# apb_master

### Zoomed window, apb_master

Region (44, 39) to (64, 59) um. Cells in grey, sequential cells in the stronger grey; small squares are vias.
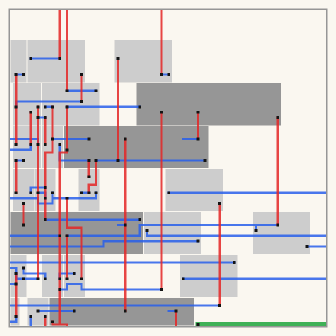

$ cat src/rtl/apb_master.sv
// APB requester: turns a valid/ready command into one APB SETUP/ACCESS transfer
// and returns read data / error on a valid/ready response. Optional APB_TIMEOUT_EN.
module apb_master #(
  parameter int ADDR_WIDTH     = 4,
  parameter int DATA_WIDTH     = 8,
  parameter int TIMEOUT_CYCLES = 16
) (
  input  logic                  PCLK,
  input  logic                  PRESETn,
  input  logic                  cmd_valid,
  output logic                  cmd_ready,
  input  logic                  cmd_write,
  input  logic [ADDR_WIDTH-1:0] cmd_addr,
  input  logic [DATA_WIDTH-1:0] cmd_wdata,
  output logic                  rsp_valid,
  input  logic                  rsp_ready,
  output logic [DATA_WIDTH-1:0] rsp_rdata,
  output logic                  rsp_err,
  output logic [ADDR_WIDTH-1:0] PADDR,
  output logic                  PSELx,
  output logic                  PENABLE,
  output logic                  PWRITE,
  output logic [DATA_WIDTH-1:0] PWDATA,
  input  logic                  PREADY,
  input  logic [DATA_WIDTH-1:0] PRDATA,
  input  logic                  PSLVERR,
  output logic [1:0]            o_dbg_state
);

  // Handshakes: a command transfers on the rising edge where cmd_valid && cmd_ready,
  // a response on the edge where rsp_valid && rsp_ready; valid never waits on ready.
  typedef enum logic [1:0] {
    ST_IDLE   = 2'd0,
    ST_SETUP  = 2'd1,
    ST_ACCESS = 2'd2,
    ST_RESP   = 2'd3
  } state_t;

  state_t                r_state;
  state_t                w_next;
  logic                  w_timeout;
  logic                  r_cmd_ready;
  logic                  r_psel;
  logic                  r_penable;
  logic                  r_rsp_valid;
  logic [ADDR_WIDTH-1:0] r_paddr;
  logic                  r_pwrite;
  logic [DATA_WIDTH-1:0] r_pwdata;
  logic [DATA_WIDTH-1:0] r_rdata;
  logic                  r_err;

`ifdef APB_TIMEOUT_EN
  localparam int CW = $clog2(TIMEOUT_CYCLES + 1);
  logic [CW-1:0] r_to_cnt;

  // Abort on the edge that closes the TIMEOUT_CYCLES-th consecutive wait cycle.
  assign w_timeout = (r_state == ST_ACCESS) && !PREADY &&
                     (r_to_cnt == CW'(TIMEOUT_CYCLES - 1));

  always_ff @(posedge PCLK or negedge PRESETn) begin
    if (!PRESETn) begin
      r_to_cnt <= '0;
    end else if (r_state != ST_ACCESS) begin
      r_to_cnt <= '0;
    end else if (!PREADY) begin
      r_to_cnt <= r_to_cnt + 1'b1;
    end
  end
`else
  // Without the counter the limit has no effect; this folds to constant 0.
  assign w_timeout = (TIMEOUT_CYCLES < 0);
`endif

  always_comb begin
    w_next = r_state;
    case (r_state)
      ST_IDLE:   if (cmd_valid) w_next = ST_SETUP;
      ST_SETUP:  w_next = ST_ACCESS;
      ST_ACCESS: if (PREADY || w_timeout) w_next = ST_RESP;
      ST_RESP:   if (rsp_ready) w_next = ST_IDLE;
      default:   w_next = ST_IDLE;
    endcase
  end

  always_ff @(posedge PCLK or negedge PRESETn) begin
    if (!PRESETn) begin
      r_state     <= ST_IDLE;
      r_cmd_ready <= 1'b1;
      r_psel      <= 1'b0;
      r_penable   <= 1'b0;
      r_rsp_valid <= 1'b0;
      r_paddr     <= '0;
      r_pwrite    <= 1'b0;
      r_pwdata    <= '0;
      r_rdata     <= '0;
      r_err       <= 1'b0;
    end else begin
      r_state     <= w_next;
      r_cmd_ready <= (w_next == ST_IDLE);
      r_psel      <= (w_next == ST_SETUP) || (w_next == ST_ACCESS);
      r_penable   <= (w_next == ST_ACCESS);
      r_rsp_valid <= (w_next == ST_RESP);
      if (r_state == ST_IDLE && cmd_valid) begin
        r_paddr  <= cmd_addr;
        r_pwrite <= cmd_write;
        r_pwdata <= cmd_wdata;
      end
      // Slave response is only meaningful in ACCESS with PREADY high.
      if (r_state == ST_ACCESS && PREADY) begin
        r_err   <= PSLVERR;
        r_rdata <= r_pwrite ? '0 : PRDATA;
      end else if (w_timeout) begin
        r_err   <= 1'b1;
        r_rdata <= '0;
      end
    end
  end

  assign cmd_ready   = r_cmd_ready;
  assign PSELx       = r_psel;
  assign PENABLE     = r_penable;
  assign rsp_valid   = r_rsp_valid;
  assign PADDR       = r_paddr;
  assign PWRITE      = r_pwrite;
  assign PWDATA      = r_pwdata;
  assign rsp_rdata   = r_rdata;
  assign rsp_err     = r_err;
  assign o_dbg_state = r_state;

endmodule

$ cat config.mk
export PLATFORM = sky130hd
export DESIGN_NAME = apb_master
export DESIGN_NICKNAME = d
export VERILOG_FILES = /design/src/rtl/apb_master.sv
export SDC_FILE = /design/constraint.sdc
export NUM_CORES = 1
export LEC_CHECK = 0
export ABC_AREA = 1
export CORE_ASPECT_RATIO = 0.9
export CORE_MARGIN = 8
export CORE_UTILIZATION = 44
export CTS_CLUSTER_SIZE = 16
export DETAILED_ROUTE_END_ITERATION = 8
export GPL_TIMING_DRIVEN = 1
export PLACE_DENSITY_LB_ADDON = 0.08
export SLEW_MARGIN = 0
export SYNTH_ARGS = -nofsm -noshare
export SYNTH_HDL_FRONTEND = slang
export SYNTH_SLANG_ARGS = --single-unit
$ cat constraint.sdc
create_clock -name PCLK -period 4 [get_ports PCLK]
set_input_delay 0.6 -clock PCLK [delete_from_list [all_inputs] [get_ports PCLK]]
set_output_delay 0.6 -clock PCLK [all_outputs]
set_load 0.01 [all_outputs]
# serial_queue_bridge

### src/rtl/serial_queue_pkg.sv
// Shared types and default configuration for the serial-to-queue bridge.
package serial_queue_pkg;

  localparam int unsigned DEF_DATA_W  = 8;
  localparam int unsigned DEF_DEPTH   = 8;
  localparam int unsigned DEF_DES_DIV = 10;
  localparam int unsigned DEF_Q_DIV   = 100;

  typedef enum logic {
    SHIFT = 1'b0,
    HOLD  = 1'b1
  } des_state_t;

endpackage

### src/rtl/serial_queue_bridge_tick_gen.sv
// One-cycle enable every DIV clocks from a free-running 0..DIV-1 counter.
module tick_gen #(
  parameter int unsigned DIV = 10
) (
  input  logic clock,
  input  logic reset,
  output logic tick
);

  localparam int unsigned CNT_W = (DIV > 1) ? $clog2(DIV) : 1;

  logic [CNT_W-1:0] cnt_q, cnt_d;

  // Next count, wrapping at DIV-1
  always_comb begin
    cnt_d = cnt_q + 1'b1;
    if (cnt_q == CNT_W'(DIV - 1)) cnt_d = '0;
  end

  // Counter register
  always_ff @(posedge clock or negedge reset) begin
    if (!reset) cnt_q <= '0;
    else        cnt_q <= cnt_d;
  end

  assign tick = (cnt_q == CNT_W'(DIV - 1));

endmodule

### src/rtl/serial_queue_bridge.sv
// Serial deserializer feeding a circular queue; both paced by tick enables.
// Optional sticky error flags (err_out) when SERIAL_QUEUE_ERR_EN is defined.
module serial_queue_bridge
  import serial_queue_pkg::*;
#(
  parameter int unsigned DATA_W  = DEF_DATA_W,
  parameter int unsigned DEPTH   = DEF_DEPTH,
  parameter int unsigned DES_DIV = DEF_DES_DIV,
  parameter int unsigned Q_DIV   = DEF_Q_DIV
) (
  input  logic                       clock,
  input  logic                       reset,
  input  logic                       data_in,
  input  logic                       write_in,
  input  logic                       enqueue_in,
  input  logic                       dequeue_in,
  output logic                       status_out,
  output logic                       data_ready,
  output logic [$clog2(DEPTH+1)-1:0] len_out,
  output logic [DATA_W-1:0]          data_out
`ifdef SERIAL_QUEUE_ERR_EN
  ,
  output logic [1:0]                 err_out
`endif
);

  localparam int unsigned LEN_W = $clog2(DEPTH + 1);
  localparam int unsigned PTR_W = $clog2(DEPTH);
  localparam int unsigned BIT_W = $clog2(DATA_W);

  logic des_tick, q_tick;

  tick_gen #(.DIV(DES_DIV)) u_des_tick (
    .clock (clock),
    .reset (reset),
    .tick  (des_tick)
  );

  tick_gen #(.DIV(Q_DIV)) u_q_tick (
    .clock (clock),
    .reset (reset),
    .tick  (q_tick)
  );

  des_state_t        state_q, state_d;
  logic [DATA_W-1:0] shift_q, shift_d;
  logic [BIT_W-1:0]  bitcnt_q, bitcnt_d;
  logic              ack_q, ack_d;
  logic [PTR_W-1:0]  wr_ptr_q, wr_ptr_d;
  logic [PTR_W-1:0]  rd_ptr_q, rd_ptr_d;
  logic [LEN_W-1:0]  len_q, len_d;
  logic [DATA_W-1:0] dout_q, dout_d;
  logic [DATA_W-1:0] mem_q [DEPTH];

  logic full, empty, enq_fire, deq_fire;

  assign full     = (len_q == LEN_W'(DEPTH));
  assign empty    = (len_q == '0);
  // A held enqueue while full waits for a later q_tick, even if a dequeue frees a slot now
  assign enq_fire = q_tick && (state_q == HOLD) && enqueue_in && !full;
  assign deq_fire = q_tick && dequeue_in && !empty;

  // Deserializer next-state: shift accepted bits, freeze word until acknowledged
  always_comb begin
    state_d  = state_q;
    shift_d  = shift_q;
    bitcnt_d = bitcnt_q;
    if (state_q == SHIFT) begin
      if (des_tick && write_in) begin
        shift_d = {shift_q[DATA_W-2:0], data_in};
        if (bitcnt_q == BIT_W'(DATA_W - 1)) begin
          bitcnt_d = '0;
          state_d  = HOLD;
        end else begin
          bitcnt_d = bitcnt_q + 1'b1;
        end
      end
    end else begin
      if (ack_q) state_d = SHIFT;
    end
  end

  // Queue pointer, occupancy and output word updates
  always_comb begin
    ack_d    = enq_fire;
    wr_ptr_d = wr_ptr_q;
    rd_ptr_d = rd_ptr_q;
    len_d    = len_q;
    dout_d   = dout_q;
    if (enq_fire) wr_ptr_d = wr_ptr_q + 1'b1;
    if (deq_fire) begin
      rd_ptr_d = rd_ptr_q + 1'b1;
      dout_d   = mem_q[rd_ptr_q];
    end
    if (enq_fire && !deq_fire) len_d = len_q + 1'b1;
    if (!enq_fire && deq_fire) len_d = len_q - 1'b1;
  end

  // Control and datapath registers
  always_ff @(posedge clock or negedge reset) begin
    if (!reset) begin
      state_q  <= SHIFT;
      shift_q  <= '0;
      bitcnt_q <= '0;
      ack_q    <= 1'b0;
      wr_ptr_q <= '0;
      rd_ptr_q <= '0;
      len_q    <= '0;
      dout_q   <= '0;
    end else begin
      state_q  <= state_d;
      shift_q  <= shift_d;
      bitcnt_q <= bitcnt_d;
      ack_q    <= ack_d;
      wr_ptr_q <= wr_ptr_d;
      rd_ptr_q <= rd_ptr_d;
      len_q    <= len_d;
      dout_q   <= dout_d;
    end
  end

  // Queue storage; contents are meaningless after reset since pointers clear
  always_ff @(posedge clock) begin
    if (enq_fire) mem_q[wr_ptr_q] <= shift_q;
  end

  assign status_out = (state_q == SHIFT);
  assign data_ready = (state_q == HOLD);
  assign len_out    = len_q;
  assign data_out   = dout_q;

`ifdef SERIAL_QUEUE_ERR_EN
  logic [1:0] err_q, err_d;

  // Sticky flags: bit0 enqueue attempted while full, bit1 dequeue while empty
  always_comb begin
    err_d = err_q;
    if (q_tick && data_ready && enqueue_in && full) err_d[0] = 1'b1;
    if (q_tick && dequeue_in && empty)              err_d[1] = 1'b1;
  end

  // Error flag register
  always_ff @(posedge clock or negedge reset) begin
    if (!reset) err_q <= '0;
    else        err_q <= err_d;
  end

  assign err_out = err_q;
`endif

endmodule

### config.mk
export PLATFORM = sky130hd
export DESIGN_NAME = serial_queue_bridge
export DESIGN_NICKNAME = d
export VERILOG_FILES = /design/src/rtl/serial_queue_pkg.sv /design/src/rtl/serial_queue_bridge_tick_gen.sv /design/src/rtl/serial_queue_bridge.sv
export SDC_FILE = /design/constraint.sdc
export NUM_CORES = 1
export LEC_CHECK = 0
export CORE_MARGIN = 4
export CORE_UTILIZATION = 54
export DETAILED_ROUTE_END_ITERATION = 10
export PLACE_DENSITY = 0.85
export REMOVE_ABC_BUFFERS = 1
export SYNTH_ARGS = -nofsm -noshare
export SYNTH_HDL_FRONTEND = slang
export SYNTH_SLANG_ARGS = --single-unit
### constraint.sdc
create_clock -name clock -period 2.3 [get_ports clock]
set_input_delay 0.575 -clock clock [delete_from_list [all_inputs] [get_ports clock]]
set_output_delay 0.575 -clock clock [all_outputs]
set_load 0.01 [all_outputs]
# pcileech_rst_ctl

**config.mk**
```make
export PLATFORM = sky130hd
export DESIGN_NAME = pcileech_rst_ctl
export DESIGN_NICKNAME = d
export VERILOG_FILES = /design/src/rtl/pcileech_rst_ctl.sv
export SDC_FILE = /design/constraint.sdc
export NUM_CORES = 1
export LEC_CHECK = 0
export CORE_MARGIN = 8
export CORE_UTILIZATION = 45
export CTS_BUF_LIST = sky130_fd_sc_hd__clkbuf_16
export DETAILED_ROUTE_END_ITERATION = 12
export GPL_TIMING_DRIVEN = 0
export PLACE_DENSITY = 0.68
export SLEW_MARGIN = 40
export SYNTH_ARGS = -nofsm -noshare
export SYNTH_HDL_FRONTEND = slang
export SYNTH_SLANG_ARGS = --single-unit
export TNS_END_PERCENT = 5
```
**constraint.sdc**
```tcl
create_clock -name clk -period 3.2 [get_ports clk]
set_clock_uncertainty 0.2 [all_clocks]
set_input_delay 0.8 -clock clk [delete_from_list [all_inputs] [get_ports clk]]
set_output_delay 0.8 -clock clk [all_outputs]
set_load 0.02 [all_outputs]
```
**src/rtl/pcileech_rst_ctl.sv**
```systemverilog
// Board reset/input conditioner: 2-FF synchronisers, button debounce, stretched system reset FSM,
// free-running tick counter and heartbeat LED. Optional PERST#-driven PCIe reset: PCILEECH_RSTCTL_PERST_EN.
module pcileech_rst_ctl #(
  parameter int PARAM_DEBOUNCE_CYCLES = 1000000,
  parameter int PARAM_RST_HOLD_CYCLES = 64,
  parameter int PARAM_HEARTBEAT_BIT   = 26
) (
  input  logic        clk,
  input  logic        rst,
  input  logic        btn_rst_in,
  input  logic        btn_inv_in,
  input  logic        perst_n_in,
  output logic        rst_sys,
  output logic        ft601_rst_n,
  output logic        rst_pcie,
  output logic        btn_inv,
  output logic        perst_n_sync,
  output logic        led_heartbeat,
  output logic [63:0] tickcount64
);

  localparam int DB_W   = $clog2(PARAM_DEBOUNCE_CYCLES + 1);
  localparam int HOLD_W = $clog2(PARAM_RST_HOLD_CYCLES + 1);
  localparam logic [DB_W-1:0]   DB_LAST   = DB_W'(PARAM_DEBOUNCE_CYCLES - 1);
  localparam logic [HOLD_W-1:0] HOLD_LAST = HOLD_W'(PARAM_RST_HOLD_CYCLES - 1);

  typedef enum logic [1:0] {
    S_HOLD = 2'd0,
    S_RUN  = 2'd1,
    S_BTN  = 2'd2
  } state_t;

  logic [1:0]        btn_rst_sync;
  logic [1:0]        btn_inv_sync;
  logic [1:0]        perst_sync;
  logic [DB_W-1:0]   db_rst_cnt;
  logic [DB_W-1:0]   db_inv_cnt;
  logic              btn_rst_db;
  logic [HOLD_W-1:0] hold_cnt;
  logic [HOLD_W-1:0] hold_cnt_nxt;
  state_t            state;
  state_t            state_nxt;

  // Stage 0: pad synchronisers; PERST# idles deasserted (high) out of reset
  always_ff @(posedge clk) begin
    if (rst) begin
      btn_rst_sync <= 2'b00;
      btn_inv_sync <= 2'b00;
      perst_sync   <= 2'b11;
    end else begin
      btn_rst_sync <= {btn_rst_sync[0], btn_rst_in};
      btn_inv_sync <= {btn_inv_sync[0], btn_inv_in};
      perst_sync   <= {perst_sync[0], perst_n_in};
    end
  end

  assign perst_n_sync = perst_sync[1];

  // Stage 1: debounce; output only flips after the input differs for a full window
  always_ff @(posedge clk) begin
    if (rst) begin
      db_rst_cnt <= '0;
      btn_rst_db <= 1'b0;
    end else if (btn_rst_sync[1] == btn_rst_db) begin
      db_rst_cnt <= '0;
    end else if (db_rst_cnt == DB_LAST) begin
      db_rst_cnt <= '0;
      btn_rst_db <= ~btn_rst_db;
    end else begin
      db_rst_cnt <= db_rst_cnt + DB_W'(1);
    end
  end

  always_ff @(posedge clk) begin
    if (rst) begin
      db_inv_cnt <= '0;
      btn_inv    <= 1'b0;
    end else if (btn_inv_sync[1] == btn_inv) begin
      db_inv_cnt <= '0;
    end else if (db_inv_cnt == DB_LAST) begin
      db_inv_cnt <= '0;
      btn_inv    <= ~btn_inv;
    end else begin
      db_inv_cnt <= db_inv_cnt + DB_W'(1);
    end
  end

  always_ff @(posedge clk) begin
    if (rst) tickcount64 <= '0;
    else     tickcount64 <= tickcount64 + 64'd1;
  end

  // Button press wins over hold expiry so a held button is never missed
  always_comb begin
    state_nxt    = S_HOLD;
    hold_cnt_nxt = '0;
    case (state)
      S_HOLD: begin
        if (btn_rst_db) begin
          state_nxt = S_BTN;
        end else if (hold_cnt == HOLD_LAST) begin
          state_nxt = S_RUN;
        end else begin
          state_nxt    = S_HOLD;
          hold_cnt_nxt = hold_cnt + HOLD_W'(1);
        end
      end
      S_RUN:   state_nxt = btn_rst_db ? S_BTN : S_RUN;
      S_BTN:   state_nxt = btn_rst_db ? S_BTN : S_HOLD;
      default: state_nxt = S_HOLD;
    endcase
  end

  // Stage 2: state register and registered reset decode
  always_ff @(posedge clk) begin
    if (rst) begin
      state    <= S_HOLD;
      hold_cnt <= '0;
      rst_sys  <= 1'b1;
    end else begin
      state    <= state_nxt;
      hold_cnt <= hold_cnt_nxt;
      rst_sys  <= (state != S_RUN);
    end
  end

  assign ft601_rst_n = ~rst_sys;

`ifdef PCILEECH_RSTCTL_PERST_EN
  logic rst_pcie_q;

  // Stage 3: PERST# only gates the PCIe core, never the system reset
  always_ff @(posedge clk) begin
    if (rst) rst_pcie_q <= 1'b1;
    else     rst_pcie_q <= rst_sys | ~perst_sync[1];
  end

  assign rst_pcie = rst_pcie_q;
`else
  assign rst_pcie = rst_sys;
`endif

  assign led_heartbeat = tickcount64[PARAM_HEARTBEAT_BIT] | btn_inv | btn_rst_db;

endmodule

```
# cycle_sequencer

File: config.mk
export PLATFORM = sky130hd
export DESIGN_NAME = cycle_sequencer
export DESIGN_NICKNAME = d
export VERILOG_FILES = /design/src/rtl/cycle_seq_pkg.sv /design/src/rtl/phase_counter.sv /design/src/rtl/cycle_sequencer.sv
export SDC_FILE = /design/constraint.sdc
export NUM_CORES = 1
export LEC_CHECK = 0
export ABC_AREA = 1
export CORE_AREA = 10 10 78 80
export CTS_CLUSTER_SIZE = 16
export DETAILED_ROUTE_END_ITERATION = 12
export DIE_AREA = 0 0 88 90
export GPL_TIMING_DRIVEN = 1
export PLACE_DENSITY_LB_ADDON = 0.25
export SYNTH_ARGS = -nofsm -noshare
export SYNTH_HDL_FRONTEND = slang
export SYNTH_HIERARCHICAL = 1
export SYNTH_SLANG_ARGS = --single-unit
File: constraint.sdc
create_clock -name clkBase -period 2.07 [get_ports clkBase]
set_input_delay 0.207 -clock clkBase [delete_from_list [all_inputs] [get_ports clkBase]]
set_output_delay 0.207 -clock clkBase [all_outputs]
set_load 0.02 [all_outputs]
File: src/rtl/cycle_seq_pkg.sv
// Shared definitions for the cycle sequencer: sequencer states and the
// parameter-legality checks that the top level evaluates at elaboration.
package cycle_seq_pkg;

  typedef enum logic [1:0] {
    IDLE = 2'd0,
    HOLD = 2'd1,
    RUN  = 2'd2,
    DONE = 2'd3
  } seq_state_t;

  function automatic bit div_ratio_ok(int unsigned div_ratio);
    return div_ratio >= 2;
  endfunction

  function automatic bit rst_hold_ok(int unsigned rst_hold);
    return rst_hold >= 1;
  endfunction

  // The run limit must be representable in the cycle counter.
  function automatic bit max_cycles_ok(int unsigned cyc_w, longint unsigned max_cycles);
    if (cyc_w >= 63) return 1'b1;
    return max_cycles < (64'd1 << cyc_w);
  endfunction

endpackage

File: src/rtl/phase_counter.sv
// Modulo-DIV_RATIO phase counter.
// Ports:
//   clk   - clock
//   rst   - synchronous active-high reset (phase <= 0)
//   clr   - synchronous clear (phase <= 0)
//   en    - advance the phase by one, wrapping DIV_RATIO-1 -> 0
//   phase - current phase
//   tc    - terminal count, high while phase == DIV_RATIO-1
module phase_counter #(
  parameter int unsigned DIV_RATIO = 8,
  parameter int unsigned PHASE_W   = $clog2(DIV_RATIO)
) (
  input  logic               clk,
  input  logic               rst,
  input  logic               clr,
  input  logic               en,
  output logic [PHASE_W-1:0] phase,
  output logic               tc
);

  localparam logic [PHASE_W-1:0] PHASE_LAST = PHASE_W'(DIV_RATIO - 1);

  assign tc = (phase == PHASE_LAST);

  always_ff @(posedge clk) begin
    if (rst || clr) begin
      phase <= '0;
    end else if (en) begin
      phase <= tc ? '0 : phase + PHASE_W'(1);
    end
  end

endmodule

File: src/rtl/cycle_sequencer.sv
// Clock-enable and run sequencer for the pipelined core.
// Derives a one-base-cycle clkEn strobe every DIV_RATIO base cycles, holds
// coreRst for RST_HOLD core cycles after start, counts core cycles in RUN
// and optionally stops after MAX_CYCLES core cycles (0 = unlimited).
// Ports:
//   clkBase - base (fast) clock
//   rst     - synchronous active-high reset, overrides everything
//   start   - begin the sequence (sampled in IDLE only)
//   pause   - freeze phase and mask clkEn (HOLD and RUN)
//   clkEn   - core-cycle strobe (combinational decode)
//   phase   - position within the core cycle
//   coreRst - reset to the downstream core
//   cycle   - completed core cycles in RUN
//   running - high in RUN
//   done    - run limit reached, sticky until rst
module cycle_sequencer
  import cycle_seq_pkg::*;
#(
  parameter int unsigned DIV_RATIO  = 8,
  parameter int unsigned RST_HOLD   = 2,
  parameter int unsigned CYC_W      = 32,
  parameter int unsigned MAX_CYCLES = 0,
  parameter int unsigned PHASE_W    = $clog2(DIV_RATIO)
) (
  input  logic               clkBase,
  input  logic               rst,
  input  logic               start,
  input  logic               pause,
  output logic               clkEn,
  output logic [PHASE_W-1:0] phase,
  output logic               coreRst,
  output logic [CYC_W-1:0]   cycle,
  output logic               running,
  output logic               done
);

  localparam int unsigned       HOLD_W    = (RST_HOLD > 1) ? $clog2(RST_HOLD) : 1;
  localparam logic [HOLD_W-1:0] HOLD_LAST = HOLD_W'(RST_HOLD - 1);
  localparam bit                LIMIT_EN  = (MAX_CYCLES != 0);
  localparam logic [CYC_W-1:0]  CYC_LAST  = CYC_W'(MAX_CYCLES - 1);
  localparam logic [CYC_W-1:0]  CYC_MAX   = CYC_W'(MAX_CYCLES);

  if (!div_ratio_ok(DIV_RATIO)) begin : g_bad_div_ratio
    $error("cycle_sequencer: DIV_RATIO must be >= 2");
  end
  if (!rst_hold_ok(RST_HOLD)) begin : g_bad_rst_hold
    $error("cycle_sequencer: RST_HOLD must be >= 1");
  end
  if (!max_cycles_ok(CYC_W, 64'(MAX_CYCLES))) begin : g_bad_max_cycles
    $error("cycle_sequencer: MAX_CYCLES must be < 2**CYC_W");
  end

  seq_state_t        state, state_next;
  logic [HOLD_W-1:0] hold_cnt, hold_next;
  logic [CYC_W-1:0]  cycle_next;
  logic              core_rst_next;
  logic              done_next;
  logic              phase_en;
  logic              phase_clr;
  logic              phase_tc;

  // Phase only moves in HOLD/RUN; IDLE pins it at 0 so HOLD starts at 0,
  // DONE neither clears nor advances it, which freezes it.
  assign phase_en  = ((state == HOLD) || (state == RUN)) && !pause;
  assign phase_clr = (state == IDLE);
  assign clkEn     = phase_tc && phase_en;
  assign running   = (state == RUN);

  phase_counter #(
    .DIV_RATIO(DIV_RATIO),
    .PHASE_W  (PHASE_W)
  ) u_phase (
    .clk  (clkBase),
    .rst  (rst),
    .clr  (phase_clr),
    .en   (phase_en),
    .phase(phase),
    .tc   (phase_tc)
  );

  always_ff @(posedge clkBase) begin
    if (rst) begin
      state    <= IDLE;
      hold_cnt <= '0;
      cycle    <= '0;
      coreRst  <= 1'b1;
      done     <= 1'b0;
    end else begin
      state    <= state_next;
      hold_cnt <= hold_next;
      cycle    <= cycle_next;
      coreRst  <= core_rst_next;
      done     <= done_next;
    end
  end

  always_comb begin
    state_next    = state;
    hold_next     = hold_cnt;
    cycle_next    = cycle;
    core_rst_next = coreRst;
    done_next     = done;
    unique case (state)
      IDLE: begin
        if (start) state_next = HOLD;
      end
      HOLD: begin
        if (clkEn) begin
          hold_next = hold_cnt + HOLD_W'(1);
          if (hold_cnt == HOLD_LAST) begin
            core_rst_next = 1'b0;
            state_next    = RUN;
          end
        end
      end
      RUN: begin
        if (clkEn) begin
          if (LIMIT_EN && (cycle == CYC_LAST)) begin
            cycle_next = CYC_MAX;
            done_next  = 1'b1;
            state_next = DONE;
          end else begin
            cycle_next = cycle + CYC_W'(1);
          end
        end
      end
      DONE: begin
        state_next = DONE;
      end
      default: state_next = IDLE;
    endcase
  end

endmodule

# seq_detector_n

--- config.mk ---
export PLATFORM = sky130hd
export DESIGN_NAME = seq_detector_n
export DESIGN_NICKNAME = d
export VERILOG_FILES = /design/src/rtl/seq_detector_n.sv
export SDC_FILE = /design/constraint.sdc
export NUM_CORES = 1
export LEC_CHECK = 0
export CAP_MARGIN = 20
export CORE_ASPECT_RATIO = 1.1
export CORE_UTILIZATION = 50
export DETAILED_ROUTE_END_ITERATION = 10
export DONT_BUFFER_PORTS = 1
export PLACE_DENSITY_LB_ADDON = 0.3
export SKIP_CTS_REPAIR_TIMING = 1
export SLEW_MARGIN = 20
export SYNTH_ARGS = -nofsm -noshare
export SYNTH_HDL_FRONTEND = slang
export SYNTH_SLANG_ARGS = --single-unit
--- constraint.sdc ---
create_clock -name clk -period 3.1 [get_ports clk]
set_input_delay 0.62 -clock clk [delete_from_list [all_inputs] [get_ports clk]]
set_output_delay 0.62 -clock clk [all_outputs]
set_load 0.03 [all_outputs]
--- src/rtl/seq_detector_n.sv ---
// Serial pattern detector: shifts valid input bits into an N-bit history and
// emits a registered one-cycle pulse plus a saturating count on each match.
module seq_detector_n #(
  parameter int              N       = 4,
  parameter logic [N-1:0]    PATTERN = 4'b1011,
  parameter bit              OVERLAP = 1'b1,
  parameter int              CNT_W   = 8
) (
  input  logic             clk,
  input  logic             rst,
  input  logic             din,
  input  logic             din_valid,
  input  logic             pat_load,
  input  logic [N-1:0]     pat_in,
  input  logic             cnt_clr,
  output logic             dout,
  output logic [CNT_W-1:0] match_cnt
);

  localparam int               FILL_W    = $clog2(N + 1);
  localparam logic [FILL_W-1:0] FILL_FULL = FILL_W'(N);
  localparam logic [CNT_W-1:0]  CNT_MAX   = '1;

  logic [N-1:0]      r_hist;
  logic [FILL_W-1:0] r_fill;
  logic [N-1:0]      r_pat;
  logic              r_dout;
  logic [CNT_W-1:0]  r_cnt;

  logic [N-1:0]      w_histNext;
  logic [FILL_W-1:0] w_fillNext;
  logic              w_shift;
  logic              w_match;

  // pat_load wins over din_valid, so a bit presented with a load never shifts in
  assign w_shift    = din_valid && !pat_load;
  assign w_histNext = {r_hist[N-2:0], din};
  assign w_fillNext = (r_fill == FILL_FULL) ? FILL_FULL : r_fill + 1'b1;
  assign w_match    = w_shift && (w_fillNext == FILL_FULL) && (w_histNext == r_pat);

  always_ff @(posedge clk or negedge rst) begin
    if (!rst) begin
      r_hist <= '0;
      r_fill <= '0;
      r_pat  <= PATTERN;
      r_dout <= 1'b0;
    end else begin
      r_dout <= w_match;
      if (pat_load) begin
        r_pat  <= pat_in;
        r_hist <= '0;
        r_fill <= '0;
      end else if (din_valid) begin
        r_hist <= w_histNext;
        // Non-overlapping mode restarts the fill so the next match needs N fresh bits
        r_fill <= (w_match && !OVERLAP) ? '0 : w_fillNext;
      end
    end
  end

  always_ff @(posedge clk or negedge rst) begin
    if (!rst) begin
      r_cnt <= '0;
    end else if (cnt_clr) begin
      r_cnt <= w_match ? CNT_W'(1) : '0;
    end else if (w_match && (r_cnt != CNT_MAX)) begin
      r_cnt <= r_cnt + 1'b1;
    end
  end

  assign dout      = r_dout;
  assign match_cnt = r_cnt;

endmodule

### Cell outlines without signal wires, pcileech_rst_ctl

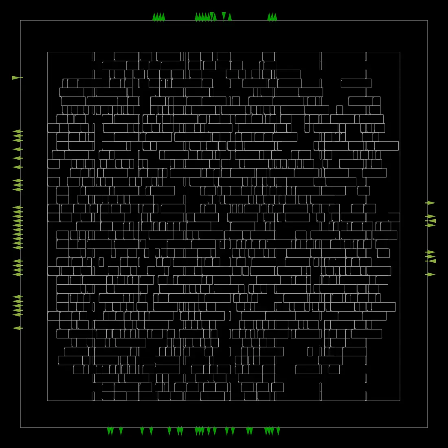
fill cell count: 1,030
Non-Filler Instances: 862

==> results.toml, pcileech_rst_ctl <==
# yosys + openroad results
[status]
status = "completed"

[setup_path]
crit_chain = "nand4_1 > nor4_1 > nand4_1 > clkbuf_1 > or3_1 > a21oi_1"
worstReg2RegEnd = "tickcount64[48]$_SDFF_PP0_"
path_max_fanout = 10
worstPathRequired_ns = 3.34
rr_startpoint = "tickcount64[26]$_SDFF_PP0_"
path_class = "flip-flop to flip-flop"
cp-end-kind = "flip-flop"

[flow_run]
warnings = 26

[power_and_ir_drop]
p_per_area_nw_per_um2 = 512
p_sw_w = 0.000701
p_leak_nw = 2.22
clock_power_w = 0.00185
irDropWorstVdd_mv = 0.357

[global_route]
antenna_found_initial = 0

[timing]
setup_viol = 0
timing.fmax_mhz = 352
finalCritPeriodShare_pct = 88.8

[clock_network]
cts_buffers = 17
cts.sinks = 122
path_clk_slew_ns = 0.05

[synthesis]
yosysUniqueCellTypes = 34
top_area_cell = "dfxtp_1"
synthCells = 613
yosysWarnings = 0
synthAoiAreaFrac_pct = 5.31
top_cell = "dfxtp_1"
synth_area_um2 = 5240
synth_chip_area_um2 = 5240
ys_async_sr_fraction_pct = 0
ys_seq_share_pct = 46.7

[detailed_routing]
wl_per_cell_um = 14.9
vias = 4600

[die]
initCoreUtil_pct = 46.0
dieArea_um2 = 15300

[placement]
place_hpwl_mm = 9.25

[worst_hold_path]
min-delay-start = "state[0]$_SDFF_PP0_"

[finish]
comb_area_um2 = 2670
most-common-layout-cells = "dfxtp_1 (122), nor2_1 (101), clkdlybuf4s50_1 (74), xor2_1 (45), nand2_1 (40)"
pcileech_rst_ctl: per-layer routing:
metal	wire length, um	share of wire, %	vias to the layer above	global-route usage [%]
met5	0	0	-	0
met4	164	1.3	0	6.55
met3	778	6.1	18	6.84
met2	6340	49	97	29.7
met1	5570	43	2176	19.4
li1	-	-	2309	-
pcileech_rst_ctl: area by class of cell:
class	instances	area share, %
multi-input cells	456	39.6
repair buffers	74	11.0
inverters	16	0.893
flip-flops and latches	122	36.3
clock inverters	15	2.08
clock buffers	17	6.32
plain buffers	19	1.13
well taps	143	2.66
pcileech_rst_ctl: sequential cells by signal, summed over array words and instances (netlist names):
name,cells
btn_inv,1
btn_inv_sync,2
btn_rst_db,1
btn_rst_sync,2
db_inv_cnt,20
db_rst_cnt,20
hold_cnt,7
perst_sync,2
rst_pcie,1
state,2
tickcount64,64
pcileech_rst_ctl: stage by stage:
step	power (W)	utilization [%]	instance area (um^2)	std cells
final	0.00345	59.2	6730	862
after global placement	0.00163	54.1	6150	830
after floorplan	0.00160	-	5240	613
after global routing	0.00355	59.2	6730	862
after CTS	0.00347	59.2	6730	862
after detailed placement	0.00163	54.2	6160	830
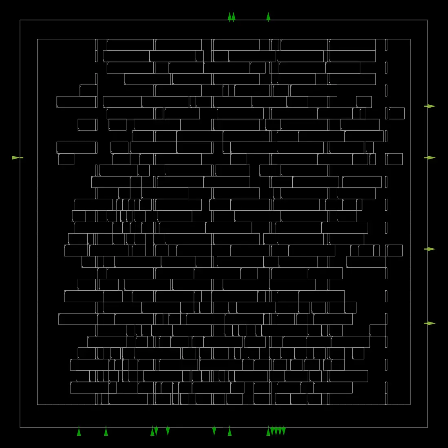
*Cell outlines without signal wires, serial_queue_bridge*
Core Footprint: 7730 um^2
num rows: 32
fill cell count: 518
well tap count: 102

==> results.toml, serial_queue_bridge <==
# yosys + openroad results
[status]
status = "completed"

[timing]
slew_headroom_pct = 47.8
rsz0062_at_grt = "yes"
hold_slack_ns = 0.200

[finish]
layoutNonFillerInstCount = 408

[setup_path]
rr_startpoint = "u_q_tick.cnt_q[1]$_DFF_PN0_"
crit_buf_inv = 1
critPathLaunch = "u_q_tick.cnt_q[1]$_DFF_PN0_"
arrival_ns = 2.52
slowest_delay_ns = 0.42

[synthesis]
synth_chip_area_um2 = 4280
ys.flop_type = "edfxtp_1"
synth_area_per_cell_um2 = 17.0
ys.flops = 106
edf_count = 64
adder_share_pct = 2.34

[clock_network]
cts_tree = "built"
clk_root_buffer_cell = "clkbuf_8"
hold_buffers = 0

[power_and_ir_drop]
p_sw_w = 0.000652
swShare_pct = 21.3
p_clk_share_pct = 33.9

[die]
die_w_um = 97.0

[placement]
place_hpwl_mm = 4.85
gp_congestion = 0.837
post-place-ws_ns = -0.411

[detailed_routing]
wl_per_cell_um = 18.3
serial_queue_bridge: power groups by stage:
stage	clock network, W	logic (W)	registers, W
2_1_floorplan	0	0.00000102	0.00204
3_3_place_gp	0	0.0000266	0.00204
3_5_place_dp	0	0.0000277	0.00204
4_1_cts	0.00106	0.0000276	0.00200
5_1_grt	0.00116	0.0000310	0.00200
6_report	0.00104	0.0000262	0.00200
serial_queue_bridge: cells in the final DEF, fill, tap and decap left out, types with 3 or more instances in the layout:
master	netlist	final
a21oi_1	11	10
buf_4	2	28
clkbuf_8	0	9
clkdlybuf4s50_1	0	18
clkinv_2	0	3
dfrtp_1	42	42
edfxtp_1	64	64
ha_1	8	4
ha_2	0	3
inv_1	4	4
mux2_2	13	13
mux2i_1	9	9
mux4_2	16	16
nand2_1	7	7
nand3_1	4	4
nor2_1	23	23
nor3_1	4	3
o21ai_0	4	4
xnor2_1	7	7
xor2_1	7	7
serial_queue_bridge: routing by layer:
metal | global-route usage, % | share of wire [%]
met5 | 0 | 0
met2 | 28.8 | 52
met1 | 23.1 | 44
met4 | 4.86 | 1.1
met3 | 3.53 | 3.0
### Drive-strength map, cycle_sequencer

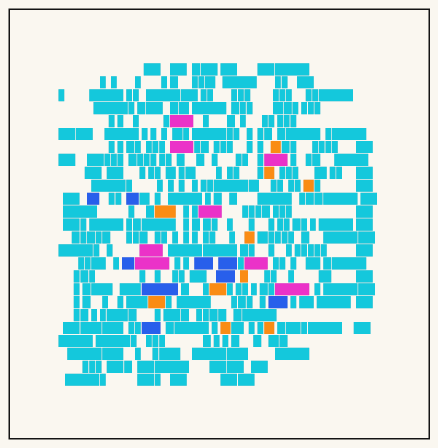
| size | colour | cells | share |
|---|---|---|---|
| x6 and larger | magenta | 8 | 2.0% |
| x3 and x4 | blue | 9 | 2.3% |
| x2 | orange | 10 | 2.5% |
| x1 and smaller | cyan | 371 | 93% |
Setup WS post-layout: 0.136 ns
Syn-to-layout area delta: 25.1%

### Pin placement, cycle_sequencer

Bar = 20 um. Pins as bars across the die edge, other pins in grey.
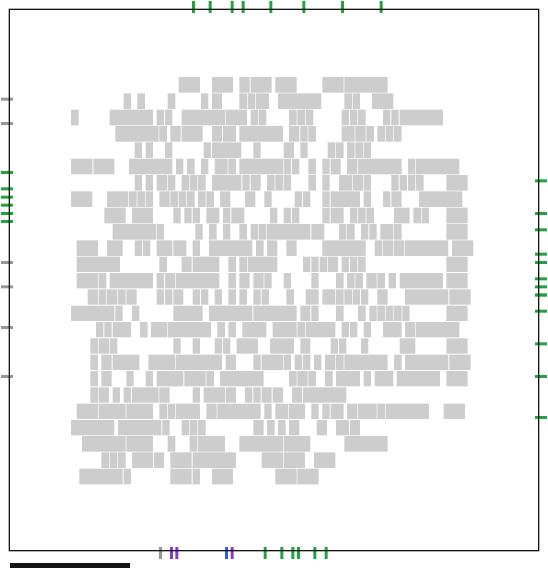
| port | colour | pins | direction | edge |
|---|---|---|---|---|
| `cycle` | green | 32 | output | 12 right, 8 top, 6 bottom, 6 left |
| `pause` | blue | 1 | input | bottom |
| `phase` | purple | 3 | output | bottom |
all pins by edge: 12 left, 12 right, 11 bottom, 8 top
IO buf count: 41
Die Span Y: 90 um
Die Wd: 88 um

==> results.toml, cycle_sequencer <==
# yosys + openroad results
[status]
status = "completed"

[global_route]
grt_max_degree = 14

[setup_path]
crit_family = "buffers and inverters"
cp_slowest_cell = "dfxtp_1"
critPathLaunch = "state[0]$_SDFFE_PP0P_"
slowest_delay_ns = 0.41
path_class = "flip-flop to output pin"
arrival_ns = 1.73

[synthesis]
synth_area_um2 = 2270
synth_chip_area_um2 = 2270
ys.flop_type = "dfxtp_1"
yosys-stat-cells = 351

[clock_network]
cts_tree = "built"
cts_resized = 1
hold_buffers = 0
clk_latency_ns = 0.30
path_clk_slew_ns = 0.07

[timing]
hold_viol_final = 0
rsz0062_at_grt = "no"
setup_viol = 0
finalCritPeriodShare_pct = 93.4

[placement]
place_hpwl_mm = 4.31

[die]
io_pins = 43
core_area_um2 = 4600

[detailed_routing]
wl_per_cell_um = 12.6
vias = 2262
wl_met2_mm = 2.53

[finish]
fill_cells = 446

[power_and_ir_drop]
p_seq_share_pct = 47.8
powerSeq_w = 0.000808
p_sw_w = 0.000514
clock_power_w = 0.000532

[worst_hold_path]
min-delay-start = "hold_cnt$_SDFFE_PP0P_"
==> cycle_sequencer: stage by stage <==
stage | hold slack, ns | utilization (%) | setup slack (ns)
detailed placement | 0.446 | 59.9 | 0.173
finish | 0.458 | 61.8 | 0.136
global route | 0.495 | 61.8 | 0.0000355
floorplan | 0.344 | - | 0.350
global placement | 0.438 | 59.9 | 0.218
CTS | 0.456 | 61.8 | 0.108
==> cycle_sequencer: cell families after synthesis <==
| logic type | after synthesis | synth area share (%) |
|---|---|---|
| flops | 39 | 34.4 |
| other cells | 1 | 0.165 |
| buf+inv | 51 | 8.59 |
| fa+ha+maj | 9 | 4.96 |
| simple gates | 225 | 45.5 |
| compound gates | 23 | 5.29 |
| xor+xnor | 3 | 1.16 |
==> cycle_sequencer: layout make-up <==
class | instances | area [um^2] | area share (%)
Sequential cell | 39 | 781 | 27.5
Multi-Input combinational cell | 261 | 1300 | 45.7
Clock buffer | 6 | 82.6 | 2.90
Tap cell | 54 | 67.6 | 2.38
Inverter | 47 | 176 | 6.21
Clock inverter | 1 | 5.00 | 0.176
Timing Repair Buffer | 44 | 432 | 15.2
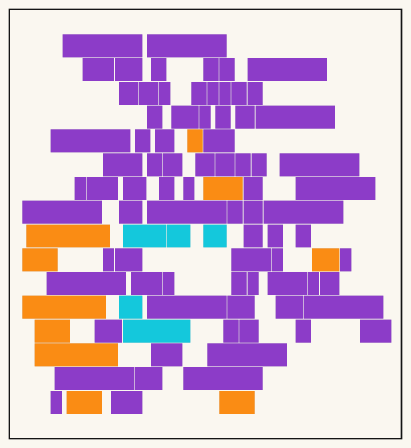
*Drive-strength map, seq_detector_n*
| size | colour | cells | share |
|---|---|---|---|
| x3 and x4 | cyan | 5 | 5.3% |
| x1 and smaller | purple | 79 | 84% |
| x2 | orange | 10 | 11% |
number of non-clock buffers in the layout: 1
Setup WS post-layout: 1.05 ns
Syn-to-layout area delta: 4.11%
Final Cell Area: 1040 um^2

### Cell outlines without signal wires, seq_detector_n

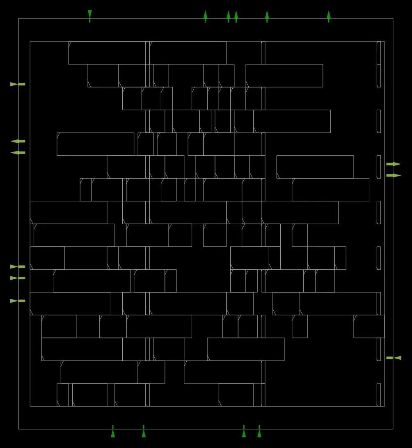
Core Footprint: 1840 um^2
well tap count: 27
num sequential: 19
Non-Filler Instances: 121

==> results.toml, seq_detector_n <==
# yosys + openroad results
[detailed_routing]
drc = 0
ant_nets = 0
wl_per_cell_um = 13.7
postRouteWirelength_mm = 1.66
drtPass1Iterations = 4

[clock_network]
cts_buffers = 3

[synthesis]
synthAoiAreaFrac_pct = 10.8
synth_area_um2 = 1000
adder_share_pct = 3.74
synth_area_per_cell_um2 = 10.8
mux_share_pct = 8.48
ys.flop_type = "dfrtp_1"
ys_sh_xor_pct = 3.49

[setup_path]
critPathLaunch = "r_fill[0]$_DFFE_PN0P_"
path_class = "flip-flop to flip-flop"
crit_cells = 7
worstReg2RegEnd = "match_cnt[4]$_DFFE_PN0P_"
path_max_fanout = 13
cp_slowest_cell = "or3_1"
rr_startpoint = "r_fill[0]$_DFFE_PN0P_"

[placement]
post-place-ws_ns = 1.09
placedCellCount = 116

[die]
die_w_um = 44.7
die_h_um = 49.0
dieArea_um2 = 2190

[power_and_ir_drop]
p_total_w = 0.000425
p_leak_nw = 0.449
p_per_area_nw_per_um2 = 407

[status]
status = "completed"

[finish]
final_util_pct = 56.7
most-common-layout-cells = "dfrtp_1 (16), a21oi_1 (9), nor2_1 (6), nand3_1 (5)"
nets = 108

[timing]
finalCritPeriodShare_pct = 66.1
hold_viol_final = 0
setup_viol = 0

[worst_hold_path]
hold_path_class = "input port to async pin"
==> seq_detector_n: cell type report <==
| cell class | instances | area [um^2] |
|---|---|---|
| repair buffers | 1 | 10.0 |
| fillers | 171 | 797 |
| inverters | 3 | 11.3 |
| well taps | 27 | 33.8 |
| clock buffers | 3 | 22.5 |
| multi-input cells | 67 | 483 |
| flip-flops and latches | 19 | 479 |
| clock inverters | 1 | 5.00 |
==> seq_detector_n: flip-flops by register name (all words and copies together) (netlist names) <==
signal	cells
match_cnt	8
r_pat	4
r_fill	3
r_hist	3
dout	1
==> seq_detector_n: synthesized netlist by cell type (2+ instances only) <==
library cell / instances
o21ai_0: 4
nand2_1: 4
nand4_1: 2
inv_1: 3
dfrtp_1: 16
nor2_1: 6
xor2_1: 4
a21oi_1: 9
or3_1: 4
nand2b_1: 3
mux2i_1: 4
nand3_1: 5
ha_1: 3
mux2_2: 4
buf_6: 2
dfstp_2: 3
==> seq_detector_n: metal layers <==
layer | up-vias | GRT usage [%] | share of wire [%]
li1 | 339 | - | -
met1 | 321 | 25.2 | 50
met2 | 17 | 25.7 | 45
met3 | 2 | 5.93 | 4.5
met4 | 0 | 4.55 | 0.85
met5 | - | 0 | 0
### Cell outlines without signal wires, apb_master

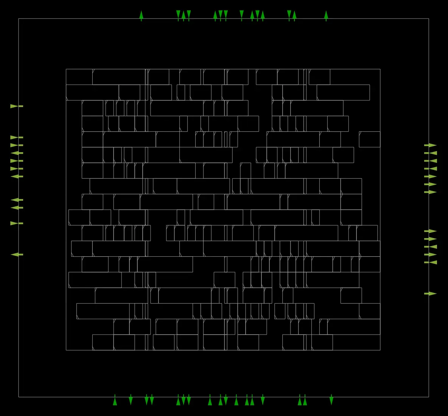
fill cell count: 216
well tap count: 30
num sequential: 28

About 'Zoomed window' of apb_master:
| layer | colour |
|---|---|
| M3 | green |
| M2 | red |
| M1 | blue |
netlist names of flops here include: `PWDATA` (4)
cells with their middle in the window: 21
sequential cells in the window: 4
most frequent: nand2_1 (7), clkdlybuf4s50_1 (7), dfrtp_1 (4)

==> results.toml, apb_master <==
# yosys + openroad results
[global_route]
grt_max_degree = 29
grt_overflow = 0

[clock_network]
path_clk_slew_ns = 0.15

[power_and_ir_drop]
clock_power_w = 0.000184
swShare_pct = 35.7
p_clk_share_pct = 14.4
internal_power_w = 0.000824

[finish]
logic_gates = 88
largest_class = "sequential cells"
drive_gt1_share_pct = 5.82
nets = 220

[timing]
fin_skew_ns = 0.0109

[synthesis]
top_area_share_pct = 55.4
yosysUniqueCellTypes = 15

[setup_path]
rr_startpoint = "o_dbg_state[0]$_DFF_PN0_"
rrSetupSlack_ns = 2.48

[status]
status = "completed"
-- apb_master: per-layer routing --
| layer | vias up | part of all wire, % | routed length [um] | global-route usage [%] |
|---|---|---|---|---|
| li1 | 522 | - | - | - |
| met1 | 506 | 44 | 1360 | 17.3 |
| met2 | 34 | 49 | 1520 | 22.3 |
| met3 | 4 | 6.5 | 202 | 5.45 |
| met4 | 0 | 0.74 | 23 | 3.82 |
| met5 | - | 0 | 0 | 0 |
-- apb_master: cells in the final DEF, fill, tap and decap left out --
cell / Yosys / layout
nand3_1: 24 / 24
inv_1: 14 / 14
clkdlybuf4s50_1: 0 / 54
nor2_1: 9 / 9
bufinv_16: 0 / 1
clkbuf_4: 0 / 3
nand2_2: 1 / 1
o21ai_1: 1 / 1
nand3_2: 1 / 1
buf_4: 1 / 1
nor2_4: 2 / 2
dfrtp_1: 27 / 27
dfstp_2: 1 / 1
nand2_1: 46 / 46
nand2_4: 1 / 1
ha_1: 3 / 3
-- apb_master: stage by stage --
step	util, %	setup WS (ns)
finish	67.6	1.91
global route	67.6	1.81
global placement	65.6	1.89
detailed placement	65.6	1.86
CTS	67.6	1.88
floorplan	-	2.54

==> screenshots <==
Zoomed window.
shot_01.png
Region (56, 58) to (76, 78) um. Cells in grey, sequential cells in the stronger grey; small squares are vias.
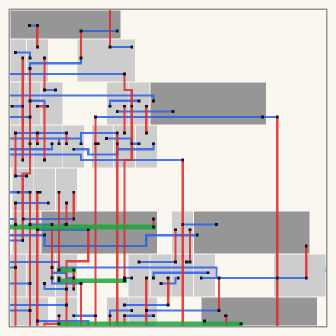
shot_02.png
Region (83, 83) to (103, 103) um. Cells in grey, sequential cells in the stronger grey; small squares are vias.
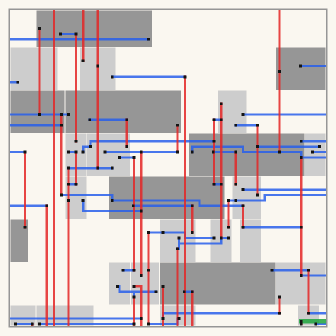
shot_03.png
Region (63, 63) to (83, 83) um. Cells in grey, sequential cells in the stronger grey; small squares are vias.
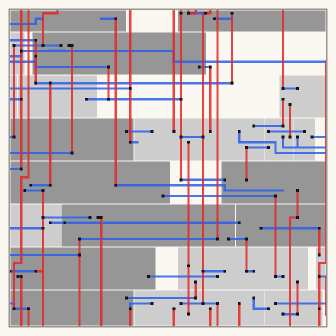
shot_04.png
Region (24, 27) to (44, 47) um. Cells in grey, sequential cells in the stronger grey; small squares are vias.
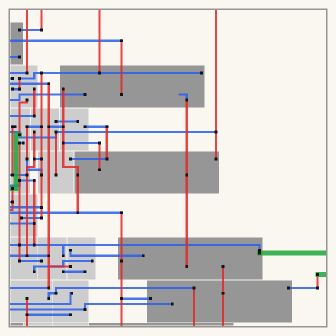
serial_queue_bridge is shot_03.png.
seq_detector_n is shot_04.png.
pcileech_rst_ctl is shot_02.png.
cycle_sequencer is shot_01.png.

Key to shot_02.png:
| layer | colour |
|---|---|
| M1 | blue |
| M3 | green |
| M2 | red |
most frequent: dfxtp_1 (5)
sequential cells in the window: 5
cells with their middle in the window: 18
netlist names of flops here include: `hold_cnt` (2), `state` (2)


# hazard_ctrl

### Pin placement, hazard_ctrl

Bar = 20 um. Pins as bars across the die edge, other pins in grey.
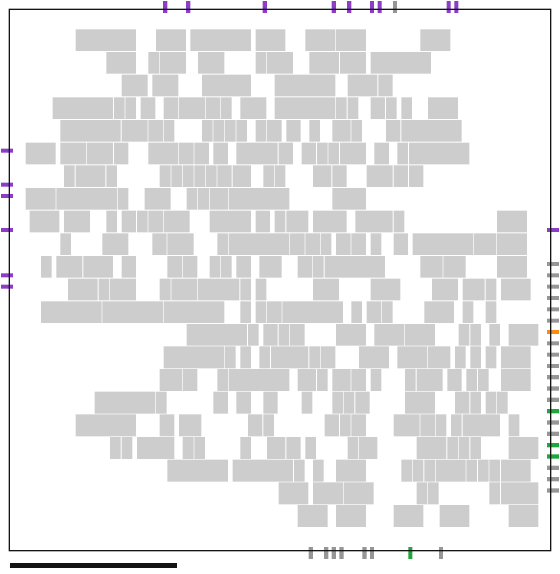

### src/rtl/hazard_ctrl.sv
// hazard_ctrl: pipeline sequencing controller for the 8-bit, 16-register, five-stage core.
// Drives the PC and IF/ID, ID/EX, EX/MEM, MEM/WB register enables plus the IF/ID flush
// and ID/EX bubble controls. Resolves memory wait states (with timeout), taken-branch
// squashes, load-use stalls and halt draining.
//
// Ports:
//   clk, rst                     clock (rising edge), synchronous active-high reset
//   id_rs1_addr/id_rs2_addr      source registers of the instruction in ID
//   id_rs1_used/id_rs2_used      corresponding source is actually read
//   id_halt                      instruction in ID is HALT
//   ex_mem_read, ex_rd_addr      instruction in EX is a load, and its destination
//   ex_branch_taken              instruction in EX redirects the PC
//   mem_req, mem_ready           MEM-stage data access and its completion
//   pc_en .. memwb_en            pipeline register enables (combinational)
//   ifid_flush, idex_bubble      load NOP into IF/ID, zeroed controls into ID/EX
//   halted, mem_err              terminal status flags
//   stall_cnt                    saturating count of freeze and load-use stall cycles
module hazard_ctrl #(
    parameter int unsigned MEM_TIMEOUT  = 16,
    parameter int unsigned DRAIN_CYCLES = 3
) (
    input  logic        clk,
    input  logic        rst,
    input  logic [3:0]  id_rs1_addr,
    input  logic [3:0]  id_rs2_addr,
    input  logic        id_rs1_used,
    input  logic        id_rs2_used,
    input  logic        id_halt,
    input  logic        ex_mem_read,
    input  logic [3:0]  ex_rd_addr,
    input  logic        ex_branch_taken,
    input  logic        mem_req,
    input  logic        mem_ready,
    output logic        pc_en,
    output logic        ifid_en,
    output logic        idex_en,
    output logic        exmem_en,
    output logic        memwb_en,
    output logic        ifid_flush,
    output logic        idex_bubble,
    output logic        halted,
    output logic        mem_err,
    output logic [15:0] stall_cnt
);

    localparam int unsigned WaitW  = $clog2(MEM_TIMEOUT);
    localparam int unsigned DrainW = (DRAIN_CYCLES > 1) ? $clog2(DRAIN_CYCLES) : 1;
    localparam logic [WaitW-1:0]  WaitLast  = WaitW'(MEM_TIMEOUT - 1);
    localparam logic [DrainW-1:0] DrainLoad = DrainW'(DRAIN_CYCLES - 1);

    typedef enum logic [1:0] {StRun, StDrain, StHalted, StError} state_e;

    state_e             state_q;
    logic [WaitW-1:0]   wait_q;
    logic [DrainW-1:0]  drain_q;
    logic [15:0]        stall_q;

    logic active;
    logic in_run;
    logic freeze;
    logic load_use;
    logic take_branch;
    logic take_load_use;
    logic take_halt;
    logic drain_step;

    // Decision priority: freeze > branch > load-use > halt > normal flow.
    always_comb begin
        active   = (state_q == StRun) || (state_q == StDrain);
        in_run   = (state_q == StRun);
        freeze   = active && mem_req && !mem_ready;
        // r0 is hardwired zero, so a load into it never feeds a dependent.
        load_use = ex_mem_read && (ex_rd_addr != 4'd0) &&
                   ((id_rs1_used && (id_rs1_addr == ex_rd_addr)) ||
                    (id_rs2_used && (id_rs2_addr == ex_rd_addr)));
        take_branch   = in_run && !freeze && ex_branch_taken;
        take_load_use = in_run && !freeze && !ex_branch_taken && load_use;
        take_halt     = in_run && !freeze && !ex_branch_taken && !load_use && id_halt;
        drain_step    = (state_q == StDrain) && !freeze;
    end

    always_comb begin
        pc_en       = 1'b0;
        ifid_en     = 1'b0;
        idex_en     = 1'b0;
        exmem_en    = 1'b0;
        memwb_en    = 1'b0;
        ifid_flush  = 1'b0;
        idex_bubble = 1'b0;
        if (rst) begin
            ifid_flush  = 1'b1;
            idex_bubble = 1'b1;
        end else if (!active || freeze) begin
            // Everything held; defaults apply.
        end else if (drain_step || take_load_use || take_halt) begin
            // Hold PC and IF/ID, push a bubble into EX, let older work retire.
            idex_en     = 1'b1;
            exmem_en    = 1'b1;
            memwb_en    = 1'b1;
            idex_bubble = 1'b1;
        end else begin
            pc_en       = 1'b1;
            ifid_en     = 1'b1;
            idex_en     = 1'b1;
            exmem_en    = 1'b1;
            memwb_en    = 1'b1;
            ifid_flush  = take_branch;
            idex_bubble = take_branch;
        end
    end

    assign halted    = !rst && (state_q == StHalted);
    assign mem_err   = !rst && (state_q == StError);
    assign stall_cnt = stall_q;

    always_ff @(posedge clk) begin
        if (rst) begin
            state_q <= StRun;
            wait_q  <= '0;
            drain_q <= '0;
            stall_q <= '0;
        end else begin
            wait_q <= freeze ? (wait_q + WaitW'(1)) : '0;

            if ((freeze || take_load_use) && (stall_q != 16'hFFFF)) begin
                stall_q <= stall_q + 16'd1;
            end

            if (freeze && (wait_q == WaitLast)) begin
                state_q <= StError;
            end else if (take_halt) begin
                state_q <= StDrain;
                drain_q <= DrainLoad;
            end else if (drain_step) begin
                if (drain_q == '0) begin
                    state_q <= StHalted;
                end else begin
                    drain_q <= drain_q - DrainW'(1);
                end
            end
        end
    end

endmodule

### config.mk
export PLATFORM = sky130hd
export DESIGN_NAME = hazard_ctrl
export DESIGN_NICKNAME = d
export VERILOG_FILES = /design/src/rtl/hazard_ctrl.sv
export SDC_FILE = /design/constraint.sdc
export NUM_CORES = 1
export LEC_CHECK = 0
export ABC_AREA = 1
export CORE_UTILIZATION = 40
export CTS_CLUSTER_SIZE = 20
export DETAILED_ROUTE_END_ITERATION = 8
export GPL_ROUTABILITY_DRIVEN = 0
export GPL_TIMING_DRIVEN = 0
export PLACE_DENSITY = 0.77
export SLEW_MARGIN = 20
export SYNTH_ARGS = -nofsm -noshare
export SYNTH_HDL_FRONTEND = slang
export SYNTH_SLANG_ARGS = --single-unit
### constraint.sdc
create_clock -name clk -period 2.55 [get_ports clk]
set_clock_uncertainty 0.1 [all_clocks]
set_input_delay 0.255 -clock clk [delete_from_list [all_inputs] [get_ports clk]]
set_output_delay 0.255 -clock clk [all_outputs]
set_load 0.02 [all_outputs]
# io_uart_tx

File: src/rtl/io_uart_tx.sv
// io_uart_tx: host-facing end of the core's write-only IO port.
// Words strobed in by the core are buffered in a small FIFO and sent
// little-endian over an 8N1 UART line, four frames per word.
// The core never stalls, so a strobe into a full FIFO is dropped and
// recorded in a sticky overflow flag.
// Build option: define IO_UART_PARITY_EN to add an even-parity bit
// between the data bits and the stop bit (11-bit frames).
//
// state  | meaning
// -------+---------------------------------------------------------
// IDLE   | line high; pops the next word when the FIFO is non-empty
// START  | start bit (line low) for one bit time
// DATA   | eight data bits, LSB first, one bit time each
// PARITY | even parity of the data byte (IO_UART_PARITY_EN only)
// STOP   | stop bit (line high); next byte or back to IDLE
//
// tx is registered from the current state, so the line lags the state
// register by one cycle. busy is stretched by the same cycle so that it
// drops only once the final stop bit has finished on the line.

module io_uart_tx #(
    parameter int CLKS_PER_BIT = 868,
    parameter int FIFO_DEPTH   = 16
) (
    input  logic                          clk,
    input  logic                          reset,
    input  logic [31:0]                   din,
    input  logic                          din_valid,
    output logic                          tx,
    output logic                          busy,
    output logic                          overflow,
    output logic [$clog2(FIFO_DEPTH):0]   fifo_count
);

    localparam int AW = $clog2(FIFO_DEPTH);
    localparam int CW = AW + 1;
    localparam logic [CW-1:0] CNT_FULL    = CW'(FIFO_DEPTH);
    localparam logic [15:0]   BAUD_RELOAD = 16'(CLKS_PER_BIT - 1);

`ifdef IO_UART_PARITY_EN
    typedef enum logic [2:0] {
        S_IDLE   = 3'd0,
        S_START  = 3'd1,
        S_DATA   = 3'd2,
        S_PARITY = 3'd3,
        S_STOP   = 3'd4
    } state_t;
`else
    typedef enum logic [1:0] {
        S_IDLE  = 2'd0,
        S_START = 2'd1,
        S_DATA  = 2'd2,
        S_STOP  = 2'd3
    } state_t;
`endif

    // FIFO storage and bookkeeping
    logic [31:0]   r_mem [FIFO_DEPTH];
    logic [AW-1:0] r_wr_ptr;
    logic [AW-1:0] r_rd_ptr;
    logic [CW-1:0] r_count;
    logic          r_overflow;

    // Serializer
    state_t        r_state;
    logic [15:0]   r_baud;
    logic [2:0]    r_bit_idx;
    logic [1:0]    r_byte_idx;
    logic [31:0]   r_word;
    logic [7:0]    r_byte;
    logic          r_tx;
    logic          r_line_busy;

    logic          w_full;
    logic          w_pop;
    logic          w_push;
    logic [31:0]   w_fifo_rdata;

    // A pop frees a slot in the same cycle, so a strobe into a full FIFO
    // is still accepted when the serializer takes a word at that edge.
    assign w_full       = (r_count == CNT_FULL);
    assign w_pop        = (r_state == S_IDLE) && (r_count != '0);
    assign w_push       = din_valid && (!w_full || w_pop);
    assign w_fifo_rdata = r_mem[r_rd_ptr];

    // FIFO data array; contents need no reset because the count guards reads
    always_ff @(posedge clk) begin
        if (w_push) begin
            r_mem[r_wr_ptr] <= din;
        end
    end

    // FIFO pointers, occupancy and sticky overflow flag
    always_ff @(posedge clk or negedge reset) begin
        if (!reset) begin
            r_wr_ptr   <= '0;
            r_rd_ptr   <= '0;
            r_count    <= '0;
            r_overflow <= 1'b0;
        end else begin
            if (w_push) begin
                r_wr_ptr <= r_wr_ptr + 1'b1;
            end
            if (w_pop) begin
                r_rd_ptr <= r_rd_ptr + 1'b1;
            end
            case ({w_push, w_pop})
                2'b10:   r_count <= r_count + 1'b1;
                2'b01:   r_count <= r_count - 1'b1;
                default: r_count <= r_count;
            endcase
            if (din_valid && w_full && !w_pop) begin
                r_overflow <= 1'b1;
            end
        end
    end

    // Frame sequencer: baud down-counter, bit/byte indices and registered line
    always_ff @(posedge clk or negedge reset) begin
        if (!reset) begin
            r_state     <= S_IDLE;
            r_baud      <= '0;
            r_bit_idx   <= '0;
            r_byte_idx  <= '0;
            r_word      <= '0;
            r_byte      <= '0;
            r_tx        <= 1'b1;
            r_line_busy <= 1'b0;
        end else begin
            r_line_busy <= (r_state != S_IDLE);
            case (r_state)
                S_IDLE: begin
                    r_tx <= 1'b1;
                    if (w_pop) begin
                        r_word     <= w_fifo_rdata;
                        r_byte_idx <= '0;
                        r_baud     <= BAUD_RELOAD;
                        r_state    <= S_START;
                    end
                end

                S_START: begin
                    r_tx <= 1'b0;
                    if (r_baud == '0) begin
                        r_byte    <= r_word[{r_byte_idx, 3'b000} +: 8];
                        r_bit_idx <= '0;
                        r_baud    <= BAUD_RELOAD;
                        r_state   <= S_DATA;
                    end else begin
                        r_baud <= r_baud - 1'b1;
                    end
                end

                S_DATA: begin
                    r_tx <= r_byte[r_bit_idx];
                    if (r_baud == '0) begin
                        r_baud <= BAUD_RELOAD;
                        if (r_bit_idx == 3'd7) begin
`ifdef IO_UART_PARITY_EN
                            r_state <= S_PARITY;
`else
                            r_state <= S_STOP;
`endif
                        end else begin
                            r_bit_idx <= r_bit_idx + 1'b1;
                        end
                    end else begin
                        r_baud <= r_baud - 1'b1;
                    end
                end

`ifdef IO_UART_PARITY_EN
                S_PARITY: begin
                    r_tx <= ^r_byte;
                    if (r_baud == '0) begin
                        r_baud  <= BAUD_RELOAD;
                        r_state <= S_STOP;
                    end else begin
                        r_baud <= r_baud - 1'b1;
                    end
                end
`endif

                S_STOP: begin
                    r_tx <= 1'b1;
                    if (r_baud == '0) begin
                        if (r_byte_idx != 2'd3) begin
                            r_byte_idx <= r_byte_idx + 1'b1;
                            r_baud     <= BAUD_RELOAD;
                            r_state    <= S_START;
                        end else begin
                            r_state <= S_IDLE;
                        end
                    end else begin
                        r_baud <= r_baud - 1'b1;
                    end
                end

                default: begin
                    r_tx    <= 1'b1;
                    r_state <= S_IDLE;
                end
            endcase
        end
    end

    assign tx         = r_tx;
    assign overflow   = r_overflow;
    assign fifo_count = r_count;
    assign busy       = (r_state != S_IDLE) | (r_count != '0) | r_line_busy;

endmodule

File: config.mk
export PLATFORM = sky130hd
export DESIGN_NAME = io_uart_tx
export DESIGN_NICKNAME = d
export VERILOG_FILES = /design/src/rtl/io_uart_tx.sv
export SDC_FILE = /design/constraint.sdc
export NUM_CORES = 1
export LEC_CHECK = 0
export CAP_MARGIN = 10
export CORE_MARGIN = 10
export CORE_UTILIZATION = 56
export DETAILED_ROUTE_END_ITERATION = 8
export PLACE_DENSITY = 0.76
export SLEW_MARGIN = 25
export SYNTH_ARGS = -nofsm -noshare
export SYNTH_HDL_FRONTEND = slang
export SYNTH_SLANG_ARGS = --single-unit
File: constraint.sdc
create_clock -name clk -period 4.4 [get_ports clk]
set_input_delay 0.88 -clock clk [delete_from_list [all_inputs] [get_ports clk]]
set_output_delay 0.88 -clock clk [all_outputs]
set_load 0.1 [all_outputs]
# uart_rx

===== config.mk =====
export PLATFORM = sky130hd
export DESIGN_NAME = uart_rx
export DESIGN_NICKNAME = d
export VERILOG_FILES = /design/src/rtl/uart_pkg.sv /design/src/rtl/sync2.sv /design/src/rtl/uart_rx.sv
export SDC_FILE = /design/constraint.sdc
export NUM_CORES = 1
export LEC_CHECK = 0
export ABC_AREA = 1
export CELL_PAD_IN_SITES_DETAIL_PLACEMENT = 0
export CELL_PAD_IN_SITES_GLOBAL_PLACEMENT = 2
export CORE_MARGIN = 2
export CORE_UTILIZATION = 36
export DETAILED_ROUTE_END_ITERATION = 6
export PLACE_DENSITY = 0.8
export SLEW_MARGIN = 20
export SYNTH_ARGS = -nofsm -noshare
export SYNTH_HDL_FRONTEND = slang
export SYNTH_SLANG_ARGS = --single-unit

===== constraint.sdc =====
create_clock -name clk_s -period 2.7 [get_ports clk_s]
set_clock_uncertainty 0.05 [all_clocks]
set_input_delay 0.81 -clock clk_s [delete_from_list [all_inputs] [get_ports clk_s]]
set_output_delay 0.81 -clock clk_s [all_outputs]
set_load 0.02 [all_outputs]

===== src/rtl/uart_pkg.sv =====
// Shared UART definitions: default frame geometry, idle line level and receiver FSM states.
package uart_pkg;

  localparam int unsigned UART_OVERSAMPLE_DEF = 16;
  localparam int unsigned UART_DATA_BITS_DEF  = 8;
  localparam logic        UART_IDLE_LEVEL     = 1'b1;

  typedef enum logic [2:0] {
    RX_IDLE,
    RX_START,
    RX_DATA,
    RX_STOP,
    RX_WAIT_IDLE
  } uart_rx_state_t;

endpackage


===== src/rtl/sync2.sv =====
// Two-flop synchronizer for asynchronous input pins, with a configurable reset value.
module sync2 #(
  parameter int unsigned     WIDTH     = 1,
  parameter logic [WIDTH-1:0] RESET_VAL = '0
) (
  input  logic             clk_i,
  input  logic             rst_i,
  input  logic [WIDTH-1:0] d_i,
  output logic [WIDTH-1:0] q_o
);

  logic [WIDTH-1:0] meta_q;
  logic [WIDTH-1:0] sync_q;

  always_ff @(posedge clk_i or posedge rst_i) begin
    if (rst_i) begin
      meta_q <= RESET_VAL;
      sync_q <= RESET_VAL;
    end else begin
      meta_q <= d_i;
      sync_q <= meta_q;
    end
  end

  assign q_o = sync_q;

endmodule


===== src/rtl/uart_rx.sv =====
// 8N1 UART receiver: oversampled start/data/stop recovery with valid and frame-error strobes.
module uart_rx
  import uart_pkg::*;
#(
  parameter int unsigned OVERSAMPLE = UART_OVERSAMPLE_DEF,
  parameter int unsigned DATA_BITS  = UART_DATA_BITS_DEF
) (
  input  logic                 clk_s,
  input  logic                 rst,
  input  logic                 rx,
  output logic [DATA_BITS-1:0] data_out,
  output logic                 valid,
  output logic                 frame_err,
  output logic                 busy,
  output logic                 led_rx
);

  localparam int unsigned TICK_W = $clog2(OVERSAMPLE);
  localparam int unsigned BIT_W  = (DATA_BITS > 1) ? $clog2(DATA_BITS) : 1;

  localparam logic [TICK_W-1:0] TICK_MID  = TICK_W'(OVERSAMPLE / 2 - 1);
  localparam logic [TICK_W-1:0] TICK_LAST = TICK_W'(OVERSAMPLE - 1);
  localparam logic [BIT_W-1:0]  BIT_LAST  = BIT_W'(DATA_BITS - 1);

  logic rx_s;

  uart_rx_state_t       state_q, state_d;
  logic [TICK_W-1:0]    tick_q, tick_d;
  logic [BIT_W-1:0]     bit_q, bit_d;
  logic [DATA_BITS-1:0] shift_q, shift_d;
  logic [DATA_BITS:0]   shift_in;
  logic [DATA_BITS-1:0] data_q, data_d;
  logic                 valid_q, valid_d;
  logic                 ferr_q, ferr_d;
  logic                 busy_q, busy_d;

  sync2 #(
    .WIDTH     (1),
    .RESET_VAL (UART_IDLE_LEVEL)
  ) u_sync_rx (
    .clk_i (clk_s),
    .rst_i (rst),
    .d_i   (rx),
    .q_o   (rx_s)
  );

  // New bit enters at the MSB so the first received bit ends up at the LSB.
  assign shift_in = {rx_s, shift_q};

  always_ff @(posedge clk_s or posedge rst) begin
    if (rst) begin
      state_q <= RX_IDLE;
      tick_q  <= '0;
      bit_q   <= '0;
      shift_q <= '0;
      data_q  <= '0;
      valid_q <= 1'b0;
      ferr_q  <= 1'b0;
      busy_q  <= 1'b0;
    end else begin
      state_q <= state_d;
      tick_q  <= tick_d;
      bit_q   <= bit_d;
      shift_q <= shift_d;
      data_q  <= data_d;
      valid_q <= valid_d;
      ferr_q  <= ferr_d;
      busy_q  <= busy_d;
    end
  end

  always_comb begin
    state_d = state_q;
    tick_d  = tick_q;
    bit_d   = bit_q;
    shift_d = shift_q;
    data_d  = data_q;
    valid_d = 1'b0;
    ferr_d  = 1'b0;
    busy_d  = (state_q != RX_IDLE);

    unique case (state_q)
      RX_IDLE: begin
        if (!rx_s) begin
          state_d = RX_START;
          tick_d  = '0;
        end
      end

      // Mid-start check rejects glitches shorter than half a bit.
      RX_START: begin
        if (tick_q == TICK_MID) begin
          if (rx_s) begin
            state_d = RX_IDLE;
          end else begin
            state_d = RX_DATA;
            tick_d  = '0;
            bit_d   = '0;
          end
        end else begin
          tick_d = tick_q + TICK_W'(1);
        end
      end

      RX_DATA: begin
        if (tick_q == TICK_LAST) begin
          tick_d  = '0;
          shift_d = shift_in[DATA_BITS:1];
          if (bit_q == BIT_LAST) begin
            state_d = RX_STOP;
          end else begin
            bit_d = bit_q + BIT_W'(1);
          end
        end else begin
          tick_d = tick_q + TICK_W'(1);
        end
      end

      RX_STOP: begin
        if (tick_q == TICK_LAST) begin
          tick_d = '0;
          if (rx_s) begin
            data_d  = shift_q;
            valid_d = 1'b1;
            state_d = RX_IDLE;
          end else begin
            ferr_d  = 1'b1;
            state_d = RX_WAIT_IDLE;
          end
        end else begin
          tick_d = tick_q + TICK_W'(1);
        end
      end

      // A held-low line (break) must not be decoded as repeated frames.
      RX_WAIT_IDLE: begin
        if (rx_s) begin
          state_d = RX_IDLE;
        end
      end

      default: state_d = RX_IDLE;
    endcase
  end

  assign data_out  = data_q;
  assign valid     = valid_q;
  assign frame_err = ferr_q;
  assign busy      = busy_q;
  assign led_rx    = busy_q;

endmodule


# pipe_stage_bank

===== src/rtl/pipe_stage_bank.sv =====
// pipe_stage_bank: DEPTH back-to-back pipeline register stages with per-stage
// valid bits, global freeze, synchronous flush, per-stage kill and occupancy
// decode for hazard logic.
// Optional feature macro: PIPE_STAGE_STALL_CNT_EN adds a 16-bit saturating
// count of edges spent frozen while holding a valid output (stall_cnt).
module pipe_stage_bank #(
  parameter int DATA_W       = 16,
  parameter int DEPTH        = 1,
  parameter int ZERO_BUBBLES = 1
) (
  input  logic                         clk,
  input  logic                         global_rst,
  input  logic                         local_clr,
  input  logic                         freeze,
  input  logic [DEPTH-1:0]             kill_mask,
  input  logic                         in_valid,
  input  logic [DATA_W-1:0]            in_data,
  output logic                         out_valid,
  output logic [DATA_W-1:0]            out_data,
  output logic [$clog2(DEPTH+1)-1:0]   occupancy,
  output logic                         empty,
  output logic                         full
`ifdef PIPE_STAGE_STALL_CNT_EN
  ,
  output logic [15:0]                  stall_cnt
`endif
);

  localparam int OCC_W = $clog2(DEPTH + 1);
  localparam logic [OCC_W-1:0] FULL_OCC = OCC_W'(DEPTH);

  logic [DEPTH-1:0]  v_q;
  logic [DEPTH-1:0]  v_nxt;
  logic [DATA_W-1:0] d_q   [DEPTH];
  logic [DATA_W-1:0] d_nxt [DEPTH];
  logic [OCC_W-1:0]  occ_sum;

  // Source feeding each stage on advance: stage 0 from the input port,
  // every later stage from its predecessor.
  wire [DEPTH-1:0]  src_v;
  wire [DATA_W-1:0] src_d [DEPTH];

  for (genvar i = 0; i < DEPTH; i++) begin : g_src
    if (i == 0) begin : g_head
      assign src_v[i] = in_valid;
      assign src_d[i] = in_data;
    end else begin : g_body
      assign src_v[i] = v_q[i-1];
      assign src_d[i] = d_q[i-1];
    end
  end

  // Next-state per stage: advance or hold, then bubble zeroing, then kill/flush.
  always_comb begin
    v_nxt = '0;
    for (int i = 0; i < DEPTH; i++) begin
      d_nxt[i] = '0;
      if (freeze) begin
        v_nxt[i] = v_q[i];
        d_nxt[i] = d_q[i];
      end else begin
        v_nxt[i] = src_v[i];
        d_nxt[i] = src_d[i];
      end
      if ((ZERO_BUBBLES != 0) && !v_nxt[i]) begin
        d_nxt[i] = '0;
      end
      if (kill_mask[i] || local_clr) begin
        v_nxt[i] = 1'b0;
        d_nxt[i] = '0;
      end
    end
  end

  // Stage registers; global_rst clears everything immediately.
  always_ff @(posedge clk or posedge global_rst) begin
    if (global_rst) begin
      v_q <= '0;
      for (int i = 0; i < DEPTH; i++) begin
        d_q[i] <= '0;
      end
    end else begin
      v_q <= v_nxt;
      for (int i = 0; i < DEPTH; i++) begin
        d_q[i] <= d_nxt[i];
      end
    end
  end

  // Population count of the registered valid bits.
  always_comb begin
    occ_sum = '0;
    for (int i = 0; i < DEPTH; i++) begin
      occ_sum = occ_sum + OCC_W'(v_q[i]);
    end
  end

  assign out_valid = v_q[DEPTH-1];
  assign out_data  = d_q[DEPTH-1];
  assign occupancy = occ_sum;
  assign empty     = (occ_sum == '0);
  assign full      = (occ_sum == FULL_OCC);

`ifdef PIPE_STAGE_STALL_CNT_EN
  // Saturating count of edges frozen while the output holds a valid beat.
  always_ff @(posedge clk or posedge global_rst) begin
    if (global_rst) begin
      stall_cnt <= '0;
    end else if (local_clr) begin
      stall_cnt <= '0;
    end else if (freeze && out_valid && (stall_cnt != 16'hFFFF)) begin
      stall_cnt <= stall_cnt + 16'd1;
    end
  end
`endif

endmodule


===== config.mk =====
export PLATFORM = sky130hd
export DESIGN_NAME = pipe_stage_bank
export DESIGN_NICKNAME = d
export VERILOG_FILES = /design/src/rtl/pipe_stage_bank.sv
export SDC_FILE = /design/constraint.sdc
export NUM_CORES = 1
export LEC_CHECK = 0
export CAP_MARGIN = 40
export CORE_AREA = 4 4 42 54
export CTS_BUF_LIST = sky130_fd_sc_hd__clkbuf_8
export DETAILED_ROUTE_END_ITERATION = 16
export DIE_AREA = 0 0 46 58
export PLACE_DENSITY = 0.83
export REMOVE_ABC_BUFFERS = 1
export SYNTH_ARGS = -nofsm -noshare
export SYNTH_HDL_FRONTEND = slang
export SYNTH_SLANG_ARGS = --single-unit

===== constraint.sdc =====
create_clock -name clk -period 1.8 [get_ports clk]
set_input_delay 0.36 -clock clk [delete_from_list [all_inputs] [get_ports clk]]
set_output_delay 0.36 -clock clk [all_outputs]
set_load 0.05 [all_outputs]


==> layout pictures side by side <==
Cell outlines without signal wires.
panel A
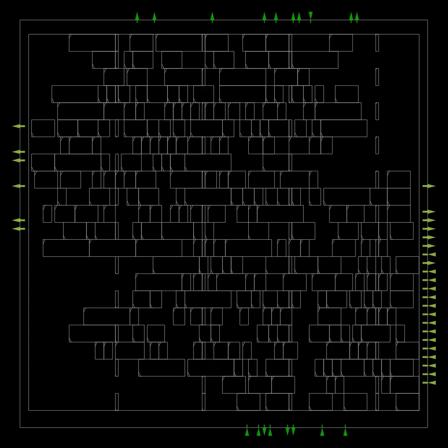
panel B
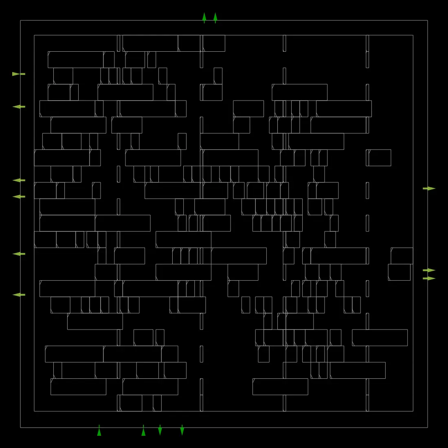
panel C
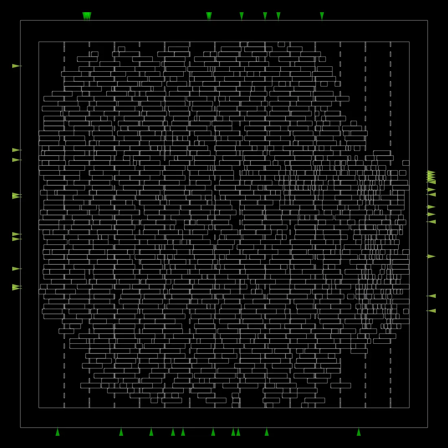
The one with the fewest cells is panel B.
The one with the most sequential cells is panel C.
| picture | from |
|---|---|
| panel C | io_uart_tx |
| panel B | uart_rx |
| panel A | hazard_ctrl |

### Drive-strength map, io_uart_tx

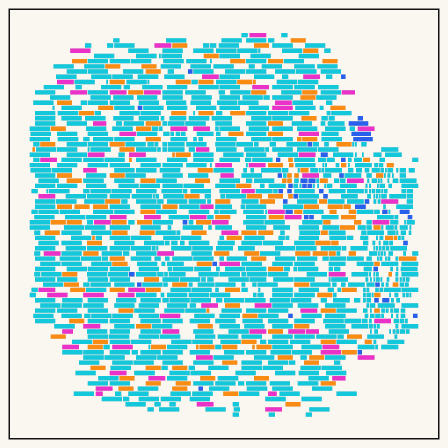
| size | colour | cells | share |
|---|---|---|---|
| x1 and smaller | cyan | 961 | 76% |
| x2 | orange | 181 | 14% |
| x3 and x4 | blue | 45 | 3.6% |
| x6 and larger | magenta | 77 | 6.1% |
Final Cell Area: 26,500 um^2
number of non-clock buffers in the layout: 72
Setup WS post-layout: 0.619 ns
Syn-to-layout area delta: 13.7%

==> results.toml, io_uart_tx <==
# yosys + openroad results
[placement]
placedCellCount = 1691
gp_congestion = 0.804

[clock_network]
htree_levels = 2
cts_setup_buffers = 0
cts_tree = "built"
clk_root_buffer_cell = "clkbuf_16"
hold_buffers = 0
cts_buffer_depth = 3

[setup_path]
worstReg2RegEnd = "r_mem[9][18]$_DFFE_PP_"
slowest_delay_ns = 0.55
reg2reg_depth = 7
worstPathRequired_ns = 3.52
crit_chain = "inv_1 > ha_1 > inv_1 > nor3_1 > nand2b_1 > buf_4"
crit_cells = 6
cp-end-kind = "output pin"

[synthesis]
syn-num-nets = 1196
synth_area_um2 = 23300
mux_share_pct = 16.8
edf_count = 512
ys_async_sr_fraction_pct = 13.4
adder_share_pct = 0.913

[detailed_routing]
wl_per_cell_um = 26.6
postRouteWirelength_mm = 47.8
drtPass1Iterations = 6
avgViaCountPerCell = 6.37
vias = 11449

[timing]
finalCritPeriodShare_pct = 85.9
setup_viol = 0
slew_headroom_pct = 29.7

[finish]
reg.largest.list = "r_mem x512, r_word x32, r_baud x16"
comb_area_um2 = 5720
drive_gt1_share_pct = 24.0
largest_register = "r_mem"
seq_share_pct = 65.6
most-common-layout-cells = "edfxtp_1 (512), mux4_2 (138), dfrtp_1 (75), mux2i_1 (64), clkbuf_16 (56)"
fill_cells = 2649
seq_cells = 591
largest_class = "sequential cells"
layout_top_cell = "edfxtp_1"
nonClkBufAreaFrac_pct = 2.80
n_clock_buffer = 64
nets = 1269
regArea_um2 = 17400

[global_route]
grt_overflow = 0
first_global_vias = 11780
antenna_found_initial = 0
grt_max_degree = 49
grt_usage_pct = 19.3

[die]
num_tap_cells = 532
dieArea_um2 = 50200
initCoreUtil_pct = 56.8

[status]
status = "completed"

[flow_run]
max-cap-violations = 0

[power_and_ir_drop]
pwr-share-comb_pct = 9.3
p_per_area_nw_per_um2 = 490
-- io_uart_tx: Yosys cell counts, drive strengths merged (2+ instances only) --
library cell / n / area (um^2)
nand3: 4 / 20.0
clkbuf: 34 / 128
nand2: 22 / 85.1
mux4: 138 / 3110
o41ai: 3 / 26.3
buf: 23 / 105
ha: 17 / 213
inv: 18 / 67.6
a32oi: 2 / 17.5
nor3: 10 / 50.1
nor3b: 2 / 15.0
nor2: 22 / 82.6
edfxtp: 512 / 15400
or3: 5 / 31.3
a21o: 34 / 255
nand4: 2 / 12.5
a211oi: 4 / 35.0
and2: 9 / 56.3
or3b: 2 / 17.5
dfrtp: 78 / 1950
o21ai: 29 / 153
mux2i: 64 / 641
o22ai: 34 / 213
mux2: 14 / 161
nor4: 9 / 56.3
nand2b: 6 / 37.5
a31oi: 3 / 18.8
a21oi: 8 / 40.0
a22o: 7 / 61.3
xor2: 3 / 26.3
xnor2: 7 / 61.3
or4: 6 / 48.8
-- io_uart_tx: routing by layer --
layer / share of wire [%] / global-route usage [%]
met1: 42 / 26.4
met2: 50 / 31.9
met3: 5.9 / 3.24
met4: 2.1 / 5.27
met5: 0 / 0
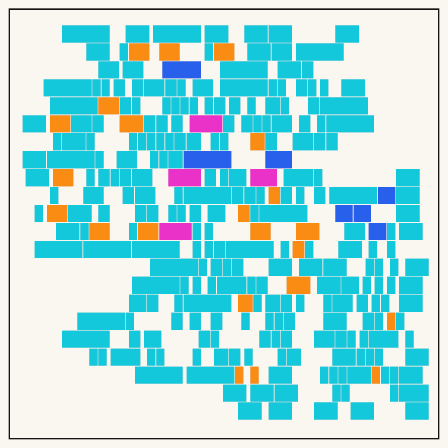
*Drive-strength map, hazard_ctrl*
| size | colour | cells | share |
|---|---|---|---|
| x1 and smaller | cyan | 248 | 88% |
| x6 and larger | magenta | 4 | 1.4% |
| x3 and x4 | blue | 7 | 2.5% |
| x2 | orange | 22 | 7.8% |
Setup WS post-layout: 0.199 ns
number of non-clock buffers in the layout: 53
Syn-to-layout area delta: 35.7%

### Cell density map, hazard_ctrl

The die is cut into 6 by 6 equal tiles; white is low, dark blue is high, 0 to 100% covered.
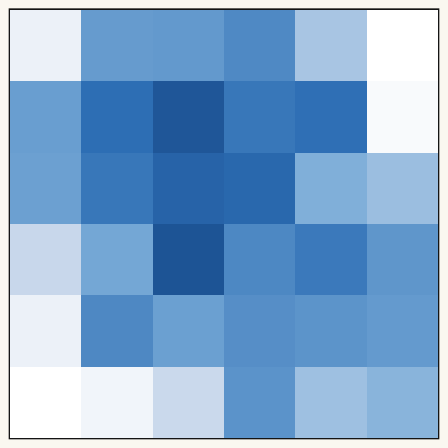
nearly empty tiles: 5.6%
densest ninth of the die: centre
mean over tiles: 50%
emptiest ninth of the die: lower left
tiles over 75% full: 11%
fp_density: 42.5%
Core Footprint: 3720 um^2

Notes on 'Pin placement' of hazard_ctrl above:
| port | colour | pins | direction | edge |
|---|---|---|---|---|
| `id_rs2_addr` | green | 4 | input | 3 right, 1 bottom |
| `stall_cnt` | purple | 16 | output | 9 top, 6 left, 1 right |
| `idex_bubble` | orange | 1 | output | right |
all pins by edge: 22 right, 10 top, 8 bottom, 6 left
Die Wd: 64.8 um
IO buf count: 45

==> results.toml, hazard_ctrl <==
# yosys + openroad results
[die]
dieArea_um2 = 4200

[global_route]
met3_usage_pct = 2.99
first_global_vias = 1438
grt_pass1_wl_mm = 6.15
antenna_found_initial = 0

[finish]
seq_share_pct = 22.4
layout_top_cell = "nand2_1"
final_util_pct = 57.7
most-common-layout-cells = "nand2_1 (52), clkdlybuf4s50_1 (40), nand3_1 (30), nor2_1 (27), dfxtp_1 (24)"
comb_area_share_pct = 44.8

[clock_network]
htree_levels = 1
cts_setup_buffers = 0
clk_latency_ns = 0.26

[synthesis]
yosysWarnings = 0
yosys-top-cells-area = "dfxtp_1 (30%), nand2_1 (12%), nand3_1 (9.8%), nor2_1 (6.4%), a21oi_2 (5.5%)"
synth_chip_area_um2 = 1580
ys_seq_share_pct = 30.4
syn-num-nets = 257

[setup_path]
crit_cells = 12
cp-end-kind = "output pin"
worstPathRequired_ns = 2.19
worstReg2RegEnd = "stall_cnt[7]$_SDFFE_PP0P_"
cpMostUsedCell = "nand2_1"
crit_end = "idex_bubble"
crit_family = "buffers and inverters"

[power_and_ir_drop]
powerSeq_w = 0.000387
p_seq_share_pct = 50.3
internal_power_w = 0.000566

[timing]
tightest_slew_ns = 0.528
timing.final.crit_period_ns = 2.35
rsz0062_at_grt = "no"
hold_viol_final = 0

[worst_hold_path]
min_path_cells = 1
min-delay-start = "wait_q[0]$_SDFF_PP0_"

[detailed_routing]
drtPass1Iterations = 4
ant_nets = 0

[placement]
dpl_cell_area_um2 = 2090

[status]
status = "completed"
-- hazard_ctrl: metrics by stage --
stage | setup slack, ns | cells | hold WS [ns]
floorplan | 0.550 | 233 | 0.318
global placement | -0.306 | 326 | 0.333
detailed placement | -0.328 | 326 | 0.341
CTS | 0.0116 | 329 | 0.352
global route | 0.00955 | 329 | 0.367
finish | 0.199 | 329 | 0.352
-- hazard_ctrl: cell families (layout without fill, tap and decap cells) --
group / count (synthesis) / count (layout) / synth area share (%)
flip-flops: 24 / 24 / 30.4
XOR/XNOR: 14 / 14 / 7.76
AND/OR/NAND/NOR: 134 / 134 / 39.7
AND-OR/OR-AND: 24 / 24 / 10.3
adder cells (fa/ha/maj): 3 / 3 / 2.38
buffers and inverters: 34 / 82 / 9.43
-- hazard_ctrl: metal layers --
metal	vias to the layer above	wire (um)
li1	850	-
met1	720	1860
met3	4	188
met2	44	1500
met4	0	23
met5	-	0
-- hazard_ctrl: sequential cells by signal, indices dropped and copies added (netlist names) --
name       flops
drain_q        2
stall_cnt     16
state_q        2
wait_q         4
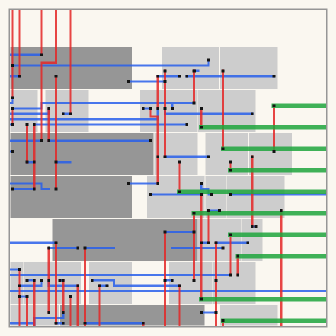
*Zoomed window, pipe_stage_bank*
Region (24, 34) to (44, 54) um. Cells in grey, sequential cells in the stronger grey; small squares are vias.
| layer | colour |
|---|---|
| M1 | blue |
| M3 | green |
| M2 | red |
most frequent: buf_4 (8), clkdlybuf4s50_1 (5), dfrtp_1 (5)
netlist names of flops here include: `out_data` (4), `out_valid` (1)
sequential cells in the window: 5
cells with their middle in the window: 24

### Pin placement, pipe_stage_bank

Bar = 10 um. Pins as bars across the die edge, other pins in grey.
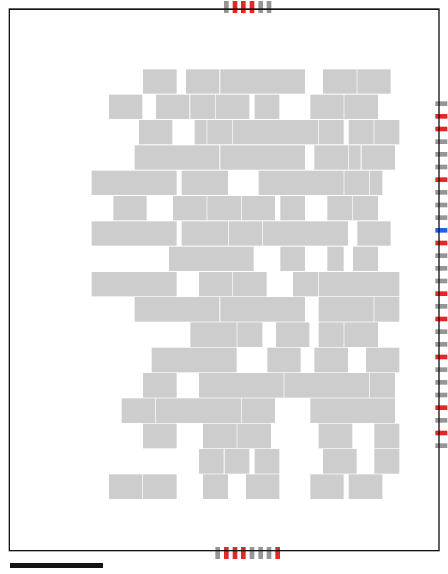
| port | colour | pins | direction | edge |
|---|---|---|---|---|
| `in_data` | red | 16 | input | 9 right, 4 bottom, 3 top |
| `kill_mask` | blue | 1 | input | right |
all pins by edge: 28 right, 8 bottom, 6 top
Die Wd: 46 um
IO buf count: 41
Die Span Y: 58 um

==> results.toml, pipe_stage_bank <==
# yosys + openroad results
[clock_network]
cts_buffer_depth = 2
cts_resized = 0
hold_buffers = 0
cts_setup_buffers = 0
cts_tree = "built"
clk_root_buffer_cell = "clkbuf_8"

[synthesis]
synth_area_per_cell_um2 = 15.6
ys_seq_share_pct = 62.2
yosys-top-cells-area = "dfrtp_1 (62%), a22o_2 (23%), nor4b_4 (3.5%), buf_6 (3.3%), buf_4 (2.2%)"
yosysUniqueCellTypes = 10
top_area_share_pct = 62.2
synth_area_um2 = 684

[power_and_ir_drop]
p_total_w = 0.000775
powerSeq_w = 0.000393
p_per_area_nw_per_um2 = 705

[detailed_routing]
ant_nets = 0
wl_per_cell_um = 16.8
drc = 0
drtPass1Iterations = 4
postRouteWirelength_mm = 1.79

[global_route]
met3_usage_pct = 5.28
grt_pass1_wl_mm = 2.86
grt_usage_pct = 14.8
gr-usage-met2_pct = 20.9

[timing]
hold_slack_ns = 0.423
setup_tns_ns = 0
timing.fmax_mhz = 686
tightest_slew_ns = 0.246

[setup_path]
critPathLaunchType = "input port"
arrival_ns = 1.64
rrSetupSlack_ns = 0.56

[die]
io_pins = 42
num_rows = 17
num_tap_cells = 19

[finish]
logic_gates = 20
nets = 110
num_antenna_cells = 0
most-common-layout-cells = "buf_4 (23), clkdlybuf4s50_1 (21), dfrtp_1 (17), a22o_2 (16)"
design_area_um2 = 1100
clkCellAreaFrac_pct = 4.10
fill_cells = 136

[placement]
post-place-ws_ns = 0.0968
gp_congestion = 0.702

[status]
status = "completed"

[flow_run]
warnings = 25

[worst_hold_path]
hold_path_class = "input port to async pin"
pipe_stage_bank: cells in the mapped netlist:
| cell | count |
|---|---|
| clkbuf_2 | 1 |
| a22o_2 | 16 |
| nor3_1 | 1 |
| buf_4 | 2 |
| mux2i_1 | 1 |
| dfrtp_1 | 17 |
| nor4b_4 | 1 |
| inv_1 | 2 |
| buf_6 | 2 |
| nor4bb_1 | 1 |
pipe_stage_bank: how the worst max path moves through the flow:
stage,endpoint,start,slack [ns]
6_report,out_data[13]$_DFFE_PP0P_,local_clr,0.34
3_5_place_dp,out_data[10]$_DFFE_PP0P_,local_clr,0.1
4_1_cts,out_data[13]$_DFFE_PP0P_,local_clr,0.34
5_1_grt,out_data[10]$_DFFE_PP0P_,freeze,0.28
2_1_floorplan,out_data[0]$_DFFE_PP0P_,out_valid$_DFF_PP0_,-1.18
3_3_place_gp,out_data[4]$_DFFE_PP0P_,local_clr,0.16
pipe_stage_bank: critical path, cell delays in order:
cell and delay, ns:
clkdlybuf4s50_1 0.49, nor4bb_2 0.34, buf_4 0.27, a22o_2 0.17
### Cell density map, uart_rx

The die is cut into 7 by 7 equal tiles; white is low, dark blue is high, 0 to 100% covered.
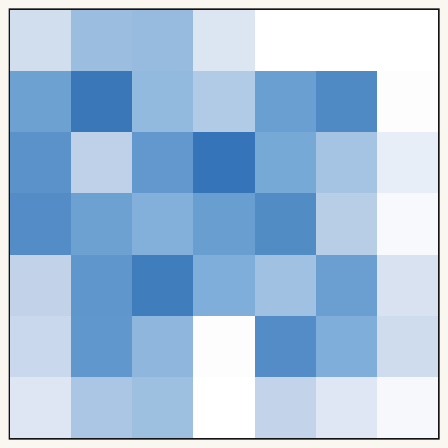
nearly empty tiles: 12%
emptiest ninth of the die: upper right
fullest tile: 72%
mean over tiles: 36%
densest ninth of the die: centre
fp_density: 37.1%
Core Footprint: 3940 um^2

==> results.toml, uart_rx <==
# yosys + openroad results
[status]
status = "completed"

[finish]
logic_gates = 107
clkCellAreaFrac_pct = 4.95
area_delta_synth_final_pct = 17.5

[timing]
finalCritPeriodShare_pct = 77.5
rsz0062_at_grt = "no"
final-max-slew-violation-count = 0
timing.fmax_mhz = 478
hold_slack_ns = 0.306
timing.final.crit_period_ns = 2.09

[global_route]
first_global_vias = 1092
grt_overflow = 0
grt_max_degree = 32

[synthesis]
top_area_share_pct = 49.6
edf_count = 0
yosysWarnings = 0
synthCells = 164
ys.flop_type = "dfrtp_1"
top_cell = "nand2_1"
common_cells = "nand2_1 (52), dfrtp_1 (29), inv_1 (18)"

[worst_hold_path]
holdPathEnd = "u_sync_rx.q_o$_DFF_PP1_"
hold_path_class = "flip-flop to flip-flop"

[setup_path]
rr_startpoint = "tick_q[1]$_DFFE_PP0P_"
worstReg2RegEnd = "state_q[1]$_DFFE_PP0P_"
critPathLaunchType = "flip-flop"
critPathLaunch = "data_out[1]$_DFFE_PP0P_"
arrival_ns = 1.23
worstPathRequired_ns = 1.84
cp_slowest_cell = "clkdlybuf4s50_1"
reg2reg_depth = 6
crit_buf_inv = 1
crit_chain = "clkdlybuf4s50_1"
rrSetupSlack_ns = 1.06
path_max_fanout = 2
crit_family = "buffers and inverters"

[power_and_ir_drop]
internal_power_w = 0.000868
power_leader = "registers"
irDropWorstVdd_mv = 0.298
powerComb_w = 0.000413
p_clk_share_pct = 25.4
p_total_w = 0.00137

[detailed_routing]
vias = 1082
ant_nets = 0
drtPass1Iterations = 3

[clock_network]
cts_resized = 0
clk_root_buffer_cell = "clkbuf_8"
cts_buffers = 5
clk_latency_ns = 0.28
htree_levels = 2

[placement]
post-place-ws_ns = 0.906
uart_rx: kinds of logic after synthesis:
family | share of synthesized area [%]
xor+xnor | 0.599
fa+ha+maj | 2.57
compound gates | 10.4
buf+inv | 8.13
flops | 53.2
simple gates | 25.1
uart_rx: layout by cell type, fill, tap and decap left out, types with 2 or more instances in the layout:
cell,count
nand3_2,2
o21ai_2,8
a21oi_1,2
o21ai_0,13
inv_1,18
nand2_1,52
dfstp_2,2
nor2_2,4
clkbuf_8,5
clkdlybuf4s50_1,14
nand2_2,2
nand3_1,11
nor2_1,3
dfrtp_1,29
ha_1,3
inv_2,3
uart_rx: flip-flops by register name, indices dropped and copies added (netlist names):
name	count
u_sync_rx.meta_q	1
valid	1
u_sync_rx.q_o	1
data_out	8
busy	1
state_q	3
tick_q	4
frame_err	1
shift_q	8
bit_q	3
uart_rx: routing by layer:
layer | part of all wire (%) | up-vias | GRT usage [%]
li1 | - | 549 | -
met1 | 46 | 515 | 17.0
met2 | 49 | 13 | 24.8
met3 | 3.3 | 5 | 3.83
met4 | 1.8 | 0 | 7.65
met5 | 0 | - | 0


==> gallery <==
Drive-strength map.
Plate I
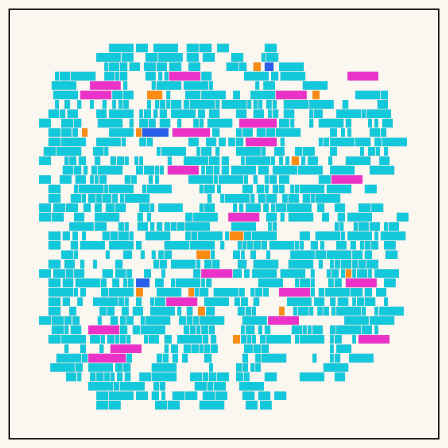
Plate II
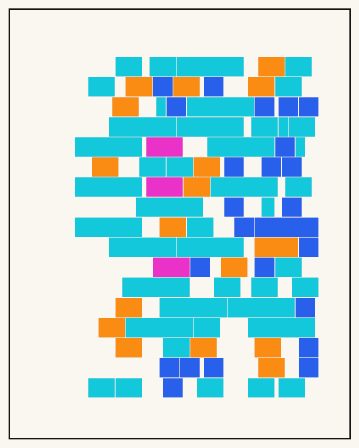
Plate III
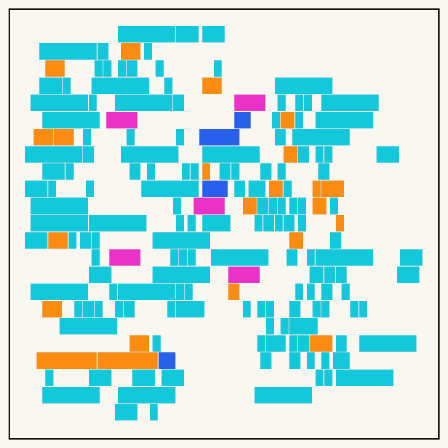
Plate IV
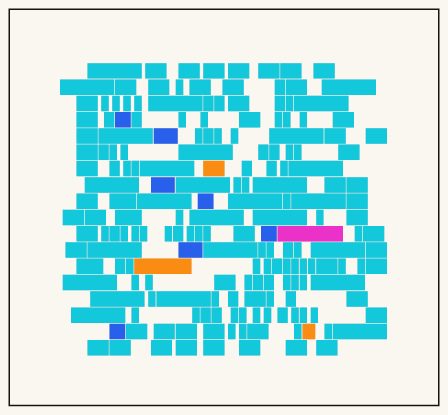
Plate V
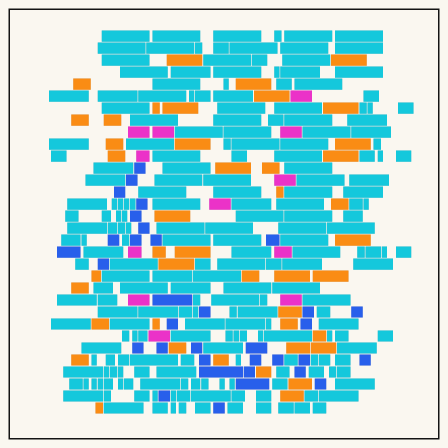
pipe_stage_bank is Plate II.
serial_queue_bridge is Plate V.
pcileech_rst_ctl is Plate I.
apb_master is Plate IV.
uart_rx is Plate III.
The one with the fewest cells is Plate II.


==> gallery <==
Pin placement.
image #1
Bar = 20 um. Pins as bars across the die edge, other pins in grey.
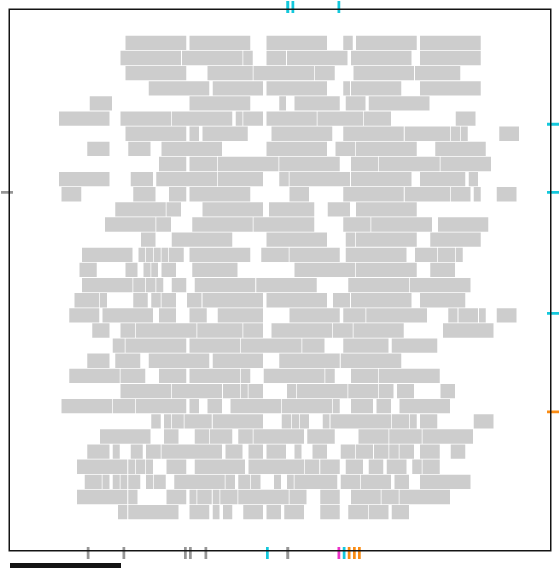
image #2
Bar = 20 um. Pins as bars across the die edge, other pins in grey.
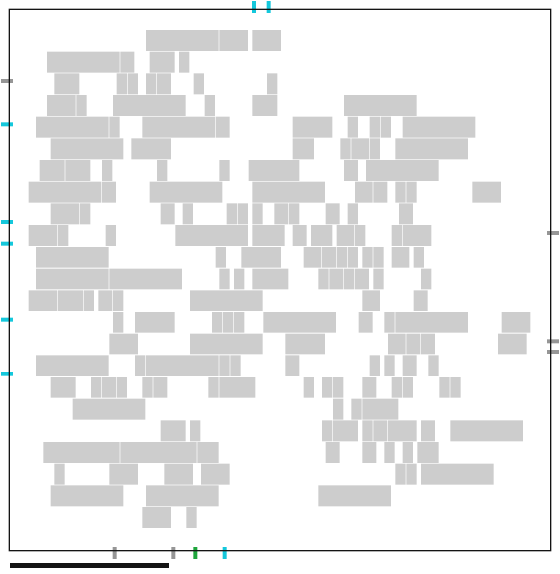
image #3
Bar = 20 um. Pins as bars across the die edge, other pins in grey.
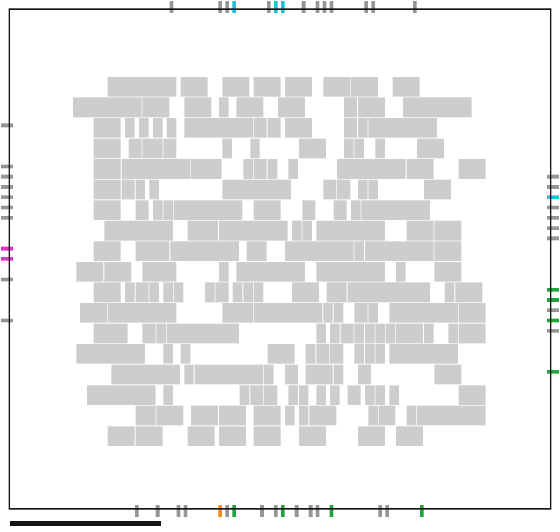
image #4
Bar = 20 um. Pins as bars across the die edge, other pins in grey.
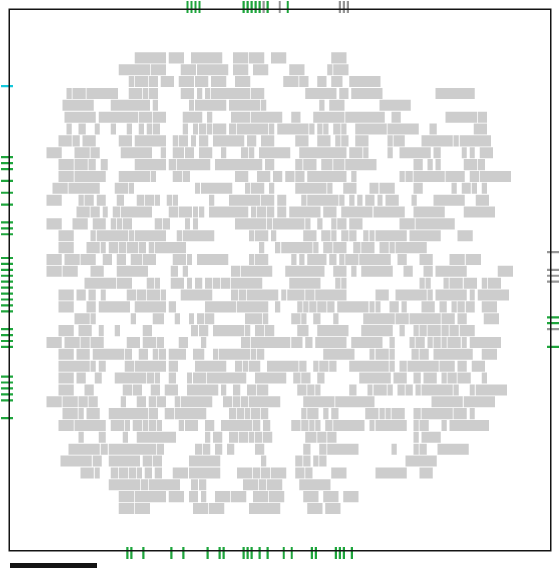
image #5
Bar = 10 um. Pins as bars across the die edge, other pins in grey.
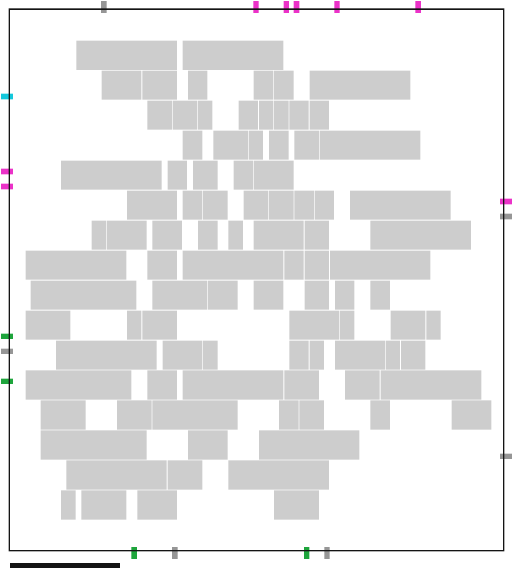
image #6
Bar = 50 um. Pins as bars across the die edge, other pins in grey.
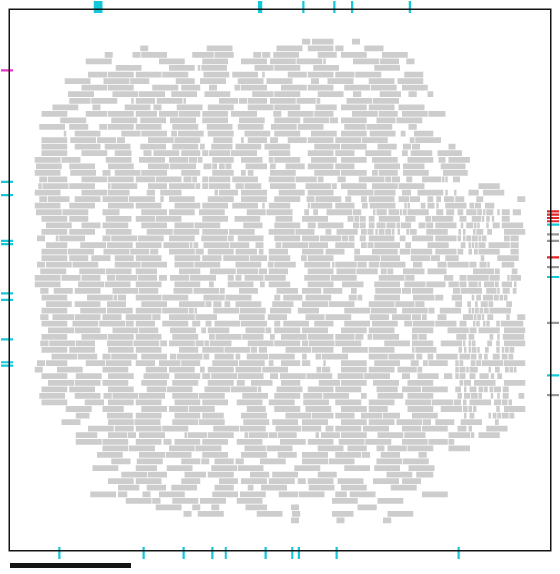
Of these, most pins: image #4
Of these, largest die: image #6
pcileech_rst_ctl is image #4.
serial_queue_bridge is image #1.
uart_rx is image #2.
apb_master is image #3.
io_uart_tx is image #6.
seq_detector_n is image #5.

Power figures rest on the tool's default switching activity, not on a simulated workload.
